# ---- design 1 ----
**src/rtl/alux_sequencer_if.sv**
```systemverilog
// ----------------------------------------------------------------------------
// alux_sequencer_if
// Purpose : bundles the three handshakes around the ALUX sequencer
//           (command in, ALUX drive/return, result out).
// Signals :
//   cmd_valid / cmd_ready          command handshake
//   cmd_opr[3:0], cmd_a/cmd_b[63:0] opcode and complex operands {Re,Im}
//   alu_start, alu_opr, alu_inA/B   drive to the ALUX
//   alu_done, alu_outAB             ALUX completion and result
//   res_valid / res_ready           result handshake
//   res_data, res_opr, res_err      result, echoed opcode, error flag
// Modports:
//   master : environment side (issues commands, acts as ALUX, takes results)
//   slave  : sequencer side
// ----------------------------------------------------------------------------
interface alux_sequencer_if;
  logic        cmd_valid;
  logic        cmd_ready;
  logic [3:0]  cmd_opr;
  logic [63:0] cmd_a;
  logic [63:0] cmd_b;

  logic        alu_start;
  logic [3:0]  alu_opr;
  logic [63:0] alu_inA;
  logic [63:0] alu_inB;
  logic        alu_done;
  logic [63:0] alu_outAB;

  logic        res_valid;
  logic        res_ready;
  logic [63:0] res_data;
  logic [3:0]  res_opr;
  logic        res_err;

  modport master (
    output cmd_valid, cmd_opr, cmd_a, cmd_b,
    input  cmd_ready,
    input  alu_start, alu_opr, alu_inA, alu_inB,
    output alu_done, alu_outAB,
    input  res_valid, res_data, res_opr, res_err,
    output res_ready
  );

  modport slave (
    input  cmd_valid, cmd_opr, cmd_a, cmd_b,
    output cmd_ready,
    output alu_start, alu_opr, alu_inA, alu_inB,
    input  alu_done, alu_outAB,
    output res_valid, res_data, res_opr, res_err,
    input  res_ready
  );
endinterface

```
**src/rtl/alux_sequencer.sv**
```systemverilog
// ----------------------------------------------------------------------------
// alux_sequencer
// Purpose : queues complex-arithmetic commands in a small FIFO and feeds them
//           one at a time to an ALUX unit, returning each result (or an error
//           for an illegal opcode) through a valid/ready result port.
// Parameters:
//   DEPTH   command FIFO entries (power of two, >= 2)
//   TIMEOUT WAIT cycles allowed before an abort (only with the macro below)
// Ports:
//   clock   master clock, rising edge
//   reset   asynchronous, active-low reset
//   bus     alux_sequencer_if.slave (command, ALUX and result handshakes)
//   busy    high while the FSM is not IDLE or the FIFO holds commands
// Build option:
//   ALUX_SEQ_TIMEOUT_EN  when defined, an ALUX operation that does not
//                        complete within TIMEOUT WAIT cycles is abandoned and
//                        reported with res_err=1, res_data=0.
// ----------------------------------------------------------------------------
module alux_sequencer #(
  parameter int DEPTH   = 4,
  parameter int TIMEOUT = 63
) (
  input  logic            clock,
  input  logic            reset,
  alux_sequencer_if.slave bus,
  output logic            busy
);

  localparam int AW = $clog2(DEPTH);
  localparam int CW = AW + 1;

  // Elaboration-time guard on the parameter ranges the design relies on
  // (pointer wrap needs a power-of-two depth).
  if (DEPTH < 2 || (DEPTH & (DEPTH - 1)) != 0) begin : g_depthCheck
    $error("alux_sequencer: DEPTH must be a power of two and at least 2");
  end
  if (TIMEOUT < 1) begin : g_timeoutCheck
    $error("alux_sequencer: TIMEOUT must be at least 1");
  end

  typedef enum logic [1:0] {
    IDLE,
    ISSUE,
    WAIT,
    HOLD
  } state_t;

  state_t r_state;
  state_t w_stateNext;

  logic [3:0]    r_oprMem [DEPTH];
  logic [63:0]   r_aMem   [DEPTH];
  logic [63:0]   r_bMem   [DEPTH];
  logic [AW-1:0] r_wrPtr;
  logic [AW-1:0] r_rdPtr;
  logic [CW-1:0] r_count;

  logic          w_full;
  logic          w_empty;
  logic          w_push;
  logic          w_pop;
  logic [3:0]    w_headOpr;
  logic [63:0]   w_headA;
  logic [63:0]   w_headB;
  logic          w_headLegal;

  logic          r_aluStart;
  logic [3:0]    r_aluOpr;
  logic [63:0]   r_aluInA;
  logic [63:0]   r_aluInB;
  logic          r_resValid;
  logic [63:0]   r_resData;
  logic [3:0]    r_resOpr;
  logic          r_resErr;

  logic          w_aluStartNext;
  logic [3:0]    w_aluOprNext;
  logic [63:0]   w_aluInANext;
  logic [63:0]   w_aluInBNext;
  logic          w_resValidNext;
  logic [63:0]   w_resDataNext;
  logic [3:0]    w_resOprNext;
  logic          w_resErrNext;

`ifdef ALUX_SEQ_TIMEOUT_EN
  localparam int TW = (TIMEOUT < 2) ? 1 : $clog2(TIMEOUT);
  logic [TW-1:0] r_waitCnt;
  logic [TW-1:0] w_waitCntNext;
`endif

  // FIFO status comes from the registered count only, so a full FIFO does
  // not advertise space in the same cycle the head is being popped. The
  // reset term forces cmd_ready low the instant reset is asserted.
  assign w_full        = (r_count == CW'(DEPTH));
  assign w_empty       = (r_count == '0);
  assign bus.cmd_ready = reset && !w_full;
  assign w_push        = bus.cmd_valid && bus.cmd_ready;

  assign w_headOpr = r_oprMem[r_rdPtr];
  assign w_headA   = r_aMem[r_rdPtr];
  assign w_headB   = r_bMem[r_rdPtr];

  assign busy = (r_state != IDLE) || !w_empty;

  assign bus.alu_start = r_aluStart;
  assign bus.alu_opr   = r_aluOpr;
  assign bus.alu_inA   = r_aluInA;
  assign bus.alu_inB   = r_aluInB;
  assign bus.res_valid = r_resValid;
  assign bus.res_data  = r_resData;
  assign bus.res_opr   = r_resOpr;
  assign bus.res_err   = r_resErr;

  // Opcode decode for the FIFO head: only these nine opcodes are sent to
  // the ALUX, anything else is answered directly with an error result.
  always_comb begin
    case (w_headOpr)
      4'h0, 4'h1, 4'h2, 4'h3, 4'h4, 4'h6, 4'h8, 4'h9, 4'hA: w_headLegal = 1'b1;
      default:                                             w_headLegal = 1'b0;
    endcase
  end

  // Command storage. The payload array carries no reset; a flush only needs
  // the pointers and count cleared, which the pointer block does.
  always_ff @(posedge clock) begin
    if (w_push) begin
      r_oprMem[r_wrPtr] <= bus.cmd_opr;
      r_aMem[r_wrPtr]   <= bus.cmd_a;
      r_bMem[r_wrPtr]   <= bus.cmd_b;
    end
  end

  // FIFO pointers and occupancy. Pointers wrap naturally because DEPTH is a
  // power of two; a simultaneous push and pop leaves the count unchanged.
  always_ff @(posedge clock or negedge reset) begin
    if (!reset) begin
      r_wrPtr <= '0;
      r_rdPtr <= '0;
      r_count <= '0;
    end else begin
      if (w_push) begin
        r_wrPtr <= r_wrPtr + AW'(1);
      end
      if (w_pop) begin
        r_rdPtr <= r_rdPtr + AW'(1);
      end
      case ({w_push, w_pop})
        2'b10:   r_count <= r_count + CW'(1);
        2'b01:   r_count <= r_count - CW'(1);
        default: r_count <= r_count;
      endcase
    end
  end

  // Next-state and next-output logic. The FIFO head stays in place while the
  // ALUX works on it and is popped only when its result is captured, which
  // keeps exactly one operation outstanding. alu_done is looked at only in
  // WAIT; the issued operands are held untouched until the next issue.
  always_comb begin
    w_stateNext    = r_state;
    w_pop          = 1'b0;
    w_aluStartNext = 1'b0;
    w_aluOprNext   = r_aluOpr;
    w_aluInANext   = r_aluInA;
    w_aluInBNext   = r_aluInB;
    w_resValidNext = r_resValid;
    w_resDataNext  = r_resData;
    w_resOprNext   = r_resOpr;
    w_resErrNext   = r_resErr;
`ifdef ALUX_SEQ_TIMEOUT_EN
    w_waitCntNext  = r_waitCnt;
`endif
    case (r_state)
      IDLE: begin
        if (!w_empty) begin
          if (w_headLegal) begin
            w_stateNext    = ISSUE;
            w_aluStartNext = 1'b1;
            w_aluOprNext   = w_headOpr;
            w_aluInANext   = w_headA;
            w_aluInBNext   = w_headB;
          end else begin
            w_stateNext    = HOLD;
            w_pop          = 1'b1;
            w_resValidNext = 1'b1;
            w_resDataNext  = '0;
            w_resOprNext   = w_headOpr;
            w_resErrNext   = 1'b1;
          end
        end
      end
      ISSUE: begin
        w_stateNext = WAIT;
`ifdef ALUX_SEQ_TIMEOUT_EN
        w_waitCntNext = '0;
`endif
      end
      WAIT: begin
        if (bus.alu_done) begin
          w_stateNext    = HOLD;
          w_pop          = 1'b1;
          w_resValidNext = 1'b1;
          w_resDataNext  = bus.alu_outAB;
          w_resOprNext   = r_aluOpr;
          w_resErrNext   = 1'b0;
        end
`ifdef ALUX_SEQ_TIMEOUT_EN
        else if (r_waitCnt == TW'(TIMEOUT - 1)) begin
          w_stateNext    = HOLD;
          w_pop          = 1'b1;
          w_resValidNext = 1'b1;
          w_resDataNext  = '0;
          w_resOprNext   = r_aluOpr;
          w_resErrNext   = 1'b1;
        end else begin
          w_waitCntNext = r_waitCnt + TW'(1);
        end
`endif
      end
      HOLD: begin
        if (bus.res_ready) begin
          w_stateNext    = IDLE;
          w_resValidNext = 1'b0;
        end
      end
      default: begin
        w_stateNext = IDLE;
      end
    endcase
  end

  // State and registered outputs. Reset abandons any ALUX operation in
  // flight: the FSM returns to IDLE and no result is ever produced for it.
  always_ff @(posedge clock or negedge reset) begin
    if (!reset) begin
      r_state    <= IDLE;
      r_aluStart <= 1'b0;
      r_aluOpr   <= '0;
      r_aluInA   <= '0;
      r_aluInB   <= '0;
      r_resValid <= 1'b0;
      r_resData  <= '0;
      r_resOpr   <= '0;
      r_resErr   <= 1'b0;
    end else begin
      r_state    <= w_stateNext;
      r_aluStart <= w_aluStartNext;
      r_aluOpr   <= w_aluOprNext;
      r_aluInA   <= w_aluInANext;
      r_aluInB   <= w_aluInBNext;
      r_resValid <= w_resValidNext;
      r_resData  <= w_resDataNext;
      r_resOpr   <= w_resOprNext;
      r_resErr   <= w_resErrNext;
    end
  end

`ifdef ALUX_SEQ_TIMEOUT_EN
  // Cycles spent in WAIT for the current operation; cleared on WAIT entry.
  always_ff @(posedge clock or negedge reset) begin
    if (!reset) begin
      r_waitCnt <= '0;
    end else begin
      r_waitCnt <= w_waitCntNext;
    end
  end
`endif

endmodule

```
**src/flat_wrapper.sv**
```systemverilog
// flat-port wrapper written by rule: the top's interface ports become plain ports
module alux_sequencer_flat 
#(
  parameter int DEPTH   = 4,
  parameter int TIMEOUT = 63
)
  (clock, reset, busy, bus_cmd_valid, bus_cmd_opr, bus_cmd_a, bus_cmd_b, bus_cmd_ready, bus_alu_start, bus_alu_opr, bus_alu_inA, bus_alu_inB, bus_alu_done, bus_alu_outAB, bus_res_valid, bus_res_data, bus_res_opr, bus_res_err, bus_res_ready);
  alux_sequencer_if bus_i ();
  input  logic clock;
  input  logic reset;
  output logic busy;
  input wire logic [$bits(bus_i.cmd_valid)-1:0] bus_cmd_valid;
  input wire logic [$bits(bus_i.cmd_opr)-1:0] bus_cmd_opr;
  input wire logic [$bits(bus_i.cmd_a)-1:0] bus_cmd_a;
  input wire logic [$bits(bus_i.cmd_b)-1:0] bus_cmd_b;
  output wire logic [$bits(bus_i.cmd_ready)-1:0] bus_cmd_ready;
  output wire logic [$bits(bus_i.alu_start)-1:0] bus_alu_start;
  output wire logic [$bits(bus_i.alu_opr)-1:0] bus_alu_opr;
  output wire logic [$bits(bus_i.alu_inA)-1:0] bus_alu_inA;
  output wire logic [$bits(bus_i.alu_inB)-1:0] bus_alu_inB;
  input wire logic [$bits(bus_i.alu_done)-1:0] bus_alu_done;
  input wire logic [$bits(bus_i.alu_outAB)-1:0] bus_alu_outAB;
  output wire logic [$bits(bus_i.res_valid)-1:0] bus_res_valid;
  output wire logic [$bits(bus_i.res_data)-1:0] bus_res_data;
  output wire logic [$bits(bus_i.res_opr)-1:0] bus_res_opr;
  output wire logic [$bits(bus_i.res_err)-1:0] bus_res_err;
  input wire logic [$bits(bus_i.res_ready)-1:0] bus_res_ready;
  assign bus_i.cmd_valid = bus_cmd_valid;
  assign bus_i.cmd_opr = bus_cmd_opr;
  assign bus_i.cmd_a = bus_cmd_a;
  assign bus_i.cmd_b = bus_cmd_b;
  assign bus_cmd_ready = bus_i.cmd_ready;
  assign bus_alu_start = bus_i.alu_start;
  assign bus_alu_opr = bus_i.alu_opr;
  assign bus_alu_inA = bus_i.alu_inA;
  assign bus_alu_inB = bus_i.alu_inB;
  assign bus_i.alu_done = bus_alu_done;
  assign bus_i.alu_outAB = bus_alu_outAB;
  assign bus_res_valid = bus_i.res_valid;
  assign bus_res_data = bus_i.res_data;
  assign bus_res_opr = bus_i.res_opr;
  assign bus_res_err = bus_i.res_err;
  assign bus_i.res_ready = bus_res_ready;
  alux_sequencer #(.DEPTH(DEPTH), .TIMEOUT(TIMEOUT)) u_core (.clock(clock), .reset(reset), .bus(bus_i), .busy(busy));
endmodule
```
**config.mk**
```make
export PLATFORM = sky130hd
export DESIGN_NAME = alux_sequencer_flat
export DESIGN_NICKNAME = d
export VERILOG_FILES = /design/src/rtl/alux_sequencer_if.sv /design/src/rtl/alux_sequencer.sv /design/src/flat_wrapper.sv
export SDC_FILE = /design/constraint.sdc
export NUM_CORES = 1
export LEC_CHECK = 0
export ABC_AREA = 1
export CORE_AREA = 2 2 233 235
export CTS_CLUSTER_SIZE = 10
export DETAILED_ROUTE_END_ITERATION = 8
export DIE_AREA = 0 0 235 237
export GPL_TIMING_DRIVEN = 0
export PLACE_DENSITY_LB_ADDON = 0.2
export SYNTH_ARGS = -nofsm -noshare
export SYNTH_HDL_FRONTEND = slang
export SYNTH_SLANG_ARGS = --single-unit
```
**constraint.sdc**
```tcl
create_clock -name clock -period 8 [get_ports clock]
set_input_delay 1.6 -clock clock [delete_from_list [all_inputs] [get_ports clock]]
set_output_delay 1.6 -clock clock [all_outputs]
set_load 0.1 [all_outputs]
```
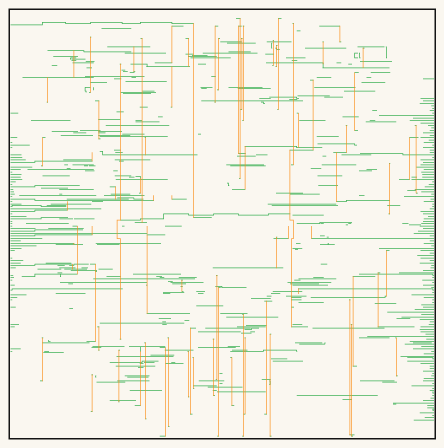
**Above:** design 1 (metal layers overlaid).
Only two layers are drawn.
Green stands for M3, wire length 6000 um. Orange stands for M4, wire length 2620 um.

==> results.py <==
# Auto-generated metrics
metrics = {
    "status": {
        "status": "completed",
    },
    "final_timing": {
        "setup_ws_ps": 2212,
        "tns_ps": 0,
        "fin_crit_ps": 5788,
    },
    "die": {
        "die_x_um": 235,
        "dieHeight_um": 237,
    },
    "final_layout": {
        "final-nonclk-buf-share_pct": 14.44,
        "area.sequential_um2": 21160,
        "comb_cells": 1420,
        "nNetsFinal": 3071,
        "comb_share_pct": 18.06,
    },
    "setup_path": {
        "worst_setup_path_start_kind": "input pin",
        "required_ps": 6400,
        "reg2regPathDepth": 8,
    },
    "clock_tree": {
        "path_clk_slew_ps": 50,
    },
    "run": {
        "warnings": 35,
    },
    "detailed_routing": {
        "vias_per_cell": 5.640,
    },
    "logic_synthesis": {
        "edf_count": 528,
        "synth_area_um2": 28540,
        "synthAdderAreaFrac_pct": 0.4209,
        "topCellsByArea": "edfxtp_1 56%, dfrtp_1 19%, nand2_1 6.9%",
    },
    "placement": {
        "port_buffers": 405,
        "dp_slack_ps": 2077,
    },
}
[worst min-delay path by stage]
stage | startpoint | depth (start not counted) | end
3_3_place_gp | u_core.bus.res_data[44] | 2 | u_core.bus.res_data[44]
2_1_floorplan | u_core.r_count[0] | 1 | u_core.r_count[0]
4_1_cts | u_core.bus.alu_inA[22] | 2 | u_core.bus.alu_inA[22]
5_1_grt | u_core.bus.alu_inA[22] | 2 | u_core.bus.alu_inA[22]
6_report | u_core.bus.alu_inA[22] | 2 | u_core.bus.alu_inA[22]
3_5_place_dp | u_core.bus.alu_inB[52] | 2 | u_core.bus.alu_inB[52]

# ---- design 2 ----
**Design 2: clock routing**

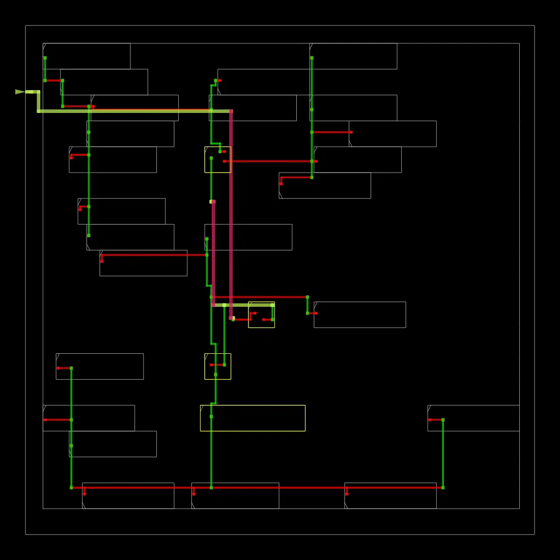
[config.mk]
export PLATFORM = sky130hd
export DESIGN_NAME = game_flow_ctrl
export DESIGN_NICKNAME = d
export VERILOG_FILES = /design/src/rtl/game_flow_ctrl.sv
export SDC_FILE = /design/constraint.sdc
export NUM_CORES = 1
export LEC_CHECK = 0
export ABC_AREA = 1
export CORE_MARGIN = 1.5
export CORE_UTILIZATION = 58
export CTS_CLUSTER_SIZE = 12
export DETAILED_ROUTE_END_ITERATION = 8
export MAX_ROUTING_LAYER = met4
export PLACE_DENSITY = 0.81
export SLEW_MARGIN = 15
export SYNTH_ARGS = -nofsm -noshare
export SYNTH_HDL_FRONTEND = slang
export SYNTH_SLANG_ARGS = --single-unit
[constraint.sdc]
create_clock -name clk -period 4.3 [get_ports clk]
set_clock_uncertainty 0.2 [all_clocks]
set_input_delay 0.86 -clock clk [delete_from_list [all_inputs] [get_ports clk]]
set_output_delay 0.86 -clock clk [all_outputs]
set_load 0.02 [all_outputs]
[src/rtl/game_flow_ctrl.sv]
// Game-progression controller: sequences title/play/pause/death/level/world/win/lose screens,
// owns level, world and lives counters, and freezes player movement outside active play.
module game_flow_ctrl #(
    parameter int LEVELS_PER_WORLD = 3,
    parameter int NUM_WORLDS       = 6,
    parameter int START_LIVES      = 7,
    parameter int MAX_LIVES        = 7,
    parameter int LIFE_W           = 3,
    parameter int HOLD_W           = 24,
    parameter int DISPLAY_HOLD     = 0
) (
    input  logic              clk,
    input  logic              rst,
    input  logic              start_btn,
    input  logic              continue_btn,
    input  logic              pause_btn,
    input  logic              player_dead,
    input  logic              level_complete,
    output logic [2:0]        level,
    output logic [2:0]        world,
    output logic [LIFE_W-1:0] lives,
    output logic [2:0]        screen,
    output logic              player_disable,
    output logic              reset_select
);

    typedef enum logic [3:0] {
        S_IDLE       = 4'd0,
        S_PLAY       = 4'd1,
        S_DEATH      = 4'd2,
        S_DEATH_WAIT = 4'd3,
        S_PAUSE      = 4'd4,
        S_LEVEL_UP   = 4'd5,
        S_WORLD_UP   = 4'd6,
        S_WIN        = 4'd7,
        S_LOSE       = 4'd8,
        S_RESET      = 4'd9
    } state_t;

    localparam logic [2:0]        LAST_LEVEL = 3'(LEVELS_PER_WORLD);
    localparam logic [2:0]        LAST_WORLD = 3'(NUM_WORLDS);
    localparam logic [LIFE_W-1:0] LIVES_INIT = LIFE_W'(START_LIVES);
    localparam logic [LIFE_W-1:0] LIVES_CAP  = LIFE_W'(MAX_LIVES);
    localparam logic [HOLD_W-1:0] HOLD_LAST  = HOLD_W'((DISPLAY_HOLD == 0) ? 0 : DISPLAY_HOLD - 1);

    state_t            state, state_nxt;
    logic [2:0]        level_nxt, world_nxt;
    logic [LIFE_W-1:0] lives_nxt;
    logic [2:0]        screen_nxt;
    logic [HOLD_W-1:0] hold_cnt;
    logic [2:0]        btn_cur, btn_prev;
    logic              start_edge, continue_edge, pause_edge;
    logic              hold_done;

    // Bit order: {pause, continue, start}
    always_ff @(posedge clk or negedge rst) begin
        if (!rst) begin
            btn_cur  <= 3'b000;
            btn_prev <= 3'b000;
        end else begin
            btn_cur  <= {pause_btn, continue_btn, start_btn};
            btn_prev <= btn_cur;
        end
    end

    assign start_edge    = btn_cur[0] & ~btn_prev[0];
    assign continue_edge = btn_cur[1] & ~btn_prev[1];
    assign pause_edge    = btn_cur[2] & ~btn_prev[2];
    assign hold_done     = (DISPLAY_HOLD != 0) && (hold_cnt == HOLD_LAST);

    always_ff @(posedge clk or negedge rst) begin
        if (!rst) begin
            state <= S_IDLE;
        end else begin
            state <= state_nxt;
        end
    end

    always_comb begin
        state_nxt = state;
        level_nxt = level;
        world_nxt = world;
        lives_nxt = lives;
        case (state)
            S_IDLE: begin
                level_nxt = 3'd1;
                world_nxt = 3'd1;
                lives_nxt = LIVES_INIT;
                if (start_edge) begin
                    state_nxt = S_PLAY;
                end
            end
            S_PLAY: begin
                // Death outranks everything, so a simultaneous level_complete is dropped
                if (player_dead) begin
                    state_nxt = S_DEATH;
                    if (lives != '0) begin
                        lives_nxt = lives - LIFE_W'(1);
                    end
                end else if (pause_edge) begin
                    state_nxt = S_PAUSE;
                end else if (level_complete) begin
                    if (level < LAST_LEVEL) begin
                        state_nxt = S_LEVEL_UP;
                        level_nxt = level + 3'd1;
                    end else if (world < LAST_WORLD) begin
                        state_nxt = S_WORLD_UP;
                        world_nxt = world + 3'd1;
                        level_nxt = 3'd1;
                        if (lives < LIVES_CAP) begin
                            lives_nxt = lives + LIFE_W'(1);
                        end
                    end else begin
                        state_nxt = S_WIN;
                    end
                end
            end
            S_DEATH: begin
                state_nxt = (lives == '0) ? S_LOSE : S_DEATH_WAIT;
            end
            S_DEATH_WAIT: begin
                if (!player_dead) begin
                    state_nxt = S_PLAY;
                end
            end
            S_PAUSE: begin
                if (pause_edge) begin
                    state_nxt = S_PLAY;
                end
            end
            S_LEVEL_UP, S_WORLD_UP: begin
                if (continue_edge || hold_done) begin
                    state_nxt = S_PLAY;
                end
            end
            S_WIN, S_LOSE: begin
                if (continue_edge) begin
                    state_nxt = S_RESET;
                end
            end
            S_RESET: begin
                // Preload start values so IDLE already shows them on entry
                state_nxt = S_IDLE;
                level_nxt = 3'd1;
                world_nxt = 3'd1;
                lives_nxt = LIVES_INIT;
            end
            default: begin
                state_nxt = S_RESET;
            end
        endcase
    end

    always_comb begin
        screen_nxt = 3'd0;
        case (state_nxt)
            S_IDLE, S_PLAY, S_DEATH, S_DEATH_WAIT: screen_nxt = 3'd1;
            S_LOSE:                                screen_nxt = 3'd2;
            S_WIN:                                 screen_nxt = 3'd3;
            S_LEVEL_UP:                            screen_nxt = 3'd4;
            S_WORLD_UP:                            screen_nxt = 3'd5;
            S_PAUSE:                               screen_nxt = 3'd6;
            default:                               screen_nxt = 3'd0;
        endcase
    end

    always_ff @(posedge clk or negedge rst) begin
        if (!rst) begin
            level          <= 3'd1;
            world          <= 3'd1;
            lives          <= LIVES_INIT;
            screen         <= 3'd1;
            player_disable <= 1'b1;
            reset_select   <= 1'b0;
            hold_cnt       <= '0;
        end else begin
            level          <= level_nxt;
            world          <= world_nxt;
            lives          <= lives_nxt;
            screen         <= screen_nxt;
            player_disable <= !(state_nxt inside {S_PLAY, S_DEATH, S_DEATH_WAIT});
            reset_select   <= (state_nxt == S_RESET);
            if (state_nxt != state) begin
                hold_cnt <= '0;
            end else if (state == S_LEVEL_UP || state == S_WORLD_UP) begin
                hold_cnt <= hold_cnt + HOLD_W'(1);
            end
        end
    end

endmodule

==> results.py <==
# Auto-generated metrics
metrics = {
    "final_timing": {
        "finalSetupViolCount": 0,
        "worst_slew_pin_slew_ps": 1038,
        "tns_ps": 0,
        "fin_crit_ps": 2628,
        "clock.fmax_ghz": 0.3805,
        "setup_ws_ps": 1672,
    },
    "setup_path": {
        "path_cells": "clkdlybuf4s50_1",
        "critPathArrivalTime_ps": 1570,
        "endpoint_kind": "primary output",
        "slowest_delay_ps": 620,
        "crit_family": "flip-flops",
    },
    "final_layout": {
        "logic_area_um2": 782.0,
        "final_area_um2": 1760,
        "comb_cells": 131,
        "drive_gt1_share_pct": 22.50,
        "syn_to_final_growth_pct": 18.73,
    },
    "grt": {
        "grt_pass1_vias": 1129,
        "use_met3_pct": 3.889,
        "track_usage_pct": 24.86,
        "grt_max_degree": 25,
        "grt.busiest_layer": "met2",
    },
    "pwr": {
        "internal-power_uw": 771.8,
        "clkPwrFrac_pct": 11.1,
        "power_frac_comb_pct": 61.1,
        "p_sw_uw": 707.0,
        "powerSeq_uw": 412,
        "p_leak_nw": 0.8454,
        "power_mw": 1.479,
        "power_frac_seq_pct": 27.9,
    },
    "clock_tree": {
        "cts_tree": "built",
    },
    "detailed_routing": {
        "ant_nets": 0,
        "top_layer": "met4",
        "first_iter_violations": 29,
        "drt-met1-wl_um": 1379,
        "wl_um": 2943,
        "dr_wl_met3_um": 143,
        "wl_met2_um": 1388,
    },
    "logic_synthesis": {
        "ys_sh_mux_pct": 0,
        "most_common_cell": "nand2_1",
        "ys_warn_count": 0,
        "simple_gate_area_share_pct": 38.14,
        "fp_nets": 190,
        "edf_count": 0,
        "syn-instance-count": 178,
        "synthArstFlopShare_pct": 100.0,
        "synth_area_um2": 1483,
        "logic_family": "simple AND/OR/NAND/NOR gates",
        "ys_ff": 24,
        "top_cells_by_count": "42 x nand2_1, 18 x nand3_1, 17 x dfrtp_1, 17 x nor2_1, 15 x inv_1",
        "synthAdderAreaFrac_pct": 4.726,
    },
    "placement": {
        "dp_slack_ps": 1501,
        "port_buffers": 20,
        "placed_cell_area_um2": 1708,
    },
    "status": {
        "status": "completed",
    },
    "die": {
        "ios": 21,
        "fp_util_pct": 60.40,
        "dieHeight_um": 53.56,
    },
}
Notes on 'clock routing' of design 2 above:
clock group power: 164 uW
Num CTS Buffers: 3
flop count: 24

[worst paths after layout]
path                                 start           end  slack [ps]  cells after the start
worst max register to register    state[1]     screen[1]        2270                     10
worst max-delay path              lives[0]      lives[0]        1670                      1
max in group asynchronous              rst  reset_select        2380                      1
worst min register to register  btn_cur[1]   btn_prev[1]         190                      0
worst min-delay path            btn_cur[1]   btn_prev[1]         190                      0
min in group asynchronous              rst      world[1]         880                      1
[sequential cells by signal, indices dropped and copies added (netlist names)]
register and flops:
btn_cur 3, btn_prev 3, level 3, lives 3
player_disable 1, reset_select 1, screen 3, state 4
world 3

# ---- design 3 ----
==> config.mk <==
export PLATFORM = sky130hd
export DESIGN_NAME = dcsg_wr_arb
export DESIGN_NICKNAME = d
export VERILOG_FILES = /design/src/rtl/dcsg_wr_arb.sv
export SDC_FILE = /design/constraint.sdc
export NUM_CORES = 1
export LEC_CHECK = 0
export CAP_MARGIN = 20
export CORE_MARGIN = 2
export CORE_UTILIZATION = 35
export DETAILED_ROUTE_END_ITERATION = 7
export SLEW_MARGIN = 30
export SYNTH_ARGS = -nofsm -noshare
export SYNTH_HDL_FRONTEND = slang
export SYNTH_SLANG_ARGS = --single-unit
==> constraint.sdc <==
create_clock -name clk -period 2.4 [get_ports clk]
set_input_delay 0.48 -clock clk [delete_from_list [all_inputs] [get_ports clk]]
set_output_delay 0.48 -clock clk [all_outputs]
set_load 0.01 [all_outputs]
==> src/rtl/dcsg_wr_arb.sv <==
// Write-port arbiter/sequencer in front of the DCSG tone/noise generator.
// Two requesters (A: CPU, B: playback) share one byte-wide write port. Writes are
// spaced by GAP cycles, latch+data pairs are kept atomic with a lock, and a
// hardware mute sequence (9F, BF, DF, FF) can be injected between transactions.
module dcsg_wr_arb #(
   parameter int unsigned GAP      = 8,
   parameter int unsigned LOCK_TMO = 1024
) (
   input  logic       clk,
   input  logic       reset_n,
   input  logic       a_valid,
   input  logic [7:0] a_data,
   input  logic       a_lock,
   output logic       a_ready,
   input  logic       b_valid,
   input  logic [7:0] b_data,
   input  logic       b_lock,
   output logic       b_ready,
   input  logic       mute_req,
   output logic       mute_done,
   output logic       lock_err,
   output logic       busy,
   output logic       psg_wr,
   output logic [7:0] psg_data
);

   localparam logic [7:0]  GapLoad = 8'(GAP - 1);
   localparam logic [15:0] TmoLast = 16'(LOCK_TMO - 1);

   typedef enum logic [1:0] {StUnlocked, StLocked, StMute} state_e;

   state_e      r_state, w_state_d;
   logic        r_owner, w_owner_d;          // lock owner: 0 = A, 1 = B
   logic        r_rr, w_rr_d;                // 0: A wins a tie, 1: B wins
   logic [7:0]  r_gap_cnt, w_gap_d;
   logic [15:0] r_tmo_cnt, w_tmo_d;
   logic        r_mute_pend, w_mute_pend_d;
   logic [2:0]  r_mute_idx, w_mute_idx_d;    // next mute byte; 4 = all emitted
   logic        r_psg_wr, w_wr;
   logic [7:0]  r_psg_data, w_wdata;
   logic        r_mute_done, w_mute_done_d;
   logic        r_lock_err, w_lock_err_d;

   logic        w_gap_zero, w_a_rdy, w_b_rdy, w_acc, w_acc_lock, w_own_valid;
   logic [7:0]  w_acc_data;

   assign w_gap_zero  = (r_gap_cnt == 8'd0);
   assign w_acc       = w_a_rdy | w_b_rdy;
   assign w_acc_data  = w_a_rdy ? a_data : b_data;
   assign w_acc_lock  = w_a_rdy ? a_lock : b_lock;
   assign w_own_valid = r_owner ? b_valid : a_valid;

   // Grant decode: who may hand over a byte this cycle.
   always_comb begin
      w_a_rdy = 1'b0;
      w_b_rdy = 1'b0;
      if (w_gap_zero) begin
         case (r_state)
            StUnlocked: begin
               // A pending mute pre-empts both requesters
               if (!r_mute_pend) begin
                  w_a_rdy = a_valid & (~b_valid | ~r_rr);
                  w_b_rdy = b_valid & (~a_valid | r_rr);
               end
            end
            StLocked: begin
               w_a_rdy = a_valid & ~r_owner;
               w_b_rdy = b_valid & r_owner;
            end
            default: ;
         endcase
      end
   end

   // Next-state: arbitration, lock tracking, mute sequencing and write spacing.
   always_comb begin
      w_state_d      = r_state;
      w_owner_d      = r_owner;
      w_rr_d         = r_rr;
      w_tmo_d        = r_tmo_cnt;
      w_mute_idx_d   = r_mute_idx;
      w_mute_pend_d  = r_mute_pend | mute_req;
      w_wr           = 1'b0;
      w_wdata        = r_psg_data;
      w_mute_done_d  = 1'b0;
      w_lock_err_d   = 1'b0;
      case (r_state)
         StUnlocked: begin
            if (r_mute_pend && w_gap_zero) begin
               w_state_d    = StMute;
               w_wr         = 1'b1;
               w_wdata      = 8'h9F;
               w_mute_idx_d = 3'd1;
            end else if (w_acc) begin
               w_wr      = 1'b1;
               w_wdata   = w_acc_data;
               w_rr_d    = w_a_rdy;
               w_owner_d = w_b_rdy;
               w_tmo_d   = 16'd0;
               if (w_acc_lock) begin
                  w_state_d = StLocked;
               end
            end
         end
         StLocked: begin
            if (w_acc) begin
               w_wr    = 1'b1;
               w_wdata = w_acc_data;
               w_tmo_d = 16'd0;
               if (!w_acc_lock) begin
                  w_state_d = StUnlocked;
               end
            end else if (!w_own_valid) begin
               if (r_tmo_cnt == TmoLast) begin
                  w_lock_err_d = 1'b1;
                  w_state_d    = StUnlocked;
                  w_tmo_d      = 16'd0;
               end else begin
                  w_tmo_d = r_tmo_cnt + 16'd1;
               end
            end
         end
         StMute: begin
            if (r_mute_idx[2]) begin
               // cycle of the FF strobe: finish; a mute_req now is absorbed
               w_state_d     = StUnlocked;
               w_mute_pend_d = 1'b0;
               w_mute_done_d = 1'b1;
               w_mute_idx_d  = 3'd0;
            end else if (w_gap_zero) begin
               w_wr         = 1'b1;
               w_wdata      = {1'b1, r_mute_idx[1:0], 5'h1F};
               w_mute_idx_d = r_mute_idx + 3'd1;
            end
         end
         default: w_state_d = StUnlocked;
      endcase
      w_gap_d = w_wr ? GapLoad : (w_gap_zero ? 8'd0 : r_gap_cnt - 8'd1);
   end

   // State registers with synchronous active-low reset.
   always_ff @(posedge clk) begin
      if (!reset_n) begin
         r_state     <= StUnlocked;
         r_owner     <= 1'b0;
         r_rr        <= 1'b0;
         r_gap_cnt   <= 8'd0;
         r_tmo_cnt   <= 16'd0;
         r_mute_pend <= 1'b0;
         r_mute_idx  <= 3'd0;
         r_psg_wr    <= 1'b0;
         r_psg_data  <= 8'h00;
         r_mute_done <= 1'b0;
         r_lock_err  <= 1'b0;
      end else begin
         r_state     <= w_state_d;
         r_owner     <= w_owner_d;
         r_rr        <= w_rr_d;
         r_gap_cnt   <= w_gap_d;
         r_tmo_cnt   <= w_tmo_d;
         r_mute_pend <= w_mute_pend_d;
         r_mute_idx  <= w_mute_idx_d;
         r_psg_wr    <= w_wr;
         r_psg_data  <= w_wdata;
         r_mute_done <= w_mute_done_d;
         r_lock_err  <= w_lock_err_d;
      end
   end

   assign a_ready   = w_a_rdy;
   assign b_ready   = w_b_rdy;
   assign psg_wr    = r_psg_wr;
   assign psg_data  = r_psg_data;
   assign mute_done = r_mute_done;
   assign lock_err  = r_lock_err;
   assign busy      = (r_state != StUnlocked) | r_mute_pend | ~w_gap_zero;

endmodule
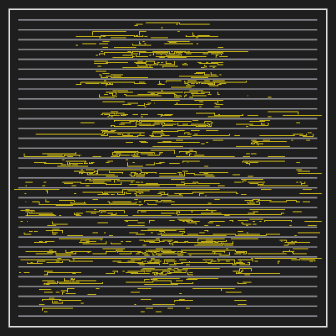
**Above:** design 3 (M1 wires).
Supply wires on this layer in grey.
355 nets have wire on it. The longest straight run is 28.5 um. The layer carries 2730 um of wire. The wires run mostly horizontal. The layer holds 47% of the routed length.

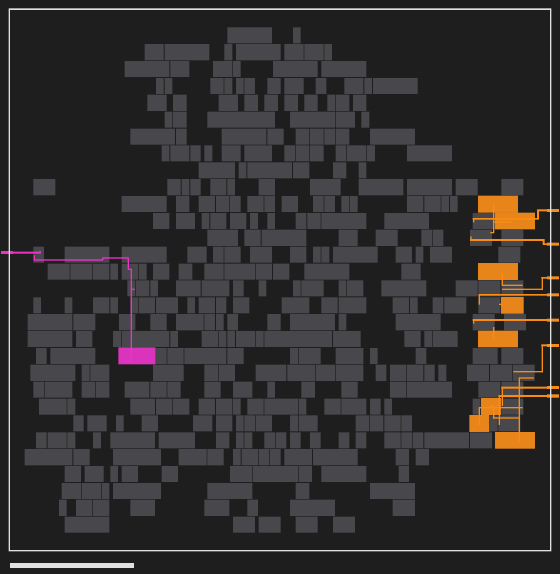
**Above:** design 3 (nets reached from selected ports).
Bar = 20 um.
Orange stands for `a_data`, bits 8, direction input, end cells 8, buffers 8, wire 137 um. Magenta stands for `b_ready`, bits 1, direction output, end cells 1, buffers 1, wire 39.7 um.

==> results.py <==
# Auto-generated metrics
metrics = {
    "status": {
        "status": "finished, violations left",
        "violations": "negative setup slack",
    },
    "placement": {
        "placed_cell_area_um2": 3110,
        "place_inst": 432,
        "dp_slack_ps": -211.5,
    },
    "grt": {
        "grt_pass1_wl_um": 9804,
        "grtUsageMet1_pct": 20.61,
    },
    "logic_synthesis": {
        "ys_ff": 43,
        "xor_area_share_pct": 6.532,
        "yosys_area_um2": 2414,
        "synthArstFlopShare_pct": 0,
        "ys_sh_mux_pct": 2.177,
        "ys_warn_count": 0,
        "aoi_share_pct": 20.06,
    },
    "clock_tree": {
        "path_clk_slew_ps": 90,
        "postCtsSetupRepairBufs": 2,
        "clockRootBuffer": "clkbuf_8",
        "cts_tree": "built",
        "cts.path.max_buffers": 2,
        "cts_hold_buf": 0,
    },
    "die": {
        "dieHeight_um": 87.04,
        "fp_util_pct": 35.92,
    },
    "final_layout": {
        "mostFrequentLayoutCells": "41 x buf_4, 40 x dfxtp_1, 33 x nand2_1, 33 x clkdlybuf4s50_1, 26 x nor2_1",
        "syn_to_final_growth_pct": 39.71,
        "lay_top_count": "buf_4",
        "drive_gt1_share_pct": 23.01,
        "nFlopsAndLatches": 43,
    },
    "setup_path": {
        "timing.critical_path.to": "a_ready",
        "critical_path_class": "flip-flop to primary output",
        "endpoint_kind": "primary output",
        "crit_family": "simple AND/OR/NAND/NOR gates",
        "path_cells": "or4_4, buf_4, nor4_2, buf_4, clkdlybuf4s15_2",
    },
    "final_timing": {
        "finalSetupViolCount": 1,
        "finalHoldViolCount": 0,
        "setup_ws_ps": -16.35,
        "fin_crit_ps": 2416,
    },
    "detailed_routing": {
        "first_iter_violations": 88,
    },
}
## state kept, by name (all words and copies together), names as in the netlist
name and count:
lock_err 1, mute_done 1, psg_data 8, psg_wr 1
r_gap_cnt 8, r_mute_idx 3, r_mute_pend 1, r_owner 1
r_rr 1, r_state 2, r_tmo_cnt 16
## routing by layer
layer	vias up	share of wire, %
met2	56	46
met5	-	0
met3	6	6.1
met4	0	0.98
met1	1086	47
li1	1181	-
## power breakdown
group | switching (mW) | internal, mW
combinational | 0.828 | 0.843
clock | 0.257 | 0.415
sequential | 0.0684 | 0.856
total | 1.15 | 2.11

# ---- design 4 ----
**Design 4: clock routing**

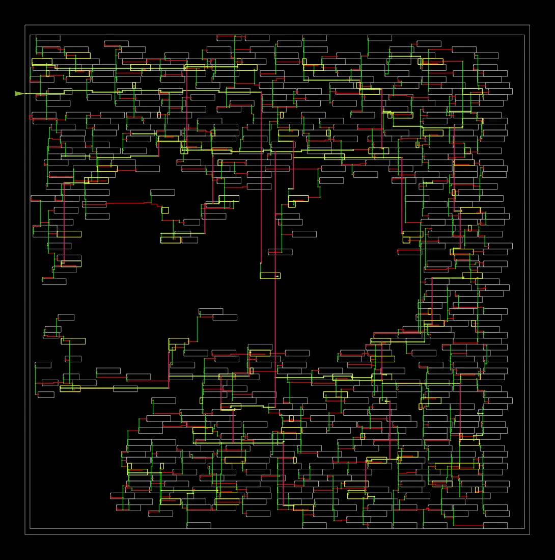
**Design 4: nets reached from selected ports**

Bar = 50 um.
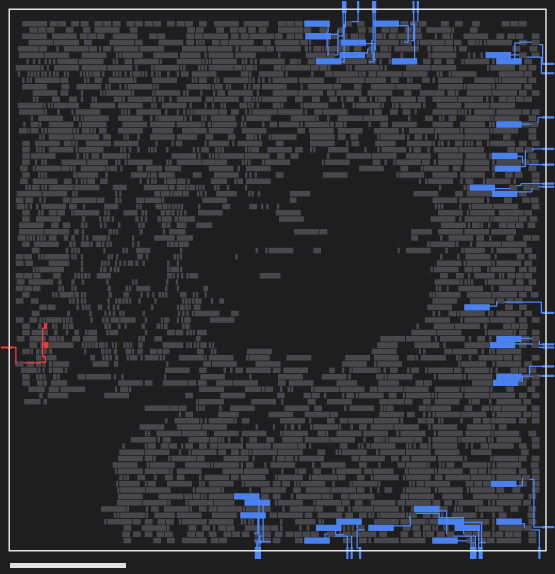
**Design 4: signal wires on met4**

Supply wires on this layer in grey.
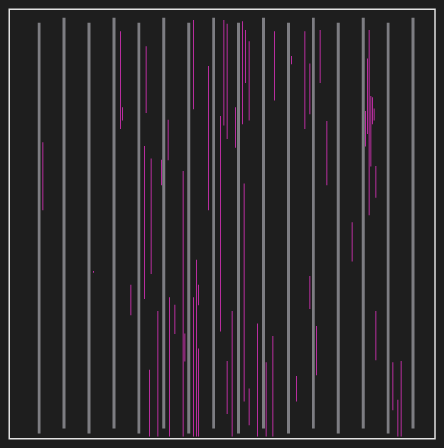
**src/rtl/fft_sample_loader_pkg.sv**
```systemverilog
// Shared types and constants for the FFT sample loader.
// The width and enable-level macros normally come from the project-wide
// define.v. The guarded fallbacks below keep this slice self-contained when
// that file is not on the include path.
`ifndef instWidth
`define instWidth 32
`endif
`ifndef funEnable
`define funEnable 1'b1
`endif
`ifndef funDisable
`define funDisable 1'b0
`endif

package fft_sample_loader_pkg;

    localparam int   DATA_W = `instWidth;
    localparam logic FUN_EN = `funEnable;

    localparam logic [1:0] ENC_FILL  = 2'd0;
    localparam logic [1:0] ENC_ISSUE = 2'd1;
    localparam logic [1:0] ENC_WAIT  = 2'd2;

    typedef enum logic [1:0] {
        ST_FILL  = ENC_FILL,
        ST_ISSUE = ENC_ISSUE,
        ST_WAIT  = ENC_WAIT
    } state_t;

endpackage

```
**src/rtl/fft_sample_loader_sample_cond.sv**
```systemverilog
// Combinational sample conditioning. Each part is arithmetically scaled.
// The imaginary part is then optionally conjugated. Negation saturates so
// that the most negative code cannot wrap back onto itself.
module sample_cond
    import fft_sample_loader_pkg::*;
#(
    parameter int SCALE_SHIFT = 0
)
(
    input  logic signed [DATA_W-1:0] real_i,
    input  logic signed [DATA_W-1:0] imag_i,
    input  logic                     conj_i,
    output logic signed [DATA_W-1:0] real_o,
    output logic signed [DATA_W-1:0] imag_o
);

    localparam logic signed [DATA_W-1:0] MOST_NEG = {1'b1, {(DATA_W-1){1'b0}}};
    localparam logic signed [DATA_W-1:0] MOST_POS = {1'b0, {(DATA_W-1){1'b1}}};

    function automatic logic signed [DATA_W-1:0] sat_negate(input logic signed [DATA_W-1:0] x);
        if (x == MOST_NEG) begin
            return MOST_POS;
        end
        return -x;
    endfunction

    logic signed [DATA_W-1:0] imag_sh;

    // Shift first, then conjugate, so that saturation acts on the scaled value
    always_comb begin
        real_o  = real_i >>> SCALE_SHIFT;
        imag_sh = imag_i >>> SCALE_SHIFT;
        imag_o  = imag_sh;
        if (conj_i) begin
            imag_o = sat_negate(imag_sh);
        end
    end

endmodule

```
**src/rtl/fft_sample_loader.sv**
```systemverilog
// Collects eight conditioned complex samples into a frame. It issues the
// frame to the first butterfly stage for one cycle. It then holds the frame
// until the butterfly signals completion.
module fft_sample_loader
    import fft_sample_loader_pkg::*;
#(
    parameter int SCALE_SHIFT = 0
)
(
    input  logic                     clk,
    input  logic                     rst,
    input  logic                     sample_valid,
    input  logic signed [DATA_W-1:0] sample_real,
    input  logic signed [DATA_W-1:0] sample_imag,
    input  logic                     ifft_mode,
    output logic                     sample_ready,
    input  logic                     butterfly1_ready,
    output logic                     fft_data_valid,
    output logic signed [DATA_W-1:0] fft_d1_real,
    output logic signed [DATA_W-1:0] fft_d1_imag,
    output logic signed [DATA_W-1:0] fft_d2_real,
    output logic signed [DATA_W-1:0] fft_d2_imag,
    output logic signed [DATA_W-1:0] fft_d3_real,
    output logic signed [DATA_W-1:0] fft_d3_imag,
    output logic signed [DATA_W-1:0] fft_d4_real,
    output logic signed [DATA_W-1:0] fft_d4_imag,
    output logic signed [DATA_W-1:0] fft_d5_real,
    output logic signed [DATA_W-1:0] fft_d5_imag,
    output logic signed [DATA_W-1:0] fft_d6_real,
    output logic signed [DATA_W-1:0] fft_d6_imag,
    output logic signed [DATA_W-1:0] fft_d7_real,
    output logic signed [DATA_W-1:0] fft_d7_imag,
    output logic signed [DATA_W-1:0] fft_d8_real,
    output logic signed [DATA_W-1:0] fft_d8_imag,
    output logic                     loader_busy
);

    state_t      state_q;
    logic [2:0]  cnt_q;
    logic [2:0]  cnt_d;
    logic        mode_q;
    logic        conj_d;
    logic        ready_q;
    logic        valid_q;
    logic        busy_q;
    logic        wait_first_q;
    logic        done_seen_q;
    logic        accept;

    logic signed [DATA_W-1:0] re_q [8];
    logic signed [DATA_W-1:0] im_q [8];
    logic signed [DATA_W-1:0] cond_real;
    logic signed [DATA_W-1:0] cond_imag;

    assign accept = sample_valid & ready_q;
    assign cnt_d  = cnt_q + 3'd1;
    // Slot 1 uses the live mode; later slots use the value latched with slot 1
    assign conj_d = (cnt_q == 3'd0) ? ifft_mode : mode_q;

    sample_cond #(.SCALE_SHIFT(SCALE_SHIFT)) u_cond (
        .real_i (sample_real),
        .imag_i (sample_imag),
        .conj_i (conj_d),
        .real_o (cond_real),
        .imag_o (cond_imag)
    );

    // Control FSM: fill eight slots, issue for one cycle, wait for butterfly completion.
    // WAIT lasts at least two cycles. A completion pulse seen in the first
    // WAIT cycle is remembered, and the FSM then returns to FILL at the end of
    // the second WAIT cycle.
    always_ff @(posedge clk) begin
        if (rst) begin
            state_q      <= ST_FILL;
            cnt_q        <= 3'd0;
            mode_q       <= 1'b0;
            ready_q      <= 1'b1;
            valid_q      <= 1'b0;
            busy_q       <= 1'b0;
            wait_first_q <= 1'b0;
            done_seen_q  <= 1'b0;
        end else begin
            case (state_q)
                ST_FILL: begin
                    if (accept) begin
                        cnt_q  <= cnt_d;
                        busy_q <= 1'b1;
                        if (cnt_q == 3'd0) begin
                            mode_q <= ifft_mode;
                        end
                        if (cnt_q == 3'd7) begin
                            state_q <= ST_ISSUE;
                            ready_q <= 1'b0;
                            valid_q <= 1'b1;
                        end
                    end
                end
                ST_ISSUE: begin
                    state_q      <= ST_WAIT;
                    valid_q      <= 1'b0;
                    wait_first_q <= 1'b1;
                    done_seen_q  <= 1'b0;
                end
                ST_WAIT: begin
                    wait_first_q <= 1'b0;
                    if (!wait_first_q && (done_seen_q || butterfly1_ready == FUN_EN)) begin
                        state_q     <= ST_FILL;
                        ready_q     <= 1'b1;
                        busy_q      <= 1'b0;
                        done_seen_q <= 1'b0;
                    end else if (butterfly1_ready == FUN_EN) begin
                        done_seen_q <= 1'b1;
                    end
                end
                default: begin
                    state_q <= ST_FILL;
                    ready_q <= 1'b1;
                    valid_q <= 1'b0;
                    busy_q  <= 1'b0;
                end
            endcase
        end
    end

    // Frame store: written only on accept, so it holds stable through ISSUE and WAIT
    always_ff @(posedge clk) begin
        if (rst) begin
            for (int i = 0; i < 8; i++) begin
                re_q[i] <= '0;
                im_q[i] <= '0;
            end
        end else if (accept) begin
            re_q[cnt_q] <= cond_real;
            im_q[cnt_q] <= cond_imag;
        end
    end

    assign sample_ready   = ready_q;
    assign fft_data_valid = valid_q;
    assign loader_busy    = busy_q;

    assign fft_d1_real = re_q[0];
    assign fft_d1_imag = im_q[0];
    assign fft_d2_real = re_q[1];
    assign fft_d2_imag = im_q[1];
    assign fft_d3_real = re_q[2];
    assign fft_d3_imag = im_q[2];
    assign fft_d4_real = re_q[3];
    assign fft_d4_imag = im_q[3];
    assign fft_d5_real = re_q[4];
    assign fft_d5_imag = im_q[4];
    assign fft_d6_real = re_q[5];
    assign fft_d6_imag = im_q[5];
    assign fft_d7_real = re_q[6];
    assign fft_d7_imag = im_q[6];
    assign fft_d8_real = re_q[7];
    assign fft_d8_imag = im_q[7];

endmodule
```
**config.mk**
```make
export PLATFORM = sky130hd
export DESIGN_NAME = fft_sample_loader
export DESIGN_NICKNAME = d
export VERILOG_FILES = /design/src/rtl/fft_sample_loader_pkg.sv /design/src/rtl/fft_sample_loader_sample_cond.sv /design/src/rtl/fft_sample_loader.sv
export SDC_FILE = /design/constraint.sdc
export NUM_CORES = 1
export LEC_CHECK = 0
export ABC_AREA = 1
export CORE_AREA = 2 2 229 231
export DETAILED_ROUTE_END_ITERATION = 8
export DIE_AREA = 0 0 231 233
export PLACE_DENSITY = 0.69
export SLEW_MARGIN = 25
export SYNTH_ARGS = -nofsm -noshare
export SYNTH_HDL_FRONTEND = slang
export SYNTH_SLANG_ARGS = --single-unit
```
**constraint.sdc**
```tcl
create_clock -name clk -period 5.4 [get_ports clk]
set_clock_uncertainty 0.05 [all_clocks]
set_input_delay 1.08 -clock clk [delete_from_list [all_inputs] [get_ports clk]]
set_output_delay 1.08 -clock clk [all_outputs]
set_load 0.01 [all_outputs]
```
==> results.py <==
# Auto-generated metrics
metrics = {
    "status": {
        "status": "completed",
    },
    "clock_tree": {
        "cts.path.max_buffers": 3,
        "numCtsBuffers": 53,
        "cts-resized-gates": 0,
    },
    "final_layout": {
        "final_area_um2": 28730,
        "lay_top_count": "clkdlybuf4s50_1",
        "area.sequential_um2": 15600,
        "final-clk-cell-share_pct": 6.185,
        "syn_to_final_growth_pct": 40.53,
        "inverters": 223,
        "comb_share_pct": 12.86,
        "biggestCellCategory": "sequential cells",
    },
    "logic_synthesis": {
        "logic_family": "simple AND/OR/NAND/NOR gates",
        "topCellsByArea": "edfxtp_1 75%, nor2_1 8.1%, nand2_1 4.7%",
        "ys_ff": 523,
        "yosys_area_um2": 20440,
        "syn-instance-count": 1617,
        "yosysTopAreaCell": "edfxtp_1",
        "top_cells_by_count": "512 x edfxtp_1, 443 x nor2_1, 254 x nand2_1",
        "ys_sh_mux_pct": 0,
        "synth_seq_share_pct": 76.29,
        "most_common_cell": "edfxtp_1",
        "edf_count": 512,
        "xor_area_share_pct": 0.2571,
        "syn_avg_cell_area_um2": 12.64,
    },
    "die": {
        "fp-row-count": 83,
        "core_um2": 51090,
        "die_area_um2": 53820,
        "tap_cells": 680,
        "ios": 584,
        "fp_util_pct": 40.01,
    },
    "grt": {
        "grt_pass1_vias": 13987,
        "grt-ovfl-total": 0,
        "antenna_found_initial": 4,
        "met2_usage_pct": 43.58,
        "grtUsageMet1_pct": 30.82,
        "grt_pass1_wl_um": 96960,
        "grt.busiest_layer": "met2",
    },
    "detailed_routing": {
        "post-route-drc-count": 0,
        "dr_wl_met3_um": 5379,
        "firstDrtPassIters": 7,
        "top_layer": "met5",
        "wl_per_cell_um": 23.48,
        "wl_um": 69000,
    },
    "final_timing": {
        "worst_slew_pin_slew_ps": 976.7,
        "finalHoldWorstSlack_ps": 430.3,
        "finalCritPeriodShare_pct": 69.05,
    },
    "worst_hold_path": {
        "whs_endpoint": "loader_busy",
        "hp-start": "loader_busy",
        "hold_depth": 1,
    },
    "placement": {
        "gp_congestion": 0.9172,
        "dp_slack_ps": 1074,
        "placed_cell_area_um2": 26870,
        "hpwlAfterDp_um": 47960,
    },
    "setup_path": {
        "startpoint": "sample_valid",
        "timing.critical_path.to": "im_q[2][17]",
        "slowest_delay_ps": 510,
        "r2r_start": "sample_ready",
        "worst_setup_path_start_kind": "input pin",
        "critPathArrivalTime_ps": 3940,
        "path_cells": "clkdlybuf4s50_1, nand2_1, nor2_1, inv_2, nor2_2, inv_2, nor2_4, inv_2, nand2_4, buf_12",
        "reg2reg_to": "im_q[2][17]",
        "reg2regPathDepth": 9,
        "endpoint_kind": "flip-flop",
    },
    "run": {
        "maxCapViolations": 0,
    },
    "pwr": {
        "cellPowerDensity_nw_per_um2": 387.6,
        "p_leak_nw": 11.93,
    },
}
## Picture notes: 'clock routing' of design 4
clock group power: 3.80 mW
flop count: 523
TritonCTS Sinks: 523
clkbuf count: 57

## Picture notes: 'nets reached from selected ports' of design 4
Blue stands for `fft_d7_real`, bits 32, direction output, end cells 32, buffers 32, wire 644 um. Red stands for `sample_valid`, bits 1, direction input, end cells 2, buffers 1, wire 37.9 um.

## Picture notes: 'signal wires on met4' of design 4
The layer holds 3.5% of the routed length. The layer carries 2430 um of wire. 40 nets have wire on it. The wires run mostly vertical. The longest straight run is 144 um.

## registers in the layout (all words and copies together), names as in the netlist
| register | flops |
|---|---|
| im_q | 256 |
| state_q | 2 |
| cnt_q | 3 |
| sample_ready | 1 |
| loader_busy | 1 |
| wait_first_q | 1 |
| done_seen_q | 1 |
| fft_data_valid | 1 |
| re_q | 256 |
| mode_q | 1 |
## where the power goes
| group | switching (mW) | leakage (nW) | internal [mW] | total, mW |
|---|---|---|---|---|
| clock network | 1.60 | 0.882 | 2.19 | 3.80 |
| registers | 0.134 | 5.39 | 4.85 | 4.99 |
| logic | 1.53 | 5.65 | 0.816 | 2.35 |

# ---- design 5 ----
**Design 5: metal layers overlaid**

Only two layers are drawn.
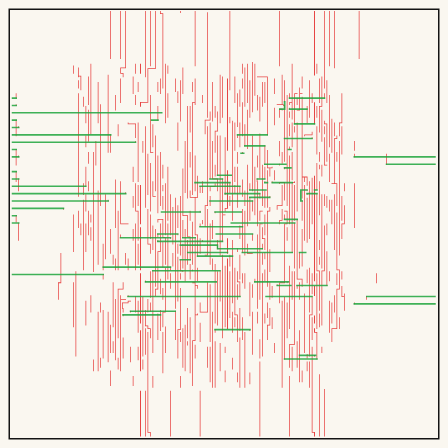
**Design 5: M1 wires**

Supply wires on this layer in grey.
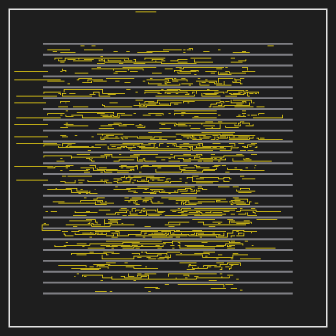
$ cat src/rtl/io_pkg.sv
// Shared IO map constants and the scan sequencer state type, so the
// image region layout is defined in one place for decoder and scanner.
package io_pkg;

    localparam int IO_ORIG_BASE = 120;
    localparam int IO_PROC_BASE = 307320;
    localparam int IO_NPIX      = 307200;
    localparam int IO_AW        = 22;
    localparam int IO_DW        = 8;
    localparam int IO_IDX_W     = 19;

    typedef enum logic [1:0] {
        ST_IDLE  = 2'd0,
        ST_READ  = 2'd1,
        ST_WAIT  = 2'd2,
        ST_WRITE = 2'd3
    } io_scan_state_t;

endpackage

$ cat src/rtl/io_pixel_op.sv
// Combinational per-pixel operation: inversion by default, or a binary
// threshold against `thresh` when IO_SCAN_THRESH_EN is defined.
module io_pixel_op #(
    parameter int DW = 8
) (
`ifdef IO_SCAN_THRESH_EN
    input  logic [DW-1:0] thresh,
`endif
    input  logic [DW-1:0] pixel,
    output logic [DW-1:0] result
);

`ifdef IO_SCAN_THRESH_EN
    always_comb begin
        result = (pixel >= thresh) ? {DW{1'b1}} : {DW{1'b0}};
    end
`else
    always_comb begin
        result = {DW{1'b1}} - pixel;
    end
`endif

endmodule

$ cat src/rtl/io_scan_ctrl.sv
// Frame scan sequencer: reads each original pixel, writes op(pixel) to the
// processed region, yielding the bus to the CPU. Optional: IO_SCAN_THRESH_EN.
module io_scan_ctrl
    import io_pkg::*;
#(
    parameter int NPIX      = IO_NPIX,
    parameter int ORIG_BASE = IO_ORIG_BASE,
    parameter int PROC_BASE = IO_PROC_BASE,
    parameter int AW        = 22,
    parameter int DW        = 8
) (
    input  logic          clk,
    input  logic          rst,
    input  logic          start,
    input  logic          cpu_req,
    input  logic [DW-1:0] rd_data,
`ifdef IO_SCAN_THRESH_EN
    input  logic [DW-1:0] thresh,
`endif
    output logic [AW-1:0] addr,
    output logic          rd_en,
    output logic          wr_en,
    output logic [DW-1:0] wr_data,
    output logic          busy,
    output logic          done,
    output logic [1:0]    dbg_state
);

    localparam logic [IO_IDX_W-1:0] LAST_IDX = IO_IDX_W'(NPIX - 1);

    io_scan_state_t       state_q, state_d;
    logic [IO_IDX_W-1:0]  idx_q, idx_d;
    logic [DW-1:0]        pix_q;
    logic [DW-1:0]        op_out;

    io_pixel_op #(.DW(DW)) u_op (
`ifdef IO_SCAN_THRESH_EN
        .thresh (thresh),
`endif
        .pixel  (pix_q),
        .result (op_out)
    );

    always_ff @(posedge clk) begin
        if (rst) begin
            state_q <= ST_IDLE;
            idx_q   <= '0;
            pix_q   <= '0;
        end else begin
            state_q <= state_d;
            idx_q   <= idx_d;
            // The read was issued last cycle, so capture even if the CPU now owns the bus.
            if (state_q == ST_WAIT) begin
                pix_q <= rd_data;
            end
        end
    end

    always_comb begin
        state_d = state_q;
        idx_d   = idx_q;
        addr    = '0;
        rd_en   = 1'b0;
        wr_en   = 1'b0;
        wr_data = '0;
        busy    = 1'b1;
        done    = 1'b0;
        case (state_q)
            ST_IDLE: begin
                busy = 1'b0;
                if (start) begin
                    idx_d   = '0;
                    state_d = ST_READ;
                end
            end
            ST_READ: begin
                if (!cpu_req) begin
                    rd_en   = 1'b1;
                    addr    = AW'(ORIG_BASE) + AW'(idx_q);
                    state_d = ST_WAIT;
                end
            end
            ST_WAIT: begin
                state_d = ST_WRITE;
            end
            ST_WRITE: begin
                if (!cpu_req) begin
                    wr_en   = 1'b1;
                    addr    = AW'(PROC_BASE) + AW'(idx_q);
                    wr_data = op_out;
                    if (idx_q == LAST_IDX) begin
                        // Software sees busy drop together with the done pulse.
                        done    = 1'b1;
                        busy    = 1'b0;
                        state_d = ST_IDLE;
                    end else begin
                        idx_d   = idx_q + 1'b1;
                        state_d = ST_READ;
                    end
                end
            end
            default: begin
                state_d = ST_IDLE;
            end
        endcase
    end

    assign dbg_state = state_q;

endmodule

$ cat config.mk
export PLATFORM = sky130hd
export DESIGN_NAME = io_scan_ctrl
export DESIGN_NICKNAME = d
export VERILOG_FILES = /design/src/rtl/io_pkg.sv /design/src/rtl/io_pixel_op.sv /design/src/rtl/io_scan_ctrl.sv
export SDC_FILE = /design/constraint.sdc
export NUM_CORES = 1
export LEC_CHECK = 0
export CAP_MARGIN = 20
export CORE_MARGIN = 8
export CORE_UTILIZATION = 55
export CTS_BUF_LIST = sky130_fd_sc_hd__clkbuf_4 sky130_fd_sc_hd__clkbuf_8
export CTS_CLUSTER_DIAMETER = 60
export DETAILED_ROUTE_END_ITERATION = 6
export PLACE_DENSITY = 0.87
export SETUP_SLACK_MARGIN = 0.5
export SLEW_MARGIN = 20
export SYNTH_ARGS = -nofsm -noshare
export SYNTH_HDL_FRONTEND = slang
export SYNTH_SLANG_ARGS = --single-unit
$ cat constraint.sdc
create_clock -name clk -period 5.2 [get_ports clk]
set_clock_uncertainty 0.15 [all_clocks]
set_input_delay 1.56 -clock clk [delete_from_list [all_inputs] [get_ports clk]]
set_output_delay 1.56 -clock clk [all_outputs]
set_load 0.03 [all_outputs]
==> results.py <==
# Auto-generated metrics
metrics = {
    "grt": {
        "grt-ovfl-total": 0,
        "grt_pass1_wl_um": 10410,
        "antenna_found_initial": 0,
    },
    "setup_path": {
        "cp_slowest_cell": "clkdlybuf4s15_1",
        "slowest_delay_ps": 390,
        "critPathArrivalTime_ps": 2940,
        "crit_cells": 8,
        "reg2reg_to": "idx_q[6]",
        "timing.critical_path.to": "addr[3]",
        "worst_setup_path_start_kind": "input pin",
        "crit_family": "buffers and inverters",
        "crit_buf_inv": 5,
    },
    "final_layout": {
        "num_antenna_cells": 0,
        "comb_cells": 231,
        "largest_reg_flops": 19,
    },
    "clock_tree": {
        "clkSinkCount": 29,
    },
    "logic_synthesis": {
        "logic_family": "simple AND/OR/NAND/NOR gates",
        "ys_sh_mux_pct": 5.068,
        "simple_gate_area_share_pct": 28.93,
        "syn_avg_cell_area_um2": 7.473,
        "most_common_cell": "nor2_1",
        "edf_count": 0,
    },
    "die": {
        "core_um2": 3914,
        "die_area_um2": 6273,
        "ios": 48,
        "fp-row-count": 23,
    },
    "pwr": {
        "power_frac_seq_pct": 29.6,
    },
    "detailed_routing": {
        "post-route-drc-count": 0,
    },
    "final_timing": {
        "tns_ps": 0,
        "rsz0062_at_grt": "false",
        "drv_slew": 0,
    },
    "status": {
        "status": "completed",
    },
    "placement": {
        "placed_cell_area_um2": 2696,
    },
}
Notes on 'metal layers overlaid' of design 5 above:
Green stands for M3, wire length 515 um. Red stands for M2, wire length 3010 um.

Notes on 'M1 wires' of design 5 above:
The layer carries 2520 um of wire. The wires run mostly horizontal.

-- layer usage --
| metal | wire length (um) | up-vias | global-route usage [%] | share of wire (%) |
|---|---|---|---|---|
| met4 | 210 | 0 | 10.19 | 3.4 |
| met1 | 2517 | 1110 | 22.57 | 40 |
| met5 | 0 | - | 0 | 0 |
| met2 | 3009 | 125 | 32.95 | 48 |
| li1 | - | 1145 | - | - |
| met3 | 515 | 24 | 5.418 | 8.2 |
-- repair_timing --
item / in CTS / in global routing
resized: 33 / 14
pin swaps: 0 / 0
endpoints found under the setup margin: 30 / 11
setup buffers: 0 / 0
gates cloned: 0 / 0

# ---- design 6 ----
**Design 6: M1 wires**

Supply wires on this layer in grey.
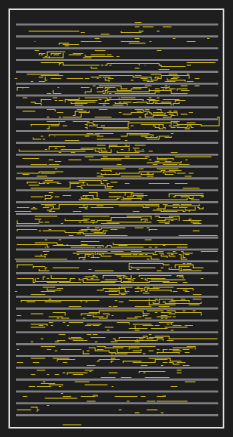
**Design 6: clock routing**

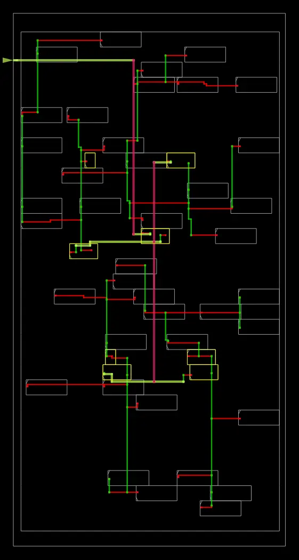
===== config.mk =====
export PLATFORM = sky130hd
export DESIGN_NAME = hazard_controller
export DESIGN_NICKNAME = d
export VERILOG_FILES = /design/src/rtl/hazard_controller.sv
export SDC_FILE = /design/constraint.sdc
export NUM_CORES = 1
export LEC_CHECK = 0
export CORE_ASPECT_RATIO = 2
export CORE_MARGIN = 1
export CORE_UTILIZATION = 51
export DETAILED_ROUTE_END_ITERATION = 8
export PLACE_DENSITY = 0.81
export SLEW_MARGIN = 20
export SYNTH_ARGS = -nofsm -noshare
export SYNTH_HDL_FRONTEND = slang
export SYNTH_SLANG_ARGS = --single-unit
export TNS_END_PERCENT = 100

===== constraint.sdc =====
create_clock -name clk -period 5.6 [get_ports clk]
set_input_delay 0.56 -clock clk [delete_from_list [all_inputs] [get_ports clk]]
set_output_delay 0.56 -clock clk [all_outputs]
set_load 0.05 [all_outputs]

===== src/rtl/hazard_controller.sv =====
// Stall/flush sequencer for the 5-stage pipeline: load-use, multi-cycle divide, EXE redirects.
module hazard_controller #(
    parameter int unsigned DIV_TIMEOUT = 64,
    parameter int unsigned CNT_W       = 32
) (
    input  logic             clk,
    input  logic             rst,
    input  logic [4:0]       id_rsA,
    input  logic [4:0]       id_rsB,
    input  logic             id_use_A,
    input  logic             id_use_B,
    input  logic [4:0]       exe_rd,
    input  logic             exe_wr_en,
    input  logic             exe_is_load,
    input  logic             exe_is_div,
    input  logic             exe_redirect,
    input  logic             div_done,
    output logic             stall_if,
    output logic             stall_id,
    output logic             stall_exe,
    output logic             bubble_exe,
    output logic             flush_ifid,
    output logic             div_start,
    output logic             div_busy,
    output logic             div_timeout,
    output logic [CNT_W-1:0] stall_cycles
);

    localparam int unsigned DIV_CNT_W = (DIV_TIMEOUT > 2) ? $clog2(DIV_TIMEOUT) : 1;
    localparam logic [DIV_CNT_W-1:0] DIV_LAST = DIV_CNT_W'(DIV_TIMEOUT - 1);

    typedef enum logic {
        ST_RUN      = 1'b0,
        ST_DIV_WAIT = 1'b1
    } state_t;

    state_t               state_q, state_d;
    logic [DIV_CNT_W-1:0] div_cnt_q, div_cnt_d;
    logic                 div_timeout_q, div_timeout_d;
    logic [CNT_W-1:0]     stall_cycles_q, stall_cycles_d;
    logic                 load_use_c;

    // ID consumes a register that the load in EXE has not produced yet
    always_comb begin
        load_use_c = exe_is_load & exe_wr_en & (exe_rd != 5'd0) &
                     ((id_use_A & (id_rsA == exe_rd)) | (id_use_B & (id_rsB == exe_rd)));
    end

    // Next-state and same-cycle pipeline controls; everything forced low during reset
    always_comb begin
        state_d       = state_q;
        div_cnt_d     = div_cnt_q;
        div_timeout_d = div_timeout_q;
        stall_if      = 1'b0;
        stall_id      = 1'b0;
        stall_exe     = 1'b0;
        bubble_exe    = 1'b0;
        flush_ifid    = 1'b0;
        div_start     = 1'b0;
        div_busy      = 1'b0;
        if (!rst) begin
            case (state_q)
                ST_RUN: begin
                    if (exe_redirect) begin
                        // ID holds a wrong-path instruction, so its hazards do not matter
                        flush_ifid = 1'b1;
                        bubble_exe = 1'b1;
                    end else if (exe_is_div) begin
                        div_start = 1'b1;
                        stall_if  = 1'b1;
                        stall_id  = 1'b1;
                        stall_exe = 1'b1;
                        state_d   = ST_DIV_WAIT;
                        div_cnt_d = '0;
                    end else if (load_use_c) begin
                        stall_if   = 1'b1;
                        stall_id   = 1'b1;
                        bubble_exe = 1'b1;
                    end
                end
                ST_DIV_WAIT: begin
                    div_busy = 1'b1;
                    if (div_done) begin
                        // Release: EXE/MEM captures the quotient at this edge
                        state_d = ST_RUN;
                    end else if (div_cnt_q == DIV_LAST) begin
                        div_timeout_d = 1'b1;
                        state_d       = ST_RUN;
                    end else begin
                        stall_if  = 1'b1;
                        stall_id  = 1'b1;
                        stall_exe = 1'b1;
                        div_cnt_d = div_cnt_q + DIV_CNT_W'(1);
                    end
                end
                default: state_d = ST_RUN;
            endcase
        end
    end

    // Saturating stall-cycle counter
    always_comb begin
        stall_cycles_d = stall_cycles_q;
        if (stall_if && (stall_cycles_q != {CNT_W{1'b1}})) begin
            stall_cycles_d = stall_cycles_q + CNT_W'(1);
        end
    end

    // State and counter registers, synchronous reset
    always_ff @(posedge clk) begin
        if (rst) begin
            state_q        <= ST_RUN;
            div_cnt_q      <= '0;
            div_timeout_q  <= 1'b0;
            stall_cycles_q <= '0;
        end else begin
            state_q        <= state_d;
            div_cnt_q      <= div_cnt_d;
            div_timeout_q  <= div_timeout_d;
            stall_cycles_q <= stall_cycles_d;
        end
    end

    assign div_timeout  = div_timeout_q;
    assign stall_cycles = stall_cycles_q;

endmodule


==> results.py <==
# Auto-generated metrics
metrics = {
    "placement": {
        "placed_cell_area_um2": 2877,
        "place_inst": 366,
        "hpwlAfterDp_um": 4084,
        "port_buffers": 63,
    },
    "grt": {
        "grt.busiest_layer": "met2",
        "grt_max_degree": 58,
        "met2_usage_pct": 48.26,
    },
    "logic_synthesis": {
        "synthArstFlopShare_pct": 0,
        "top_cells_by_count": "40 x dfxtp_1, 23 x a21oi_1, 20 x nor2_1",
        "edf_count": 0,
        "xor_area_share_pct": 5.072,
        "simple_gate_area_share_pct": 31.44,
        "synth.distinct_cells": 49,
        "yosysTopAreaCellShare_pct": 35.67,
    },
    "clock_tree": {
        "htreeDepth": 2,
        "cts-resized-gates": 0,
        "numCtsBuffers": 5,
        "path_clk_slew_ps": 70,
    },
    "setup_path": {
        "critPathArrivalTime_ps": 3300,
        "rrSetupSlack_ps": 3010,
    },
    "detailed_routing": {
        "ant_nets": 0,
        "first_iter_violations": 36,
    },
    "worst_hold_path": {
        "hp-start": "div_timeout",
        "whs_endpoint": "div_timeout",
    },
    "final_layout": {
        "logic_area_um2": 1346,
    },
    "final_timing": {
        "worst_slew_pin_slew_ps": 521.1,
    },
    "status": {
        "status": "completed",
    },
}
Notes on 'M1 wires' of design 6 above:
The layer holds 38% of the routed length. The longest straight run is 23.0 um. 306 nets have wire on it. The layer carries 2130 um of wire.

Notes on 'clock routing' of design 6 above:
clk_skew: 9.617 ps
TritonCTS Sinks: 40
Late-Pin Clk Latency: 300 ps
clkbuf count: 6

[placed cells by master, fill, tap and decap left out, drive strengths merged, types with 2 or more instances in the layout]
cell,count
o21ai,15
inv,5
or3,11
clkbuf,6
buf,2
o31ai,9
a21oi,23
xor2,9
nand2,14
and4,8
nor3,5
nand3,14
nor2b,4
nor2,21
ha,2
and2,2
o41ai,5
or4,17
clkdlybuf4s50,63
clkinv,2
nor4,5
xnor2,4
and3,6
dfxtp,40
mux2,4
o311ai,5
nand4,7

# ---- design 7 ----
<file path="config.mk">
export PLATFORM = sky130hd
export DESIGN_NAME = des_decrypt_key_sequencer
export DESIGN_NICKNAME = d
export VERILOG_FILES = /design/src/rtl/des_decrypt_key_sequencer.sv
export SDC_FILE = /design/constraint.sdc
export NUM_CORES = 1
export LEC_CHECK = 0
export CORE_AREA = 5 5 111 81
export CTS_CLUSTER_SIZE = 30
export DETAILED_ROUTE_END_ITERATION = 8
export DIE_AREA = 0 0 116 86
export GPL_TIMING_DRIVEN = 0
export PLACE_DENSITY = 0.8
export SETUP_SLACK_MARGIN = 0.02
export SLEW_MARGIN = 20
export SYNTH_ARGS = -nofsm -noshare
export SYNTH_HDL_FRONTEND = slang
export SYNTH_SLANG_ARGS = --single-unit
</file>
<file path="constraint.sdc">
create_clock -name clk -period 2.4 [get_ports clk]
set_clock_uncertainty 0.15 [all_clocks]
set_input_delay 0.48 -clock clk [delete_from_list [all_inputs] [get_ports clk]]
set_output_delay 0.48 -clock clk [all_outputs]
set_load 0.02 [all_outputs]
</file>
<file path="src/rtl/des_decrypt_key_sequencer.sv">
// DES decryption subkey sequencer: streams K16..K1 over a valid/ready handshake,
// regenerating each round key by right-rotating C/D instead of storing all sixteen.
module des_decrypt_key_sequencer (
  input  logic        clk,
  input  logic        rst_n,
  input  logic [63:0] key,
  input  logic        start,
  output logic [47:0] round_key,
  output logic [3:0]  round_idx,
  output logic        rk_valid,
  input  logic        rk_ready,
  output logic        busy,
  output logic        done
);

  typedef enum logic {IDLE, EMIT} state_t;

  // FIPS 46-3 tables, entries are 1-based bit numbers with bit 1 = MSB
  localparam int PC1_T [56] = '{
    57, 49, 41, 33, 25, 17,  9,  1, 58, 50, 42, 34, 26, 18,
    10,  2, 59, 51, 43, 35, 27, 19, 11,  3, 60, 52, 44, 36,
    63, 55, 47, 39, 31, 23, 15,  7, 62, 54, 46, 38, 30, 22,
    14,  6, 61, 53, 45, 37, 29, 21, 13,  5, 28, 20, 12,  4
  };

  localparam int PC2_T [48] = '{
    14, 17, 11, 24,  1,  5,  3, 28, 15,  6, 21, 10,
    23, 19, 12,  4, 26,  8, 16,  7, 27, 20, 13,  2,
    41, 52, 31, 37, 47, 55, 30, 40, 51, 45, 33, 48,
    44, 49, 39, 56, 34, 53, 46, 42, 50, 36, 29, 32
  };

  function automatic logic [55:0] pc1(input logic [63:0] k);
    logic [55:0] r;
    r = '0;
    for (int i = 0; i < 56; i++) begin
      r[6'(55 - i)] = k[6'(64 - PC1_T[i])];
    end
    return r;
  endfunction

  function automatic logic [47:0] pc2(input logic [55:0] cd);
    logic [47:0] r;
    r = '0;
    for (int i = 0; i < 48; i++) begin
      r[6'(47 - i)] = cd[6'(56 - PC2_T[i])];
    end
    return r;
  endfunction

  // Reverse of the encryption left-shift schedule: single step at K16, K9 and K2 boundaries
  function automatic logic single_step(input logic [3:0] i);
    return (i == 4'd15) || (i == 4'd8) || (i == 4'd1);
  endfunction

  function automatic logic [27:0] rotr(input logic [27:0] v, input logic one);
    return one ? {v[0], v[27:1]} : {v[1:0], v[27:2]};
  endfunction

  state_t      state, state_nxt;
  logic [27:0] c, d, c_nxt, d_nxt;
  logic [3:0]  idx, idx_nxt;
  logic        busy_nxt, done_nxt;
  logic [55:0] pc1_key;

  assign pc1_key   = pc1(key);
  assign rk_valid  = (state == EMIT);
  assign round_key = pc2({c, d});
  assign round_idx = idx;

  always_comb begin
    state_nxt = state;
    c_nxt     = c;
    d_nxt     = d;
    idx_nxt   = idx;
    busy_nxt  = busy;
    done_nxt  = 1'b0;
    case (state)
      IDLE: begin
        // Total rotation over all rounds is 28, so C16/D16 equal C0/D0
        if (start) begin
          c_nxt     = pc1_key[55:28];
          d_nxt     = pc1_key[27:0];
          idx_nxt   = 4'd15;
          busy_nxt  = 1'b1;
          state_nxt = EMIT;
        end
      end
      EMIT: begin
        if (rk_ready) begin
          if (idx != 4'd0) begin
            c_nxt   = rotr(c, single_step(idx));
            d_nxt   = rotr(d, single_step(idx));
            idx_nxt = idx - 4'd1;
          end else begin
            busy_nxt  = 1'b0;
            done_nxt  = 1'b1;
            state_nxt = IDLE;
          end
        end
      end
      default: state_nxt = IDLE;
    endcase
  end

  always_ff @(posedge clk or negedge rst_n) begin
    if (!rst_n) begin
      state <= IDLE;
      c     <= '0;
      d     <= '0;
      idx   <= '0;
      busy  <= 1'b0;
      done  <= 1'b0;
    end else begin
      state <= state_nxt;
      c     <= c_nxt;
      d     <= d_nxt;
      idx   <= idx_nxt;
      busy  <= busy_nxt;
      done  <= done_nxt;
    end
  end

endmodule

</file>
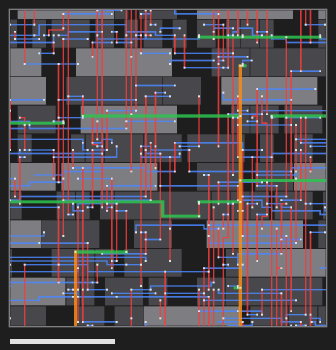
**Above:** design 7 (close-up of the layout).
Bar = 10 um. Window x 43 to 73, y 28 to 58 um. Cells in grey, sequential cells in the stronger grey; small squares are vias.
Green stands for M3. Orange stands for M4. Blue stands for M1. Red stands for M2.
Sequential cells in the window: 8. Most frequent: mux2i_1 (12), o21ai_1 (11), nand2_1 (10). Netlist names of flops here include `c` (5), `d` (3). 62 logic cells have their middle in the window.

==> results.py <==
# Auto-generated metrics
metrics = {
    "final_layout": {
        "nClkBuffers": 11,
        "mostFrequentLayoutCells": "63 x dfrtp_1, 59 x mux2i_1, 51 x clkdlybuf4s50_1, 50 x buf_4, 50 x o21ai_1",
        "num_antenna_cells": 0,
        "comb_cells": 226,
    },
    "clock_tree": {
        "htreeDepth": 3,
        "clk_latency_ps": 330,
        "cts_hold_buf": 1,
    },
    "setup_path": {
        "required_ps": 2440,
        "timing.critical_path.to": "c[24]",
        "crit_cells": 6,
        "critical_path_class": "flip-flop to flip-flop",
        "rrSetupSlack_ps": 160,
        "cp_slowest_cell": "dfrtp_1",
    },
    "grt": {
        "grt_pass1_vias": 2671,
        "grt_max_degree": 34,
        "grt.busiest_layer": "met2",
        "track_usage_pct": 16.57,
        "use_met3_pct": 4.090,
        "grt_pass1_wl_um": 13000,
        "grt-ovfl-total": 0,
    },
    "die": {
        "ios": 123,
        "fp-row-count": 27,
        "tap_cells": 101,
        "die_x_um": 116,
        "dieHeight_um": 86,
    },
    "detailed_routing": {
        "post-route-drc-count": 0,
        "firstDrtPassIters": 4,
        "first_iter_violations": 85,
        "num_vias": 2632,
        "top_layer": "met4",
    },
    "worst_hold_path": {
        "hold_depth": 2,
        "hp-start": "busy",
    },
    "logic_synthesis": {
        "edf_count": 0,
        "yosysTopAreaCell": "dfrtp_1",
        "yosys_area_um2": 3492,
        "syn-instance-count": 339,
        "top_cells_by_count": "63 x dfrtp_1, 59 x mux2i_1, 50 x o21ai_1",
        "syn_avg_cell_area_um2": 10.30,
        "topCellsByArea": "dfrtp_1 45%, mux2i_1 17%, buf_4 11%",
        "ys_ff": 63,
        "synth_area_um2": 3492,
    },
    "status": {
        "status": "completed",
    },
    "placement": {
        "dp_slack_ps": -44.65,
        "placed_cell_area_um2": 4235,
    },
    "final_timing": {
        "clock.fmax_ghz": 0.4474,
        "finalHoldViolCount": 0,
    },
}
[power by group]
part           switching [mW]  internal, mW
registers               0.434          1.48
clock network           0.428         0.704
logic                    1.50          1.57
[cell families after synthesis]
kind of cell,after synthesis,synth area share [%]
fa+ha+maj,3,1.075
compound gates,79,12.65
simple gates,60,7.309
xor+xnor,1,0.2509
mux,61,17.56
other cells,1,0.1074
buf+inv,71,15.91
flops,63,45.15
[state kept, by name, indices dropped and copies added, names as in the netlist]
name	cells
done	1
c	28
round_idx	4
rk_valid	1
d	28
busy	1

# ---- design 8 ----
## src/rtl/router_pkg.sv

```systemverilog
// Shared router types: flit type encoding, arbiter FSM states and flit
// decode helpers. Imported by output_port_arbiter and rr_arbiter users.
package router_pkg;

  localparam int unsigned FLIT_DATA_WIDTH = 64;
  localparam int unsigned FLIT_TYPE_MSB   = FLIT_DATA_WIDTH - 1;
  localparam int unsigned FLIT_TYPE_LSB   = FLIT_DATA_WIDTH - 2;

  typedef enum logic [1:0] {
    BODY   = 2'b00,
    HEAD   = 2'b01,
    TAIL   = 2'b10,
    SINGLE = 2'b11
  } flit_type_e;

  typedef enum logic {
    IDLE   = 1'b0,
    LOCKED = 1'b1
  } arb_state_e;

  // A SINGLE flit opens and closes a packet, so it counts as both.
  function automatic logic flit_is_head(input flit_type_e t);
    return (t == HEAD) || (t == SINGLE);
  endfunction

  function automatic logic flit_is_tail(input flit_type_e t);
    return (t == TAIL) || (t == SINGLE);
  endfunction

endpackage

```

## src/rtl/rr_arbiter.sv

```systemverilog
// Combinational round-robin pick: first eligible index at or after rr_ptr,
// wrapping modulo NUM_IN.
// Ports: eligible (request vector), rr_ptr (priority start),
//        gnt_valid (any eligible), gnt_idx (chosen index).
module rr_arbiter #(
  parameter int unsigned NUM_IN = 5,
  parameter int unsigned IDX_W  = $clog2(NUM_IN)
) (
  input  logic [NUM_IN-1:0] eligible,
  input  logic [IDX_W-1:0]  rr_ptr,
  output logic              gnt_valid,
  output logic [IDX_W-1:0]  gnt_idx
);

  // Scan offsets 0..NUM_IN-1 from rr_ptr; the first hit wins.
  always_comb begin
    int unsigned j;
    gnt_valid = 1'b0;
    gnt_idx   = '0;
    j         = 0;
    for (int unsigned k = 0; k < NUM_IN; k++) begin
      j = 32'(rr_ptr) + k;
      if (j >= NUM_IN) j = j - NUM_IN;
      if (!gnt_valid && eligible[IDX_W'(j)]) begin
        gnt_valid = 1'b1;
        gnt_idx   = IDX_W'(j);
      end
    end
  end

endmodule

```

## src/rtl/output_port_arbiter.sv

```systemverilog
// Wormhole output-port arbiter: locks one input FIFO onto the output link
// from head flit to tail flit, round-robin between competing packets.
// Ports: clk, reset (async, active-low), req/fifo_empty/fifo_dout from the
//        input FIFOs, fifo_pop (one-hot) back to them, out_valid/out_data/
//        out_ready toward the link, grant_idx/locked status, sticky proto_err.
// Optional: define OUTPUT_PORT_ARB_PERF_EN to add pkt_count and stall_count.
module output_port_arbiter
  import router_pkg::*;
#(
  parameter int unsigned NUM_IN     = 5,
  parameter int unsigned DATA_WIDTH = 64,
  parameter int unsigned IDX_W      = $clog2(NUM_IN)
) (
  input  logic                                clk,
  input  logic                                reset,
  input  logic [NUM_IN-1:0]                   req,
  input  logic [NUM_IN-1:0]                   fifo_empty,
  input  logic [NUM_IN-1:0][DATA_WIDTH-1:0]   fifo_dout,
  output logic [NUM_IN-1:0]                   fifo_pop,
  output logic                                out_valid,
  output logic [DATA_WIDTH-1:0]               out_data,
  input  logic                                out_ready,
  output logic [IDX_W-1:0]                    grant_idx,
  output logic                                locked,
`ifdef OUTPUT_PORT_ARB_PERF_EN
  output logic [31:0]                         pkt_count,
  output logic [31:0]                         stall_count,
`endif
  output logic                                proto_err
);

  localparam int unsigned TYPE_MSB = DATA_WIDTH - 1;
  localparam int unsigned TYPE_LSB = DATA_WIDTH - 2;

  arb_state_e        state_q;
  logic [IDX_W-1:0]  rr_ptr_q;
  logic [IDX_W-1:0]  grant_idx_q;
  logic              first_sent_q;
  logic              proto_err_q;

  logic [NUM_IN-1:0] is_head;
  logic [NUM_IN-1:0] is_tail;
  logic [NUM_IN-1:0] eligible;
  logic              idle_err;
  logic              gnt_valid;
  logic [IDX_W-1:0]  gnt_idx;
  logic              transfer;
  logic              tail_xfer;
  logic              locked_err;
  logic [IDX_W-1:0]  next_ptr;

  // Per-input flit type decode from the top two bits of the head flit.
  for (genvar g = 0; g < NUM_IN; g++) begin : g_decode
    flit_type_e ft;
    assign ft         = flit_type_e'(fifo_dout[g][TYPE_MSB:TYPE_LSB]);
    assign is_head[g] = flit_is_head(ft);
    assign is_tail[g] = flit_is_tail(ft);
  end

  assign eligible = req & ~fifo_empty & is_head;
  assign idle_err = |(req & ~fifo_empty & ~is_head);

  rr_arbiter #(
    .NUM_IN (NUM_IN),
    .IDX_W  (IDX_W)
  ) u_rr_arbiter (
    .eligible  (eligible),
    .rr_ptr    (rr_ptr_q),
    .gnt_valid (gnt_valid),
    .gnt_idx   (gnt_idx)
  );

  // Locked datapath: the granted FIFO head passes straight to the link.
  always_comb begin
    out_valid  = 1'b0;
    out_data   = '0;
    fifo_pop   = '0;
    transfer   = 1'b0;
    tail_xfer  = 1'b0;
    locked_err = 1'b0;
    if (state_q == LOCKED) begin
      out_valid             = !fifo_empty[grant_idx_q];
      out_data              = fifo_dout[grant_idx_q];
      transfer              = out_valid && out_ready;
      fifo_pop[grant_idx_q] = transfer;
      tail_xfer             = transfer && is_tail[grant_idx_q];
      // The opening head is presented while locked; only a later head is bad.
      locked_err            = first_sent_q && out_valid && is_head[grant_idx_q];
    end
  end

  assign next_ptr = (grant_idx_q == IDX_W'(NUM_IN - 1)) ? '0
                                                         : grant_idx_q + IDX_W'(1);

  // Arbitration FSM with registered status outputs.
  always_ff @(posedge clk or negedge reset) begin
    if (!reset) begin
      state_q      <= IDLE;
      rr_ptr_q     <= '0;
      grant_idx_q  <= '0;
      first_sent_q <= 1'b0;
      proto_err_q  <= 1'b0;
    end else begin
      case (state_q)
        IDLE: begin
          if (idle_err) proto_err_q <= 1'b1;
          if (gnt_valid) begin
            state_q      <= LOCKED;
            grant_idx_q  <= gnt_idx;
            first_sent_q <= 1'b0;
          end
        end
        LOCKED: begin
          if (locked_err) proto_err_q <= 1'b1;
          if (transfer) first_sent_q <= 1'b1;
          if (tail_xfer) begin
            state_q     <= IDLE;
            rr_ptr_q    <= next_ptr;
            grant_idx_q <= '0;
          end
        end
        default: state_q <= IDLE;
      endcase
    end
  end

  assign grant_idx = grant_idx_q;
  assign locked    = (state_q == LOCKED);
  assign proto_err = proto_err_q;

`ifdef OUTPUT_PORT_ARB_PERF_EN
  logic [31:0] pkt_count_q;
  logic [31:0] stall_count_q;
  logic        stall;

  assign stall = out_valid && !out_ready;

  // Free-running, wrapping performance counters.
  always_ff @(posedge clk or negedge reset) begin
    if (!reset) begin
      pkt_count_q   <= '0;
      stall_count_q <= '0;
    end else begin
      if (tail_xfer) pkt_count_q   <= pkt_count_q + 32'd1;
      if (stall)     stall_count_q <= stall_count_q + 32'd1;
    end
  end

  assign pkt_count   = pkt_count_q;
  assign stall_count = stall_count_q;
`endif

endmodule
```

## config.mk

```make
export PLATFORM = sky130hd
export DESIGN_NAME = output_port_arbiter
export DESIGN_NICKNAME = d
export VERILOG_FILES = /design/src/rtl/router_pkg.sv /design/src/rtl/rr_arbiter.sv /design/src/rtl/output_port_arbiter.sv
export SDC_FILE = /design/constraint.sdc
export NUM_CORES = 1
export LEC_CHECK = 0
export CAP_MARGIN = 10
export CORE_AREA = 5 5 154 156
export CTS_BUF_LIST = sky130_fd_sc_hd__clkbuf_8
export DETAILED_ROUTE_END_ITERATION = 10
export DIE_AREA = 0 0 159 161
export DONT_BUFFER_PORTS = 1
export HOLD_SLACK_MARGIN = 0.15
export PLACE_DENSITY = 0.3
export SETUP_SLACK_MARGIN = 0.2
export SLEW_MARGIN = 30
export SYNTH_ARGS = -nofsm -noshare
export SYNTH_HDL_FRONTEND = slang
export SYNTH_HIERARCHICAL = 1
export SYNTH_SLANG_ARGS = --single-unit
```

## constraint.sdc

```tcl
create_clock -name clk -period 4.4 [get_ports clk]
set_input_delay 1.32 -clock clk [delete_from_list [all_inputs] [get_ports clk]]
set_output_delay 1.32 -clock clk [all_outputs]
set_load 0.02 [all_outputs]
```

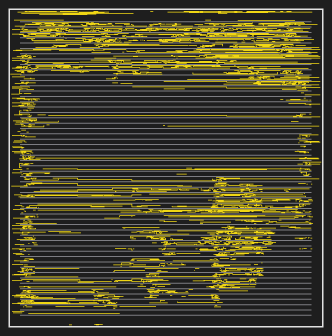
**Above:** design 8 (M1 wires).
Supply wires on this layer in grey.
The layer carries 10100 um of wire. The longest straight run is 144 um. 775 nets have wire on it. The wires run mostly horizontal.

==> results.py <==
# Auto-generated metrics
metrics = {
    "status": {
        "status": "completed",
    },
    "final_layout": {
        "logic_area_um2": 3311,
        "fin_util_pct": 20.06,
        "lay_top_count": "a21oi_1",
        "inverters": 14,
        "final_area_um2": 4459,
        "num_antenna_cells": 0,
        "mostFrequentLayoutCells": "134 x a21oi_1, 80 x nor2_1, 72 x mux2i_1, 62 x a22oi_1, 54 x buf_4",
        "area.sequential_um2": 229.0,
    },
    "final_timing": {
        "clock_skew_ps": 0.3177,
        "finalSetupViolCount": 0,
        "finalHoldViolCount": 0,
        "worst_slew_pin_slew_ps": 864.5,
    },
    "detailed_routing": {
        "first_iter_violations": 319,
        "drt-met1-wl_um": 10100,
        "ant_nets": 0,
        "firstDrtPassIters": 7,
    },
    "setup_path": {
        "startpoint": "grant_idx[0]",
        "reg2reg_to": "grant_idx[1]",
        "critPathArrivalTime_ps": 2650,
        "crit_buf_inv": 1,
        "endpoint_kind": "primary output",
        "path_cells": "buf_4, mux2i_1, o21ai_0, a21oi_1, nor2_1",
        "critical_path_class": "flip-flop to primary output",
    },
    "logic_synthesis": {
        "fp_nets": 898,
        "yosys_area_um2": 3787,
        "ys_ff": 9,
        "ff_type": "dfrtp_1",
        "synth_seq_share_pct": 5.946,
    },
    "die": {
        "die_x_um": 159,
        "die_area_um2": 25600,
        "core_um2": 22230,
        "fp-row-count": 55,
    },
    "worst_hold_path": {
        "hold_depth": 2,
    },
    "pwr": {
        "p_sw_share_pct": 63.88,
        "ir_drop_v": 0.0002086,
        "internal-power_mw": 1.280,
        "p_leak_nw": 1.642,
    },
    "clock_tree": {
        "clkSinkCount": 9,
        "cts-resized-gates": 0,
        "clockRootBuffer": "clkbuf_8",
    },
    "placement": {
        "placed_cell_area_um2": 4414,
    },
    "grt": {
        "grt_pass1_wl_um": 33300,
        "grt.busiest_layer": "met2",
        "met2_usage_pct": 27.05,
    },
}
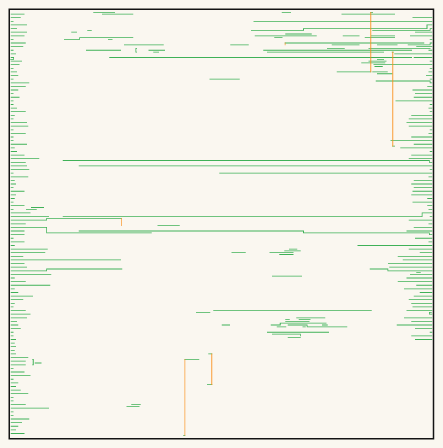
**Above:** design 8 (metal layers overlaid).
Only two layers are drawn.
Green stands for M3, wire length 2790 um. Orange stands for M4, wire length 101 um.

==> through the flow <==
stage / hold WS [ps] / instances / worst slack, ps
floorplan: 445.6 / 554 / 440.0
global placement: 479.0 / 850 / 479.9
detailed placement: 475.1 / 850 / 506.2
CTS: 486.4 / 854 / 338.1
global route: 510.5 / 854 / 234.7
finish: 488.5 / 854 / 426.8
==> power by group through the flow <==
stage	sequential [mW]	clock [mW]	combinational [mW]
detailed placement	0.186	0	3.29
global placement	0.184	0	3.27
global route	0.188	0.0992	3.54
floorplan	0.155	0	2.14
CTS	0.184	0.0940	3.30
finish	0.181	0.0928	3.27

# ---- design 9 ----
**config.mk**
```make
export PLATFORM = sky130hd
export DESIGN_NAME = btn_event_gen
export DESIGN_NICKNAME = d
export VERILOG_FILES = /design/src/rtl/btn_event_gen_pkg.sv /design/src/rtl/btn_event_gen.sv
export SDC_FILE = /design/constraint.sdc
export NUM_CORES = 1
export LEC_CHECK = 0
export CAP_MARGIN = 10
export CORE_MARGIN = 1
export CORE_UTILIZATION = 30
export CTS_CLUSTER_SIZE = 8
export DETAILED_ROUTE_END_ITERATION = 12
export PLACE_DENSITY = 0.43
export REMOVE_ABC_BUFFERS = 1
export SLEW_MARGIN = 20
export SYNTH_ARGS = -nofsm -noshare
export SYNTH_HDL_FRONTEND = slang
export SYNTH_SLANG_ARGS = --single-unit
```
**constraint.sdc**
```tcl
create_clock -name iClk -period 2.4 [get_ports iClk]
set_input_delay 0.24 -clock iClk [delete_from_list [all_inputs] [get_ports iClk]]
set_output_delay 0.24 -clock iClk [all_outputs]
set_load 0.1 [all_outputs]
```
**src/rtl/btn_event_gen_pkg.sv**
```systemverilog
// Shared state encodings and repeat-count sizing for the button event generator.
package btn_event_gen_pkg;

    localparam int REP_CNT_W = 8;
    localparam logic [REP_CNT_W-1:0] REP_CNT_MAX = '1;

    typedef enum logic [1:0] {
        IDLE    = 2'd0,
        PRESSED = 2'd1,
        LONG    = 2'd2,
        ILLEGAL = 2'd3
    } btnState_t;

    function automatic logic [REP_CNT_W-1:0] satInc(input logic [REP_CNT_W-1:0] v);
        return (v == REP_CNT_MAX) ? v : v + 1'b1;
    endfunction

endpackage

```
**src/rtl/btn_event_gen.sv**
```systemverilog
// Turns a debounced button level into press/release/long/repeat one-cycle pulses.
// Moore FSM sharing one cycle counter between the long-press and repeat timers.
module btn_event_gen
    import btn_event_gen_pkg::*;
#(
    parameter int LONG_CYCLES   = 50_000_000,
    parameter int REPEAT_CYCLES = 10_000_000,
    parameter int CNT_W         = 26
) (
    input  logic                 iClk,
    input  logic                 iRst,
    input  logic                 iBtn,
    output logic                 oPress,
    output logic                 oRelease,
    output logic                 oLong,
    output logic                 oRepeat,
    output logic                 oHeld,
    output logic [REP_CNT_W-1:0] oRepCnt,
    output logic [1:0]           oState
);

    localparam logic [CNT_W-1:0] LONG_LAST = CNT_W'(LONG_CYCLES - 1);
    localparam logic [CNT_W-1:0] REP_LAST  = CNT_W'(REPEAT_CYCLES - 1);

    btnState_t        state;
    logic             armed;
    logic [CNT_W-1:0] cnt;

    assign oState = state;

    always_ff @(posedge iClk or posedge iRst) begin
        if (iRst) begin
            state    <= IDLE;
            armed    <= 1'b0;
            cnt      <= '0;
            oPress   <= 1'b0;
            oRelease <= 1'b0;
            oLong    <= 1'b0;
            oRepeat  <= 1'b0;
            oHeld    <= 1'b0;
            oRepCnt  <= '0;
        end else begin
            oPress   <= 1'b0;
            oRelease <= 1'b0;
            oLong    <= 1'b0;
            oRepeat  <= 1'b0;
            // Arming needs a sampled low so a button held through reset is ignored.
            armed    <= armed | ~iBtn;

            case (state)
                IDLE: begin
                    if (armed && iBtn) begin
                        state   <= PRESSED;
                        oPress  <= 1'b1;
                        oHeld   <= 1'b1;
                        cnt     <= '0;
                        oRepCnt <= '0;
                    end
                end

                PRESSED: begin
                    if (!iBtn) begin
                        state    <= IDLE;
                        oRelease <= 1'b1;
                        oHeld    <= 1'b0;
                        cnt      <= '0;
                    end else if (cnt == LONG_LAST) begin
                        state <= LONG;
                        oLong <= 1'b1;
                        cnt   <= '0;
                    end else begin
                        cnt <= cnt + 1'b1;
                    end
                end

                LONG: begin
                    if (!iBtn) begin
                        state    <= IDLE;
                        oRelease <= 1'b1;
                        oHeld    <= 1'b0;
                        cnt      <= '0;
                    end else if (cnt == REP_LAST) begin
                        oRepeat <= 1'b1;
                        oRepCnt <= satInc(oRepCnt);
                        cnt     <= '0;
                    end else begin
                        cnt <= cnt + 1'b1;
                    end
                end

                default: begin
                    state <= IDLE;
                    oHeld <= 1'b0;
                    cnt   <= '0;
                end
            endcase
        end
    end

endmodule

```
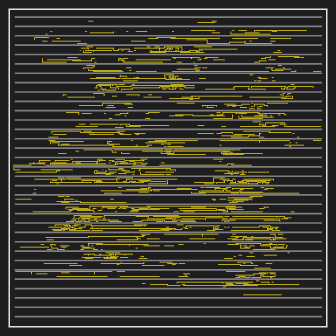
**Above:** design 9 (M1 wires).
Supply wires on this layer in grey.
The wires run mostly horizontal. The layer holds 49% of the routed length. 264 nets have wire on it.

==> results.py <==
# Auto-generated metrics
metrics = {
    "status": {
        "status": "completed",
    },
    "final_layout": {
        "syn_to_final_growth_pct": 16.70,
        "final_cells": 390,
        "fillers": 824,
    },
    "clock_tree": {
        "postCtsSetupRepairBufs": 0,
        "cts.path.max_buffers": 2,
        "clockRootBuffer": "clkbuf_8",
        "htreeDepth": 2,
    },
    "detailed_routing": {
        "dr_wl_met3_um": 182,
        "wl_per_cell_um": 15.28,
        "firstDrtPassIters": 4,
        "vias_per_cell": 5.121,
        "top_layer": "met4",
        "num_vias": 1997,
    },
    "final_timing": {
        "setup_ws_ps": 220.5,
        "slew_headroom_pct": 63.17,
        "drv_slew": 0,
        "clock_skew_ps": 6.887,
        "fin_crit_ps": 2179,
        "worst_slew_pin_slew_ps": 552.4,
        "finalHoldViolCount": 0,
        "finalCritPeriodShare_pct": 90.81,
    },
    "die": {
        "dieHeight_um": 91.81,
        "die_area_um2": 8429,
        "core_um2": 7767,
        "fp-row-count": 32,
        "ios": 18,
    },
    "logic_synthesis": {
        "most_common_cell": "dfrtp_1",
        "ys_sh_mux_pct": 0.8790,
        "ys_warn_count": 0,
        "syn_avg_cell_area_um2": 9.343,
        "syn-instance-count": 259,
    },
    "setup_path": {
        "cp_slowest_cell": "and4_1",
        "critical_path_class": "flip-flop to flip-flop",
        "crit_buf_inv": 0,
        "timing.critical_path.to": "oRepCnt[7]",
        "critPathMaxFanout": 8,
    },
    "grt": {
        "antenna_found_initial": 0,
        "use_met3_pct": 2.819,
        "grt.busiest_layer": "met2",
        "grt-ovfl-total": 0,
    },
    "placement": {
        "port_buffers": 17,
        "placed_cell_area_um2": 2733,
        "place_inst": 382,
        "hpwlAfterDp_um": 4205,
        "gp_congestion": 0.7884,
    },
    "pwr": {
        "p_sw_share_pct": 39.76,
        "powerComb_uw": 686,
        "internal-power_mw": 1.170,
    },
}
-- cell type report --
type	instances	area (um^2)	area share, %
Sequential cell	42	1051	37.22
Clock buffer	7	86.33	3.057
Inverter	11	41.29	1.462
Timing Repair Buffer	30	242.7	8.595
Tap cell	102	127.6	4.519
Clock inverter	1	5.005	0.1772
Multi-Input combinational cell	197	1270	44.97
-- state kept, by name (all words and copies together), names as in the netlist --
name	flops
cnt	26
oRepCnt	8
oState	2
armed	1
oHeld	1
oLong	1
oPress	1
oRelease	1
oRepeat	1

# ---- design 10 ----
<file path="config.mk">
export PLATFORM = sky130hd
export DESIGN_NAME = bram_rmw_engine_flat
export DESIGN_NICKNAME = d
export VERILOG_FILES = /design/src/rtl/bram_rmw_engine_if.sv /design/src/rtl/bram_rmw_engine.sv /design/src/flat_wrapper.sv
export SDC_FILE = /design/constraint.sdc
export NUM_CORES = 1
export LEC_CHECK = 0
export CAP_MARGIN = 0
export CORE_UTILIZATION = 50
export CTS_CLUSTER_SIZE = 40
export DETAILED_ROUTE_END_ITERATION = 10
export GPL_TIMING_DRIVEN = 0
export PLACE_DENSITY = 0.77
export SKIP_CTS_REPAIR_TIMING = 1
export SLEW_MARGIN = 20
export SYNTH_ARGS = -nofsm -noshare
export SYNTH_HDL_FRONTEND = slang
export SYNTH_SLANG_ARGS = --single-unit
export TNS_END_PERCENT = 100
</file>
<file path="constraint.sdc">
create_clock -name clk -period 7.4 [get_ports clk]
set_input_delay 0.74 -clock clk [delete_from_list [all_inputs] [get_ports clk]]
set_output_delay 0.74 -clock clk [all_outputs]
set_load 0.02 [all_outputs]
</file>
<file path="src/rtl/bram_rmw_engine_if.sv">
// Bus bundle between the BRAM read-modify-write engine and its environment:
// PS-side control/status plus the PL port of the shared BRAM.
interface bram_rmw_engine_if #(
    parameter int ADDR_W = 13,
    parameter int DATA_W = 32
);
    logic                  start;
    logic [ADDR_W-1:0]     base_addr;
    logic [ADDR_W:0]       len;
    logic [DATA_W-1:0]     offset;
    logic                  busy;
    logic                  done;
    logic [DATA_W-1:0]     checksum;
    logic [ADDR_W-1:0]     bram_addr;
    logic                  bram_en;
    logic [DATA_W/8-1:0]   bram_we;
    logic [DATA_W-1:0]     bram_din;
    logic [DATA_W-1:0]     bram_dout;

    modport slave (
        input  start, base_addr, len, offset, bram_dout,
        output busy, done, checksum, bram_addr, bram_en, bram_we, bram_din
    );

    modport master (
        output start, base_addr, len, offset, bram_dout,
        input  busy, done, checksum, bram_addr, bram_en, bram_we, bram_din
    );
endinterface

</file>
<file path="src/rtl/bram_rmw_engine.sv">
// Walks a window of BRAM words, adds a saturating offset to each in place and
// sums the original words into a checksum.
module bram_rmw_engine #(
    parameter int ADDR_W = 13,
    parameter int DATA_W = 32,
    parameter int RD_LAT = 1
) (
    input  logic             clk,
    input  logic             rst_n,
    bram_rmw_engine_if.slave bus
);
    localparam int LEN_W = ADDR_W + 1;
    localparam int BE_W  = DATA_W / 8;
    localparam int WC_W  = (RD_LAT > 1) ? $clog2(RD_LAT) : 1;
    localparam logic [LEN_W-1:0] DEPTH = {1'b1, {ADDR_W{1'b0}}};

    typedef enum logic [2:0] {
        ST_IDLE,
        ST_RD,
        ST_WAIT,
        ST_WR,
        ST_DONE
    } state_t;

    function automatic logic [DATA_W-1:0] sat_add(input logic [DATA_W-1:0] a,
                                                  input logic [DATA_W-1:0] b);
        logic [DATA_W:0] s;
        s = {1'b0, a} + {1'b0, b};
        return s[DATA_W] ? {DATA_W{1'b1}} : s[DATA_W-1:0];
    endfunction

    state_t            state_q;
    logic              pend_q;
    logic [ADDR_W-1:0] addr_q;
    logic [LEN_W-1:0]  remain_q;
    logic [DATA_W-1:0] offset_q;
    logic [WC_W-1:0]   wait_q;
    logic              busy_q;
    logic              done_q;
    logic [DATA_W-1:0] checksum_q;
    logic [ADDR_W-1:0] bram_addr_q;
    logic              bram_en_q;
    logic [BE_W-1:0]   bram_we_q;
    logic [DATA_W-1:0] bram_din_q;

    logic [LEN_W-1:0]  len_d;
    logic [ADDR_W-1:0] addr_inc_d;
    logic [LEN_W-1:0]  remain_dec_d;
    logic [DATA_W-1:0] wr_data_d;

    always_comb begin
        len_d        = (bus.len > DEPTH) ? DEPTH : bus.len;
        addr_inc_d   = addr_q + 1'b1;
        remain_dec_d = remain_q - 1'b1;
        wr_data_d    = sat_add(bus.bram_dout, offset_q);
    end

    // An accepted start spends one cycle in IDLE with pend_q set, so busy and the
    // first read appear the cycle after the start edge.
    always_ff @(posedge clk or negedge rst_n) begin
        if (!rst_n) begin
            state_q     <= ST_IDLE;
            pend_q      <= 1'b0;
            addr_q      <= '0;
            remain_q    <= '0;
            offset_q    <= '0;
            wait_q      <= '0;
            busy_q      <= 1'b0;
            done_q      <= 1'b0;
            checksum_q  <= '0;
            bram_addr_q <= '0;
            bram_en_q   <= 1'b0;
            bram_we_q   <= '0;
            bram_din_q  <= '0;
        end else begin
            case (state_q)
                ST_IDLE: begin
                    done_q <= 1'b0;
                    if (pend_q) begin
                        pend_q <= 1'b0;
                        busy_q <= 1'b1;
                        if (remain_q == '0) begin
                            state_q <= ST_DONE;
                            done_q  <= 1'b1;
                        end else begin
                            state_q     <= ST_RD;
                            bram_en_q   <= 1'b1;
                            bram_we_q   <= '0;
                            bram_addr_q <= addr_q;
                        end
                    end else if (bus.start) begin
                        pend_q     <= 1'b1;
                        addr_q     <= bus.base_addr;
                        remain_q   <= len_d;
                        offset_q   <= bus.offset;
                        checksum_q <= '0;
                    end
                end
                ST_RD: begin
                    bram_en_q <= 1'b0;
                    wait_q    <= WC_W'(RD_LAT - 1);
                    state_q   <= ST_WAIT;
                end
                ST_WAIT: begin
                    if (wait_q == '0) begin
                        checksum_q  <= checksum_q + bus.bram_dout;
                        bram_din_q  <= wr_data_d;
                        bram_en_q   <= 1'b1;
                        bram_we_q   <= '1;
                        bram_addr_q <= addr_q;
                        state_q     <= ST_WR;
                    end else begin
                        wait_q <= wait_q - 1'b1;
                    end
                end
                ST_WR: begin
                    bram_we_q <= '0;
                    addr_q    <= addr_inc_d;
                    remain_q  <= remain_dec_d;
                    if (remain_dec_d != '0) begin
                        state_q     <= ST_RD;
                        bram_en_q   <= 1'b1;
                        bram_addr_q <= addr_inc_d;
                    end else begin
                        state_q   <= ST_DONE;
                        bram_en_q <= 1'b0;
                        done_q    <= 1'b1;
                    end
                end
                ST_DONE: begin
                    done_q  <= 1'b0;
                    busy_q  <= 1'b0;
                    state_q <= ST_IDLE;
                end
                default: begin
                    state_q   <= ST_IDLE;
                    bram_en_q <= 1'b0;
                    bram_we_q <= '0;
                    busy_q    <= 1'b0;
                    done_q    <= 1'b0;
                end
            endcase
        end
    end

    assign bus.busy      = busy_q;
    assign bus.done      = done_q;
    assign bus.checksum  = checksum_q;
    assign bus.bram_addr = bram_addr_q;
    assign bus.bram_en   = bram_en_q;
    assign bus.bram_we   = bram_we_q;
    assign bus.bram_din  = bram_din_q;
endmodule

</file>
<file path="src/flat_wrapper.sv">
// flat-port wrapper written by rule: the top's interface ports become plain ports
module bram_rmw_engine_flat 
#(
    parameter int ADDR_W = 13,
    parameter int DATA_W = 32,
    parameter int RD_LAT = 1
)
  (clk, rst_n, bus_start, bus_base_addr, bus_len, bus_offset, bus_bram_dout, bus_busy, bus_done, bus_checksum, bus_bram_addr, bus_bram_en, bus_bram_we, bus_bram_din);
  bram_rmw_engine_if #(.ADDR_W(ADDR_W), .DATA_W(DATA_W)) bus_i ();
  input  logic clk;
  input  logic rst_n;
  input wire logic [$bits(bus_i.start)-1:0] bus_start;
  input wire logic [$bits(bus_i.base_addr)-1:0] bus_base_addr;
  input wire logic [$bits(bus_i.len)-1:0] bus_len;
  input wire logic [$bits(bus_i.offset)-1:0] bus_offset;
  input wire logic [$bits(bus_i.bram_dout)-1:0] bus_bram_dout;
  output wire logic [$bits(bus_i.busy)-1:0] bus_busy;
  output wire logic [$bits(bus_i.done)-1:0] bus_done;
  output wire logic [$bits(bus_i.checksum)-1:0] bus_checksum;
  output wire logic [$bits(bus_i.bram_addr)-1:0] bus_bram_addr;
  output wire logic [$bits(bus_i.bram_en)-1:0] bus_bram_en;
  output wire logic [$bits(bus_i.bram_we)-1:0] bus_bram_we;
  output wire logic [$bits(bus_i.bram_din)-1:0] bus_bram_din;
  assign bus_i.start = bus_start;
  assign bus_i.base_addr = bus_base_addr;
  assign bus_i.len = bus_len;
  assign bus_i.offset = bus_offset;
  assign bus_i.bram_dout = bus_bram_dout;
  assign bus_busy = bus_i.busy;
  assign bus_done = bus_i.done;
  assign bus_checksum = bus_i.checksum;
  assign bus_bram_addr = bus_i.bram_addr;
  assign bus_bram_en = bus_i.bram_en;
  assign bus_bram_we = bus_i.bram_we;
  assign bus_bram_din = bus_i.bram_din;
  bram_rmw_engine #(.ADDR_W(ADDR_W), .DATA_W(DATA_W), .RD_LAT(RD_LAT)) u_core (.clk(clk), .rst_n(rst_n), .bus(bus_i));
endmodule
</file>
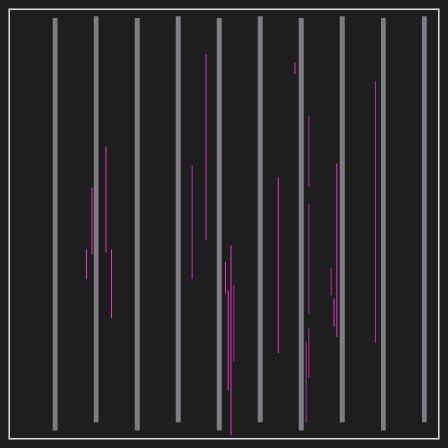
**Above:** design 10 (signal wires on met4).
Supply wires on this layer in grey.
The wires run mostly vertical. The layer holds 2.4% of the routed length. 17 nets have wire on it. The longest straight run is 86.4 um. The layer carries 642 um of wire.

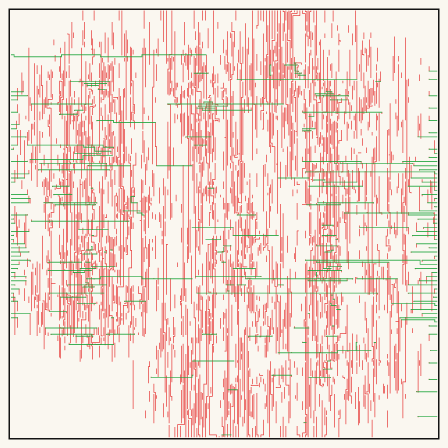
**Above:** design 10 (metal layers overlaid).
Only two layers are drawn.
Green stands for M3, wire length 1840 um. Red stands for M2, wire length 12700 um.

## cell type report
class                           instances  area [um^2]
Inverter                               21        78.83
Timing Repair Buffer                  178         1804
Tap cell                              260        325.3
Fill cell                            1610         6432
Sequential cell                       144         3603
Clock inverter                         15        160.2
Buffer                                 59        311.5
Clock buffer                           17        425.4
Multi-Input combinational cell        852         5752
## layer usage
layer | up-vias | global-route usage [%]
met5 | - | 0
met4 | 0 | 9.394
met3 | 47 | 4.860
met2 | 347 | 45.37
met1 | 4367 | 36.13
li1 | 4376 | -
==> results.py <==
# Auto-generated metrics
metrics = {
    "detailed_routing": {
        "vias_per_cell": 5.910,
        "first_iter_violations": 421,
        "wl_met2_um": 12730,
        "ant_nets": 0,
        "dr_wl_met3_um": 1836,
        "post-route-drc-count": 0,
    },
    "setup_path": {
        "cp_slowest_cell": "o31ai_1",
        "critPathArrivalTime_ps": 3970,
        "crit_buf_inv": 1,
        "path_cells": "clkdlybuf4s50_1, ha_1, a21oi_1, or3b_1, a21oi_1, o31ai_1, nor2_1, o31ai_1, mux2i_1, o32a_1",
        "critical_path_class": "input pin to flip-flop",
        "crit_cells": 10,
    },
    "logic_synthesis": {
        "simple_gate_area_share_pct": 15.09,
        "ys_cells": 1076,
        "xor_area_share_pct": 5.392,
        "most_common_cell": "dfrtp_1",
        "synth_area_um2": 9746,
        "yosysTopAreaCellShare_pct": 36.98,
        "yosys_area_um2": 9746,
        "logic_family": "AND-OR/OR-AND gates",
        "edf_count": 0,
        "syn_avg_cell_area_um2": 9.057,
        "yosysTopAreaCell": "dfrtp_1",
        "synth.distinct_cells": 76,
        "ys_sh_mux_pct": 4.237,
        "topCellsByArea": "dfrtp_1 37%, ha_1 8.5%, a21oi_1 5.0%",
    },
    "placement": {
        "placed_cell_area_um2": 11880,
        "dp_slack_ps": 3388,
    },
    "clock_tree": {
        "numCtsBuffers": 17,
        "clkSinkCount": 144,
    },
    "grt": {
        "grt_pass1_vias": 8621,
        "track_usage_pct": 27.39,
    },
    "status": {
        "status": "completed",
    },
    "final_timing": {
        "fin_crit_ps": 3658,
        "finalHoldViolCount": 0,
        "setup_ws_ps": 3742,
    },
    "pwr": {
        "clkPwrFrac_pct": 14.4,
        "power_frac_comb_pct": 61.5,
        "p_sw_mw": 2.710,
        "p_sw_share_pct": 45.16,
    },
    "final_layout": {
        "final_area_um2": 12460,
        "fin_util_pct": 65.95,
    },
    "die": {
        "dieHeight_um": 141.6,
        "core_um2": 18890,
        "die_x_um": 141.6,
    },
    "run": {
        "maxCapViolations": 0,
    },
}

# ---- design 11 ----
**Design 11: metal layers overlaid**

Only two layers are drawn.
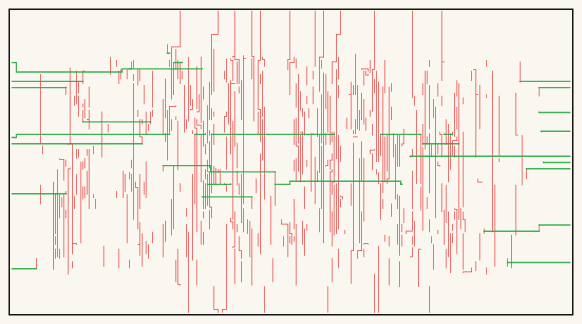
**Design 11: nets reached from selected ports**

Bar = 20 um.
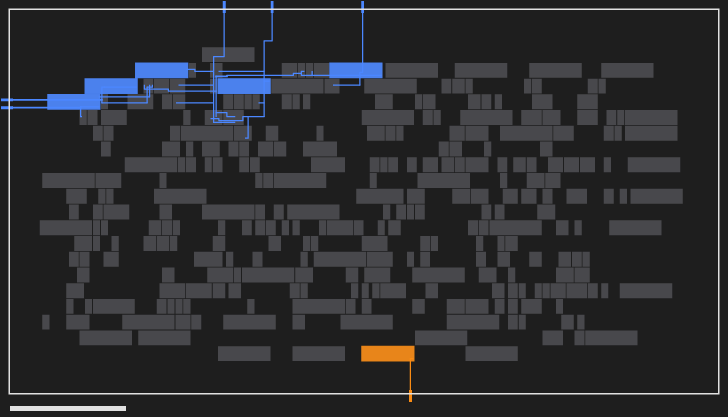
$ cat config.mk
export PLATFORM = sky130hd
export DESIGN_NAME = func_scanner
export DESIGN_NICKNAME = d
export VERILOG_FILES = /design/src/rtl/func_pkg.sv /design/src/rtl/func_scanner.sv
export SDC_FILE = /design/constraint.sdc
export NUM_CORES = 1
export LEC_CHECK = 0
export ABC_AREA = 0
export CORE_ASPECT_RATIO = 0.5
export CORE_MARGIN = 5
export CORE_UTILIZATION = 40
export CTS_CLUSTER_SIZE = 28
export DETAILED_ROUTE_END_ITERATION = 10
export DONT_BUFFER_PORTS = 1
export GPL_TIMING_DRIVEN = 0
export PLACE_DENSITY_LB_ADDON = 0.05
export SLEW_MARGIN = 25
export SYNTH_ARGS = -nofsm -noshare
export SYNTH_HDL_FRONTEND = slang
export SYNTH_SLANG_ARGS = --single-unit
$ cat constraint.sdc
create_clock -name clk -period 3.8 [get_ports clk]
set_clock_uncertainty 0.05 [all_clocks]
set_input_delay 0.76 -clock clk [delete_from_list [all_inputs] [get_ports clk]]
set_output_delay 0.76 -clock clk [all_outputs]
set_load 0.05 [all_outputs]
$ cat src/rtl/func_pkg.sv
// Shared definitions for the truth-table scanner: FSM state encoding and the
// default golden table for the 4-input function under test.
package func_pkg;

  typedef enum logic [1:0] {
    IDLE   = 2'd0,
    DRIVE  = 2'd1,
    SAMPLE = 2'd2,
    FINISH = 2'd3
  } state_t;

  localparam logic [15:0] EXPECTED_DEFAULT = 16'h754B;

endpackage

$ cat src/rtl/func_scanner.sv
// Walks all 16 input vectors of a 4-input function, holds each for SETTLE_CYC
// cycles, samples the response and compares the captured table to EXPECTED.
module func_scanner
  import func_pkg::*;
#(
  parameter int          SETTLE_CYC = 1,
  parameter logic [15:0] EXPECTED   = EXPECTED_DEFAULT
) (
  input  logic        clk,
  input  logic        rst,
  input  logic        start,
  input  logic        f_in,
  output logic        A,
  output logic        B,
  output logic        C,
  output logic        D,
  output logic        busy,
  output logic        done,
  output logic [15:0] table_out,
  output logic        pass,
  output logic [4:0]  mismatch_cnt,
  output logic [3:0]  first_fail
);

  localparam logic [3:0] SETTLE_LAST = 4'(SETTLE_CYC - 1);

  state_t      state, state_nx;
  logic [3:0]  idx, idx_nx;
  logic [3:0]  settle, settle_nx;
  logic [3:0]  vec;
  logic [15:0] table_nx;
  logic [4:0]  mm_nx;
  logic [3:0]  ff_nx;
  logic        pass_nx, busy_nx, done_nx;
  logic        miss;

  always_ff @(posedge clk or posedge rst) begin
    if (rst) state <= IDLE;
    else     state <= state_nx;
  end

  always_comb begin
    state_nx  = state;
    idx_nx    = idx;
    settle_nx = settle;
    table_nx  = table_out;
    mm_nx     = mismatch_cnt;
    ff_nx     = first_fail;
    pass_nx   = pass;
    busy_nx   = busy;
    done_nx   = 1'b0;
    miss      = f_in ^ EXPECTED[idx];
    case (state)
      IDLE: begin
        if (start) begin
          state_nx  = DRIVE;
          idx_nx    = 4'd0;
          settle_nx = 4'd0;
          table_nx  = 16'd0;
          mm_nx     = 5'd0;
          ff_nx     = 4'd0;
          pass_nx   = 1'b0;
          busy_nx   = 1'b1;
        end
      end
      DRIVE: begin
        if (settle == SETTLE_LAST) begin
          settle_nx = 4'd0;
          state_nx  = SAMPLE;
        end else begin
          settle_nx = settle + 4'd1;
        end
      end
      SAMPLE: begin
        table_nx[idx] = f_in;
        if (miss) begin
          mm_nx = mismatch_cnt + 5'd1;
          if (mismatch_cnt == 5'd0) ff_nx = idx;
        end
        // pass is registered on entry to FINISH so it is already valid while done is high
        if (idx == 4'd15) begin
          state_nx = FINISH;
          done_nx  = 1'b1;
          pass_nx  = (table_nx == EXPECTED);
        end else begin
          idx_nx   = idx + 4'd1;
          state_nx = DRIVE;
        end
      end
      FINISH: begin
        state_nx = IDLE;
        busy_nx  = 1'b0;
      end
      default: state_nx = IDLE;
    endcase
  end

  always_ff @(posedge clk or posedge rst) begin
    if (rst) begin
      idx          <= 4'd0;
      settle       <= 4'd0;
      vec          <= 4'd0;
      busy         <= 1'b0;
      done         <= 1'b0;
      table_out    <= 16'd0;
      mismatch_cnt <= 5'd0;
      first_fail   <= 4'd0;
      pass         <= 1'b0;
    end else begin
      idx          <= idx_nx;
      settle       <= settle_nx;
      vec          <= busy_nx ? idx_nx : 4'd0;
      busy         <= busy_nx;
      done         <= done_nx;
      table_out    <= table_nx;
      mismatch_cnt <= mm_nx;
      first_fail   <= ff_nx;
      pass         <= pass_nx;
    end
  end

  assign {A, B, C, D} = vec;

endmodule

==> results.py <==
# Auto-generated metrics
metrics = {
    "placement": {
        "dp_slack_ps": 1121,
    },
    "status": {
        "status": "completed",
    },
    "logic_synthesis": {
        "edf_count": 0,
        "top_cells_by_count": "42 x dfrtp_1, 35 x nand2_1, 25 x o21ai_0",
        "most_common_cell": "dfrtp_1",
        "fp_nets": 299,
        "synth_area_um2": 2526,
        "yosysTopAreaCell": "dfrtp_1",
        "xor_area_share_pct": 1.981,
        "ff_type": "dfrtp_1",
    },
    "setup_path": {
        "reg2reg_to": "table_out[8]",
    },
    "final_layout": {
        "largest_reg_flops": 16,
        "final_cells": 380,
    },
    "pwr": {
        "ir_drop_v": 0.0002717,
        "top_power_group": "combinational cells",
    },
    "final_timing": {
        "slew_headroom_pct": 52.80,
        "setup_ws_ps": 1140,
    },
    "die": {
        "dieHeight_um": 66.20,
        "fp-row-count": 20,
    },
    "clock_tree": {
        "postCtsSetupRepairBufs": 0,
        "clk_latency_ps": 290,
    },
    "grt": {
        "grt_pass1_vias": 2047,
        "grt_max_degree": 28,
    },
    "worst_hold_path": {
        "hold_class": "input pin to async pin",
    },
}
Notes on 'metal layers overlaid' of design 11 above:
Green stands for M3, wire length 399 um. Red stands for M2, wire length 2820 um.

Notes on 'nets reached from selected ports' of design 11 above:
Orange stands for `C`, bits 1, direction output, end cells 1, buffers 0, wire 6.10 um. Blue stands for `mismatch_cnt`, bits 5, direction output, end cells 5, buffers 0, wire 222 um.

cell type report:
type / count / area, um^2 / area share (%)
well taps: 88 / 110.1 / 3.927
flip-flops and latches: 42 / 1051 / 37.48
plain buffers: 14 / 57.56 / 2.053
inverters: 20 / 75.07 / 2.677
repair buffers: 1 / 20.02 / 0.7140
multi-input cells: 207 / 1343 / 47.88
clock inverters: 1 / 5.005 / 0.1785
clock buffers: 7 / 142.6 / 5.087
per-layer routing:
layer  part of all wire [%]  routed length, um
met5                      0                  0
met4                   0.77                 52
met3                    5.9                398
met2                     42               2817
met1                     52               3500

# ---- design 12 ----
### config.mk
export PLATFORM = sky130hd
export DESIGN_NAME = decoder_pulse
export DESIGN_NICKNAME = d
export VERILOG_FILES = /design/src/rtl/pulse_code_pkg.sv /design/src/rtl/decoder_pulse.sv
export SDC_FILE = /design/constraint.sdc
export NUM_CORES = 1
export LEC_CHECK = 0
export CAP_MARGIN = 20
export CELL_PAD_IN_SITES_DETAIL_PLACEMENT = 0
export CELL_PAD_IN_SITES_GLOBAL_PLACEMENT = 1
export CORE_UTILIZATION = 38
export CTS_CLUSTER_DIAMETER = 30
export DETAILED_ROUTE_END_ITERATION = 12
export PLACE_DENSITY_LB_ADDON = 0.1
export SLEW_MARGIN = 10
export SYNTH_ARGS = -nofsm -noshare
export SYNTH_HDL_FRONTEND = slang
export SYNTH_SLANG_ARGS = --single-unit
### constraint.sdc
create_clock -name clock -period 2.6 [get_ports clock]
set_input_delay 0.52 -clock clock [delete_from_list [all_inputs] [get_ports clock]]
set_output_delay 0.52 -clock clock [all_outputs]
set_load 0.005 [all_outputs]
### src/rtl/pulse_code_pkg.sv
// rtl/pulse_code_pkg.sv - shared types and helpers for the temporal pulse code
// A timed-out window reports value == MAX_VALUE together with the no-spike flag.
package pulse_code_pkg;

   typedef enum logic [0:0] {
      IDLE  = 1'b0,
      COUNT = 1'b1
   } pulse_state_e;

   localparam bit NO_SPIKE_FLAG = 1'b1;

   function automatic int value_width(input int max);
      return (max < 1) ? 1 : $clog2(max + 1);
   endfunction

endpackage

### src/rtl/decoder_pulse.sv
// rtl/decoder_pulse.sv - decodes a timed active-low pulse into a binary value
// Optional two-sample spike qualification under macro DECODER_PULSE_DEGLITCH_EN.
module decoder_pulse
   import pulse_code_pkg::*;
#(
   parameter int MAX_VALUE = 8,
   localparam int VW = value_width(MAX_VALUE)
) (
   input  logic          clock,
   input  logic          reset,
   input  logic          window_start,
   input  logic          incoming_line,
   output logic [VW-1:0] decoded_value,
   output logic          decoded_valid,
   output logic          no_spike,
   output logic          busy
);

   localparam logic [VW-1:0] MAX_CNT = VW'(MAX_VALUE);

   pulse_state_e  state_q, state_d;
   logic [VW-1:0] counter_q, counter_d;
   logic [VW-1:0] value_q, value_d;
   logic          valid_q, valid_d;
   logic          no_spike_q, no_spike_d;
`ifdef DECODER_PULSE_DEGLITCH_EN
   logic          pending_q, pending_d;
   logic [VW-1:0] cand_q, cand_d;
`endif

   always_ff @(posedge clock or posedge reset) begin
      if (reset) begin
         state_q    <= IDLE;
         counter_q  <= '0;
         value_q    <= '0;
         valid_q    <= 1'b0;
         no_spike_q <= 1'b0;
`ifdef DECODER_PULSE_DEGLITCH_EN
         pending_q  <= 1'b0;
         cand_q     <= '0;
`endif
      end else begin
         state_q    <= state_d;
         counter_q  <= counter_d;
         value_q    <= value_d;
         valid_q    <= valid_d;
         no_spike_q <= no_spike_d;
`ifdef DECODER_PULSE_DEGLITCH_EN
         pending_q  <= pending_d;
         cand_q     <= cand_d;
`endif
      end
   end

   always_comb begin
      state_d    = state_q;
      counter_d  = counter_q;
      value_d    = value_q;
      valid_d    = 1'b0;
      no_spike_d = no_spike_q;
`ifdef DECODER_PULSE_DEGLITCH_EN
      pending_d  = pending_q;
      cand_d     = cand_q;
`endif
      case (state_q)
         IDLE: begin
            if (window_start) begin
               counter_d = '0;
               state_d   = COUNT;
`ifdef DECODER_PULSE_DEGLITCH_EN
               pending_d = 1'b0;
`endif
            end
         end
         COUNT: begin
            // A restart outranks any spike sampled on the same edge.
            if (window_start) begin
               counter_d = '0;
`ifdef DECODER_PULSE_DEGLITCH_EN
               pending_d = 1'b0;
            end else if (pending_q) begin
               pending_d = 1'b0;
               if (!incoming_line) begin
                  value_d    = cand_q;
                  no_spike_d = 1'b0;
                  valid_d    = 1'b1;
                  state_d    = IDLE;
               end else if (counter_q == MAX_CNT) begin
                  value_d    = MAX_CNT;
                  no_spike_d = NO_SPIKE_FLAG;
                  valid_d    = 1'b1;
                  state_d    = IDLE;
               end else begin
                  counter_d = counter_q + VW'(1);
               end
            end else if (!incoming_line) begin
               // First low sample only nominates a candidate; counting continues.
               pending_d = 1'b1;
               cand_d    = counter_q;
               if (counter_q != MAX_CNT) begin
                  counter_d = counter_q + VW'(1);
               end
`else
            end else if (!incoming_line) begin
               value_d    = counter_q;
               no_spike_d = 1'b0;
               valid_d    = 1'b1;
               state_d    = IDLE;
`endif
            end else if (counter_q == MAX_CNT) begin
               value_d    = MAX_CNT;
               no_spike_d = NO_SPIKE_FLAG;
               valid_d    = 1'b1;
               state_d    = IDLE;
            end else begin
               counter_d = counter_q + VW'(1);
            end
         end
         default: begin
            state_d = IDLE;
         end
      endcase
   end

   assign decoded_value = value_q;
   assign decoded_valid = valid_q;
   assign no_spike      = no_spike_q;
   assign busy          = (state_q == COUNT);

endmodule

==> results.py <==
# Auto-generated metrics
metrics = {
    "final_layout": {
        "fin_util_pct": 55.63,
        "logic_area_um2": 205.2,
    },
    "setup_path": {
        "cp_slowest_cell": "clkdlybuf4s50_1",
        "critPathMaxFanout": 5,
        "startpoint": "busy",
    },
    "logic_synthesis": {
        "syn_avg_cell_area_um2": 10.85,
        "synth_area_um2": 499.2,
    },
    "pwr": {
        "p_sw_share_pct": 23.39,
        "powerSeq_uw": 189,
        "powerComb_uw": 48.0,
    },
    "status": {
        "status": "completed",
    },
    "final_timing": {
        "rsz0062_at_grt": "false",
        "finalSetupViolCount": 0,
    },
    "detailed_routing": {
        "ant_nets": 0,
        "dr_wl_met3_um": 57,
    },
    "worst_hold_path": {
        "hold_class": "flip-flop to flip-flop",
        "hold_depth": 1,
    },
    "clock_tree": {
        "cts-resized-gates": 0,
    },
    "grt": {
        "grt_pass1_wl_um": 1573,
        "grt.busiest_layer": "met2",
    },
    "die": {
        "fp-row-count": 12,
    },
}
-- cell usage after synthesis, drive strengths merged --
cell	instances	area (um^2)
o32a	1	10.01
nor2b	1	6.260
dfrtp	11	275.3
or3	2	12.51
nand2	1	3.750
a22o	3	26.28
a21oi	4	20.02
nand3	2	10.01
inv	5	18.77
and3b	1	12.51
o21ai	3	18.77
or2	1	6.260
mux2i	2	20.02
ha	2	25.02
nand2b	3	18.77
nor2	4	15.01
-- final cells by class --
type	instances	area share [%]
clock buffers	4	4.086
inverters	5	2.918
multi-input cells	30	31.91
flip-flops and latches	11	42.80
well taps	14	2.724
repair buffers	10	15.56
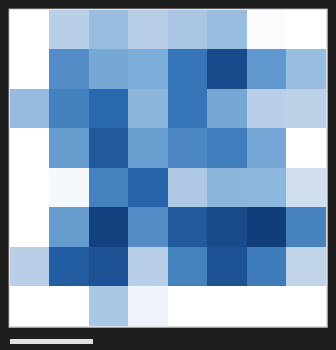
**Above:** design 12 (local utilization).
Bar = 10 um. The die is cut into 8 by 8 equal tiles; white is low, dark blue is high, 0 to 100% covered.
20% of the tiles are nearly empty. 17% of the tiles are over 75% full. The mean over all tiles is 43%. The fullest tile reaches 95%. The densest ninth of the die: middle.

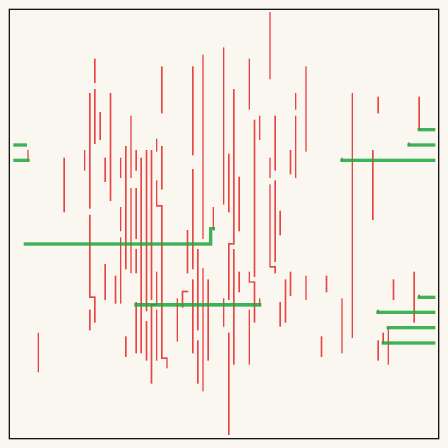
**Above:** design 12 (metal layers overlaid).
Only two layers are drawn.
Red stands for M2, wire length 481 um. Green stands for M3, wire length 57.7 um.

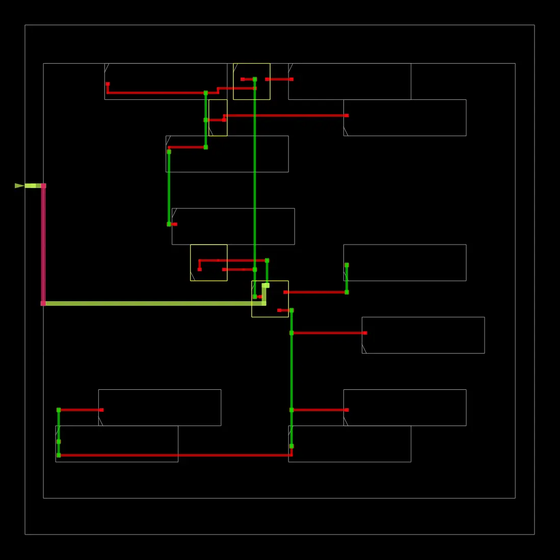
**Above:** design 12 (clock routing).
clk_skew: 6.238 ps
flop count: 11
TritonCTS Sinks: 11
clock group power: 113 uW



## Gallery

M1 wires.
Supply wires on this layer in grey.
shot_01.png
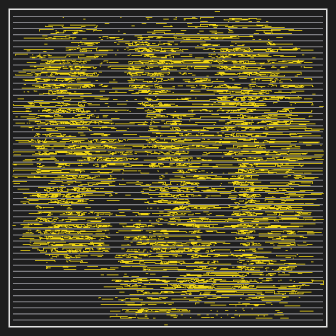
shot_02.png
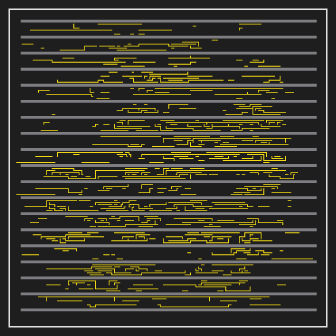
shot_03.png
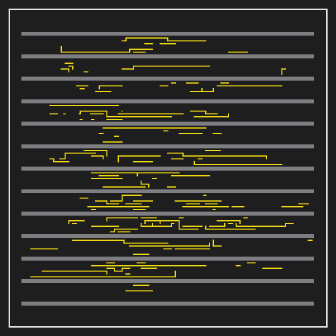
shot_04.png
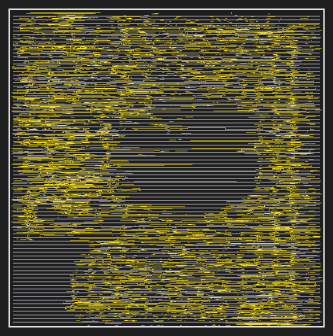
shot_05.png
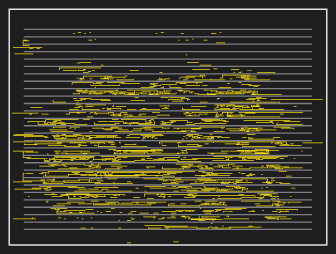
shot_06.png
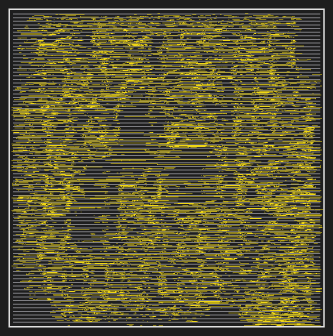
shot_03.png comes from design 12.
shot_05.png comes from design 7.
shot_06.png comes from design 1.
shot_02.png comes from design 2.
shot_01.png comes from design 10.
shot_04.png comes from design 4.

Key to shot_06.png:
The longest straight run is 103 um. 2844 nets have wire on it. The wires run mostly horizontal. The layer carries 31.1 mm of wire.


==> gallery <==
Metal layers overlaid.
Only two layers are drawn.
panel A
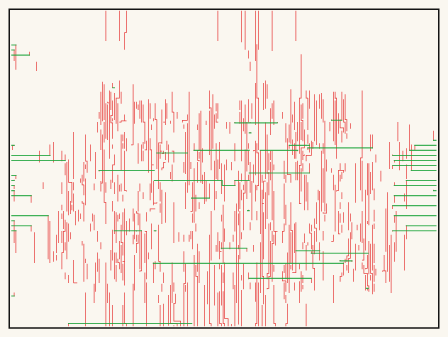
panel B
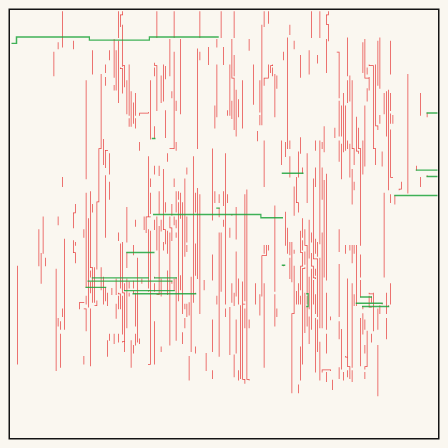
panel C
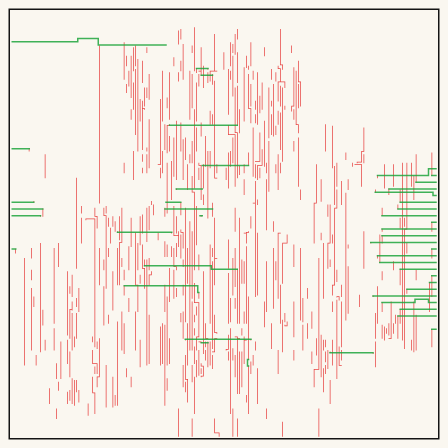
panel D
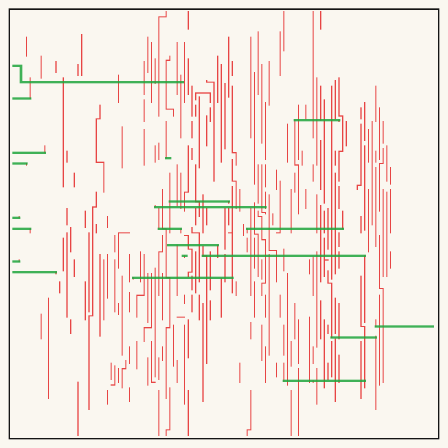
panel E
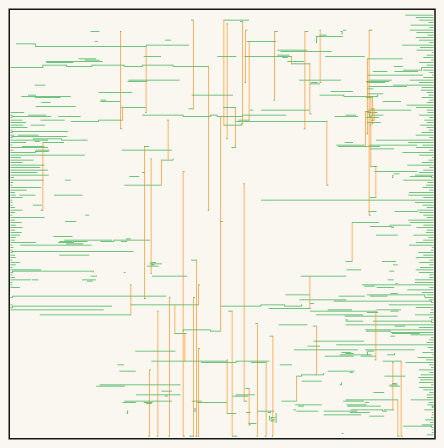
panel F
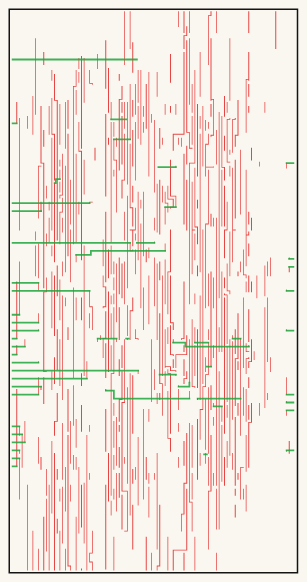
design 9 -> panel B
design 2 -> panel D
design 6 -> panel F
design 7 -> panel A
design 3 -> panel C
design 4 -> panel E
- least wire: panel D
- most wire: panel E

Power is estimated from default activity; no workload was simulated.
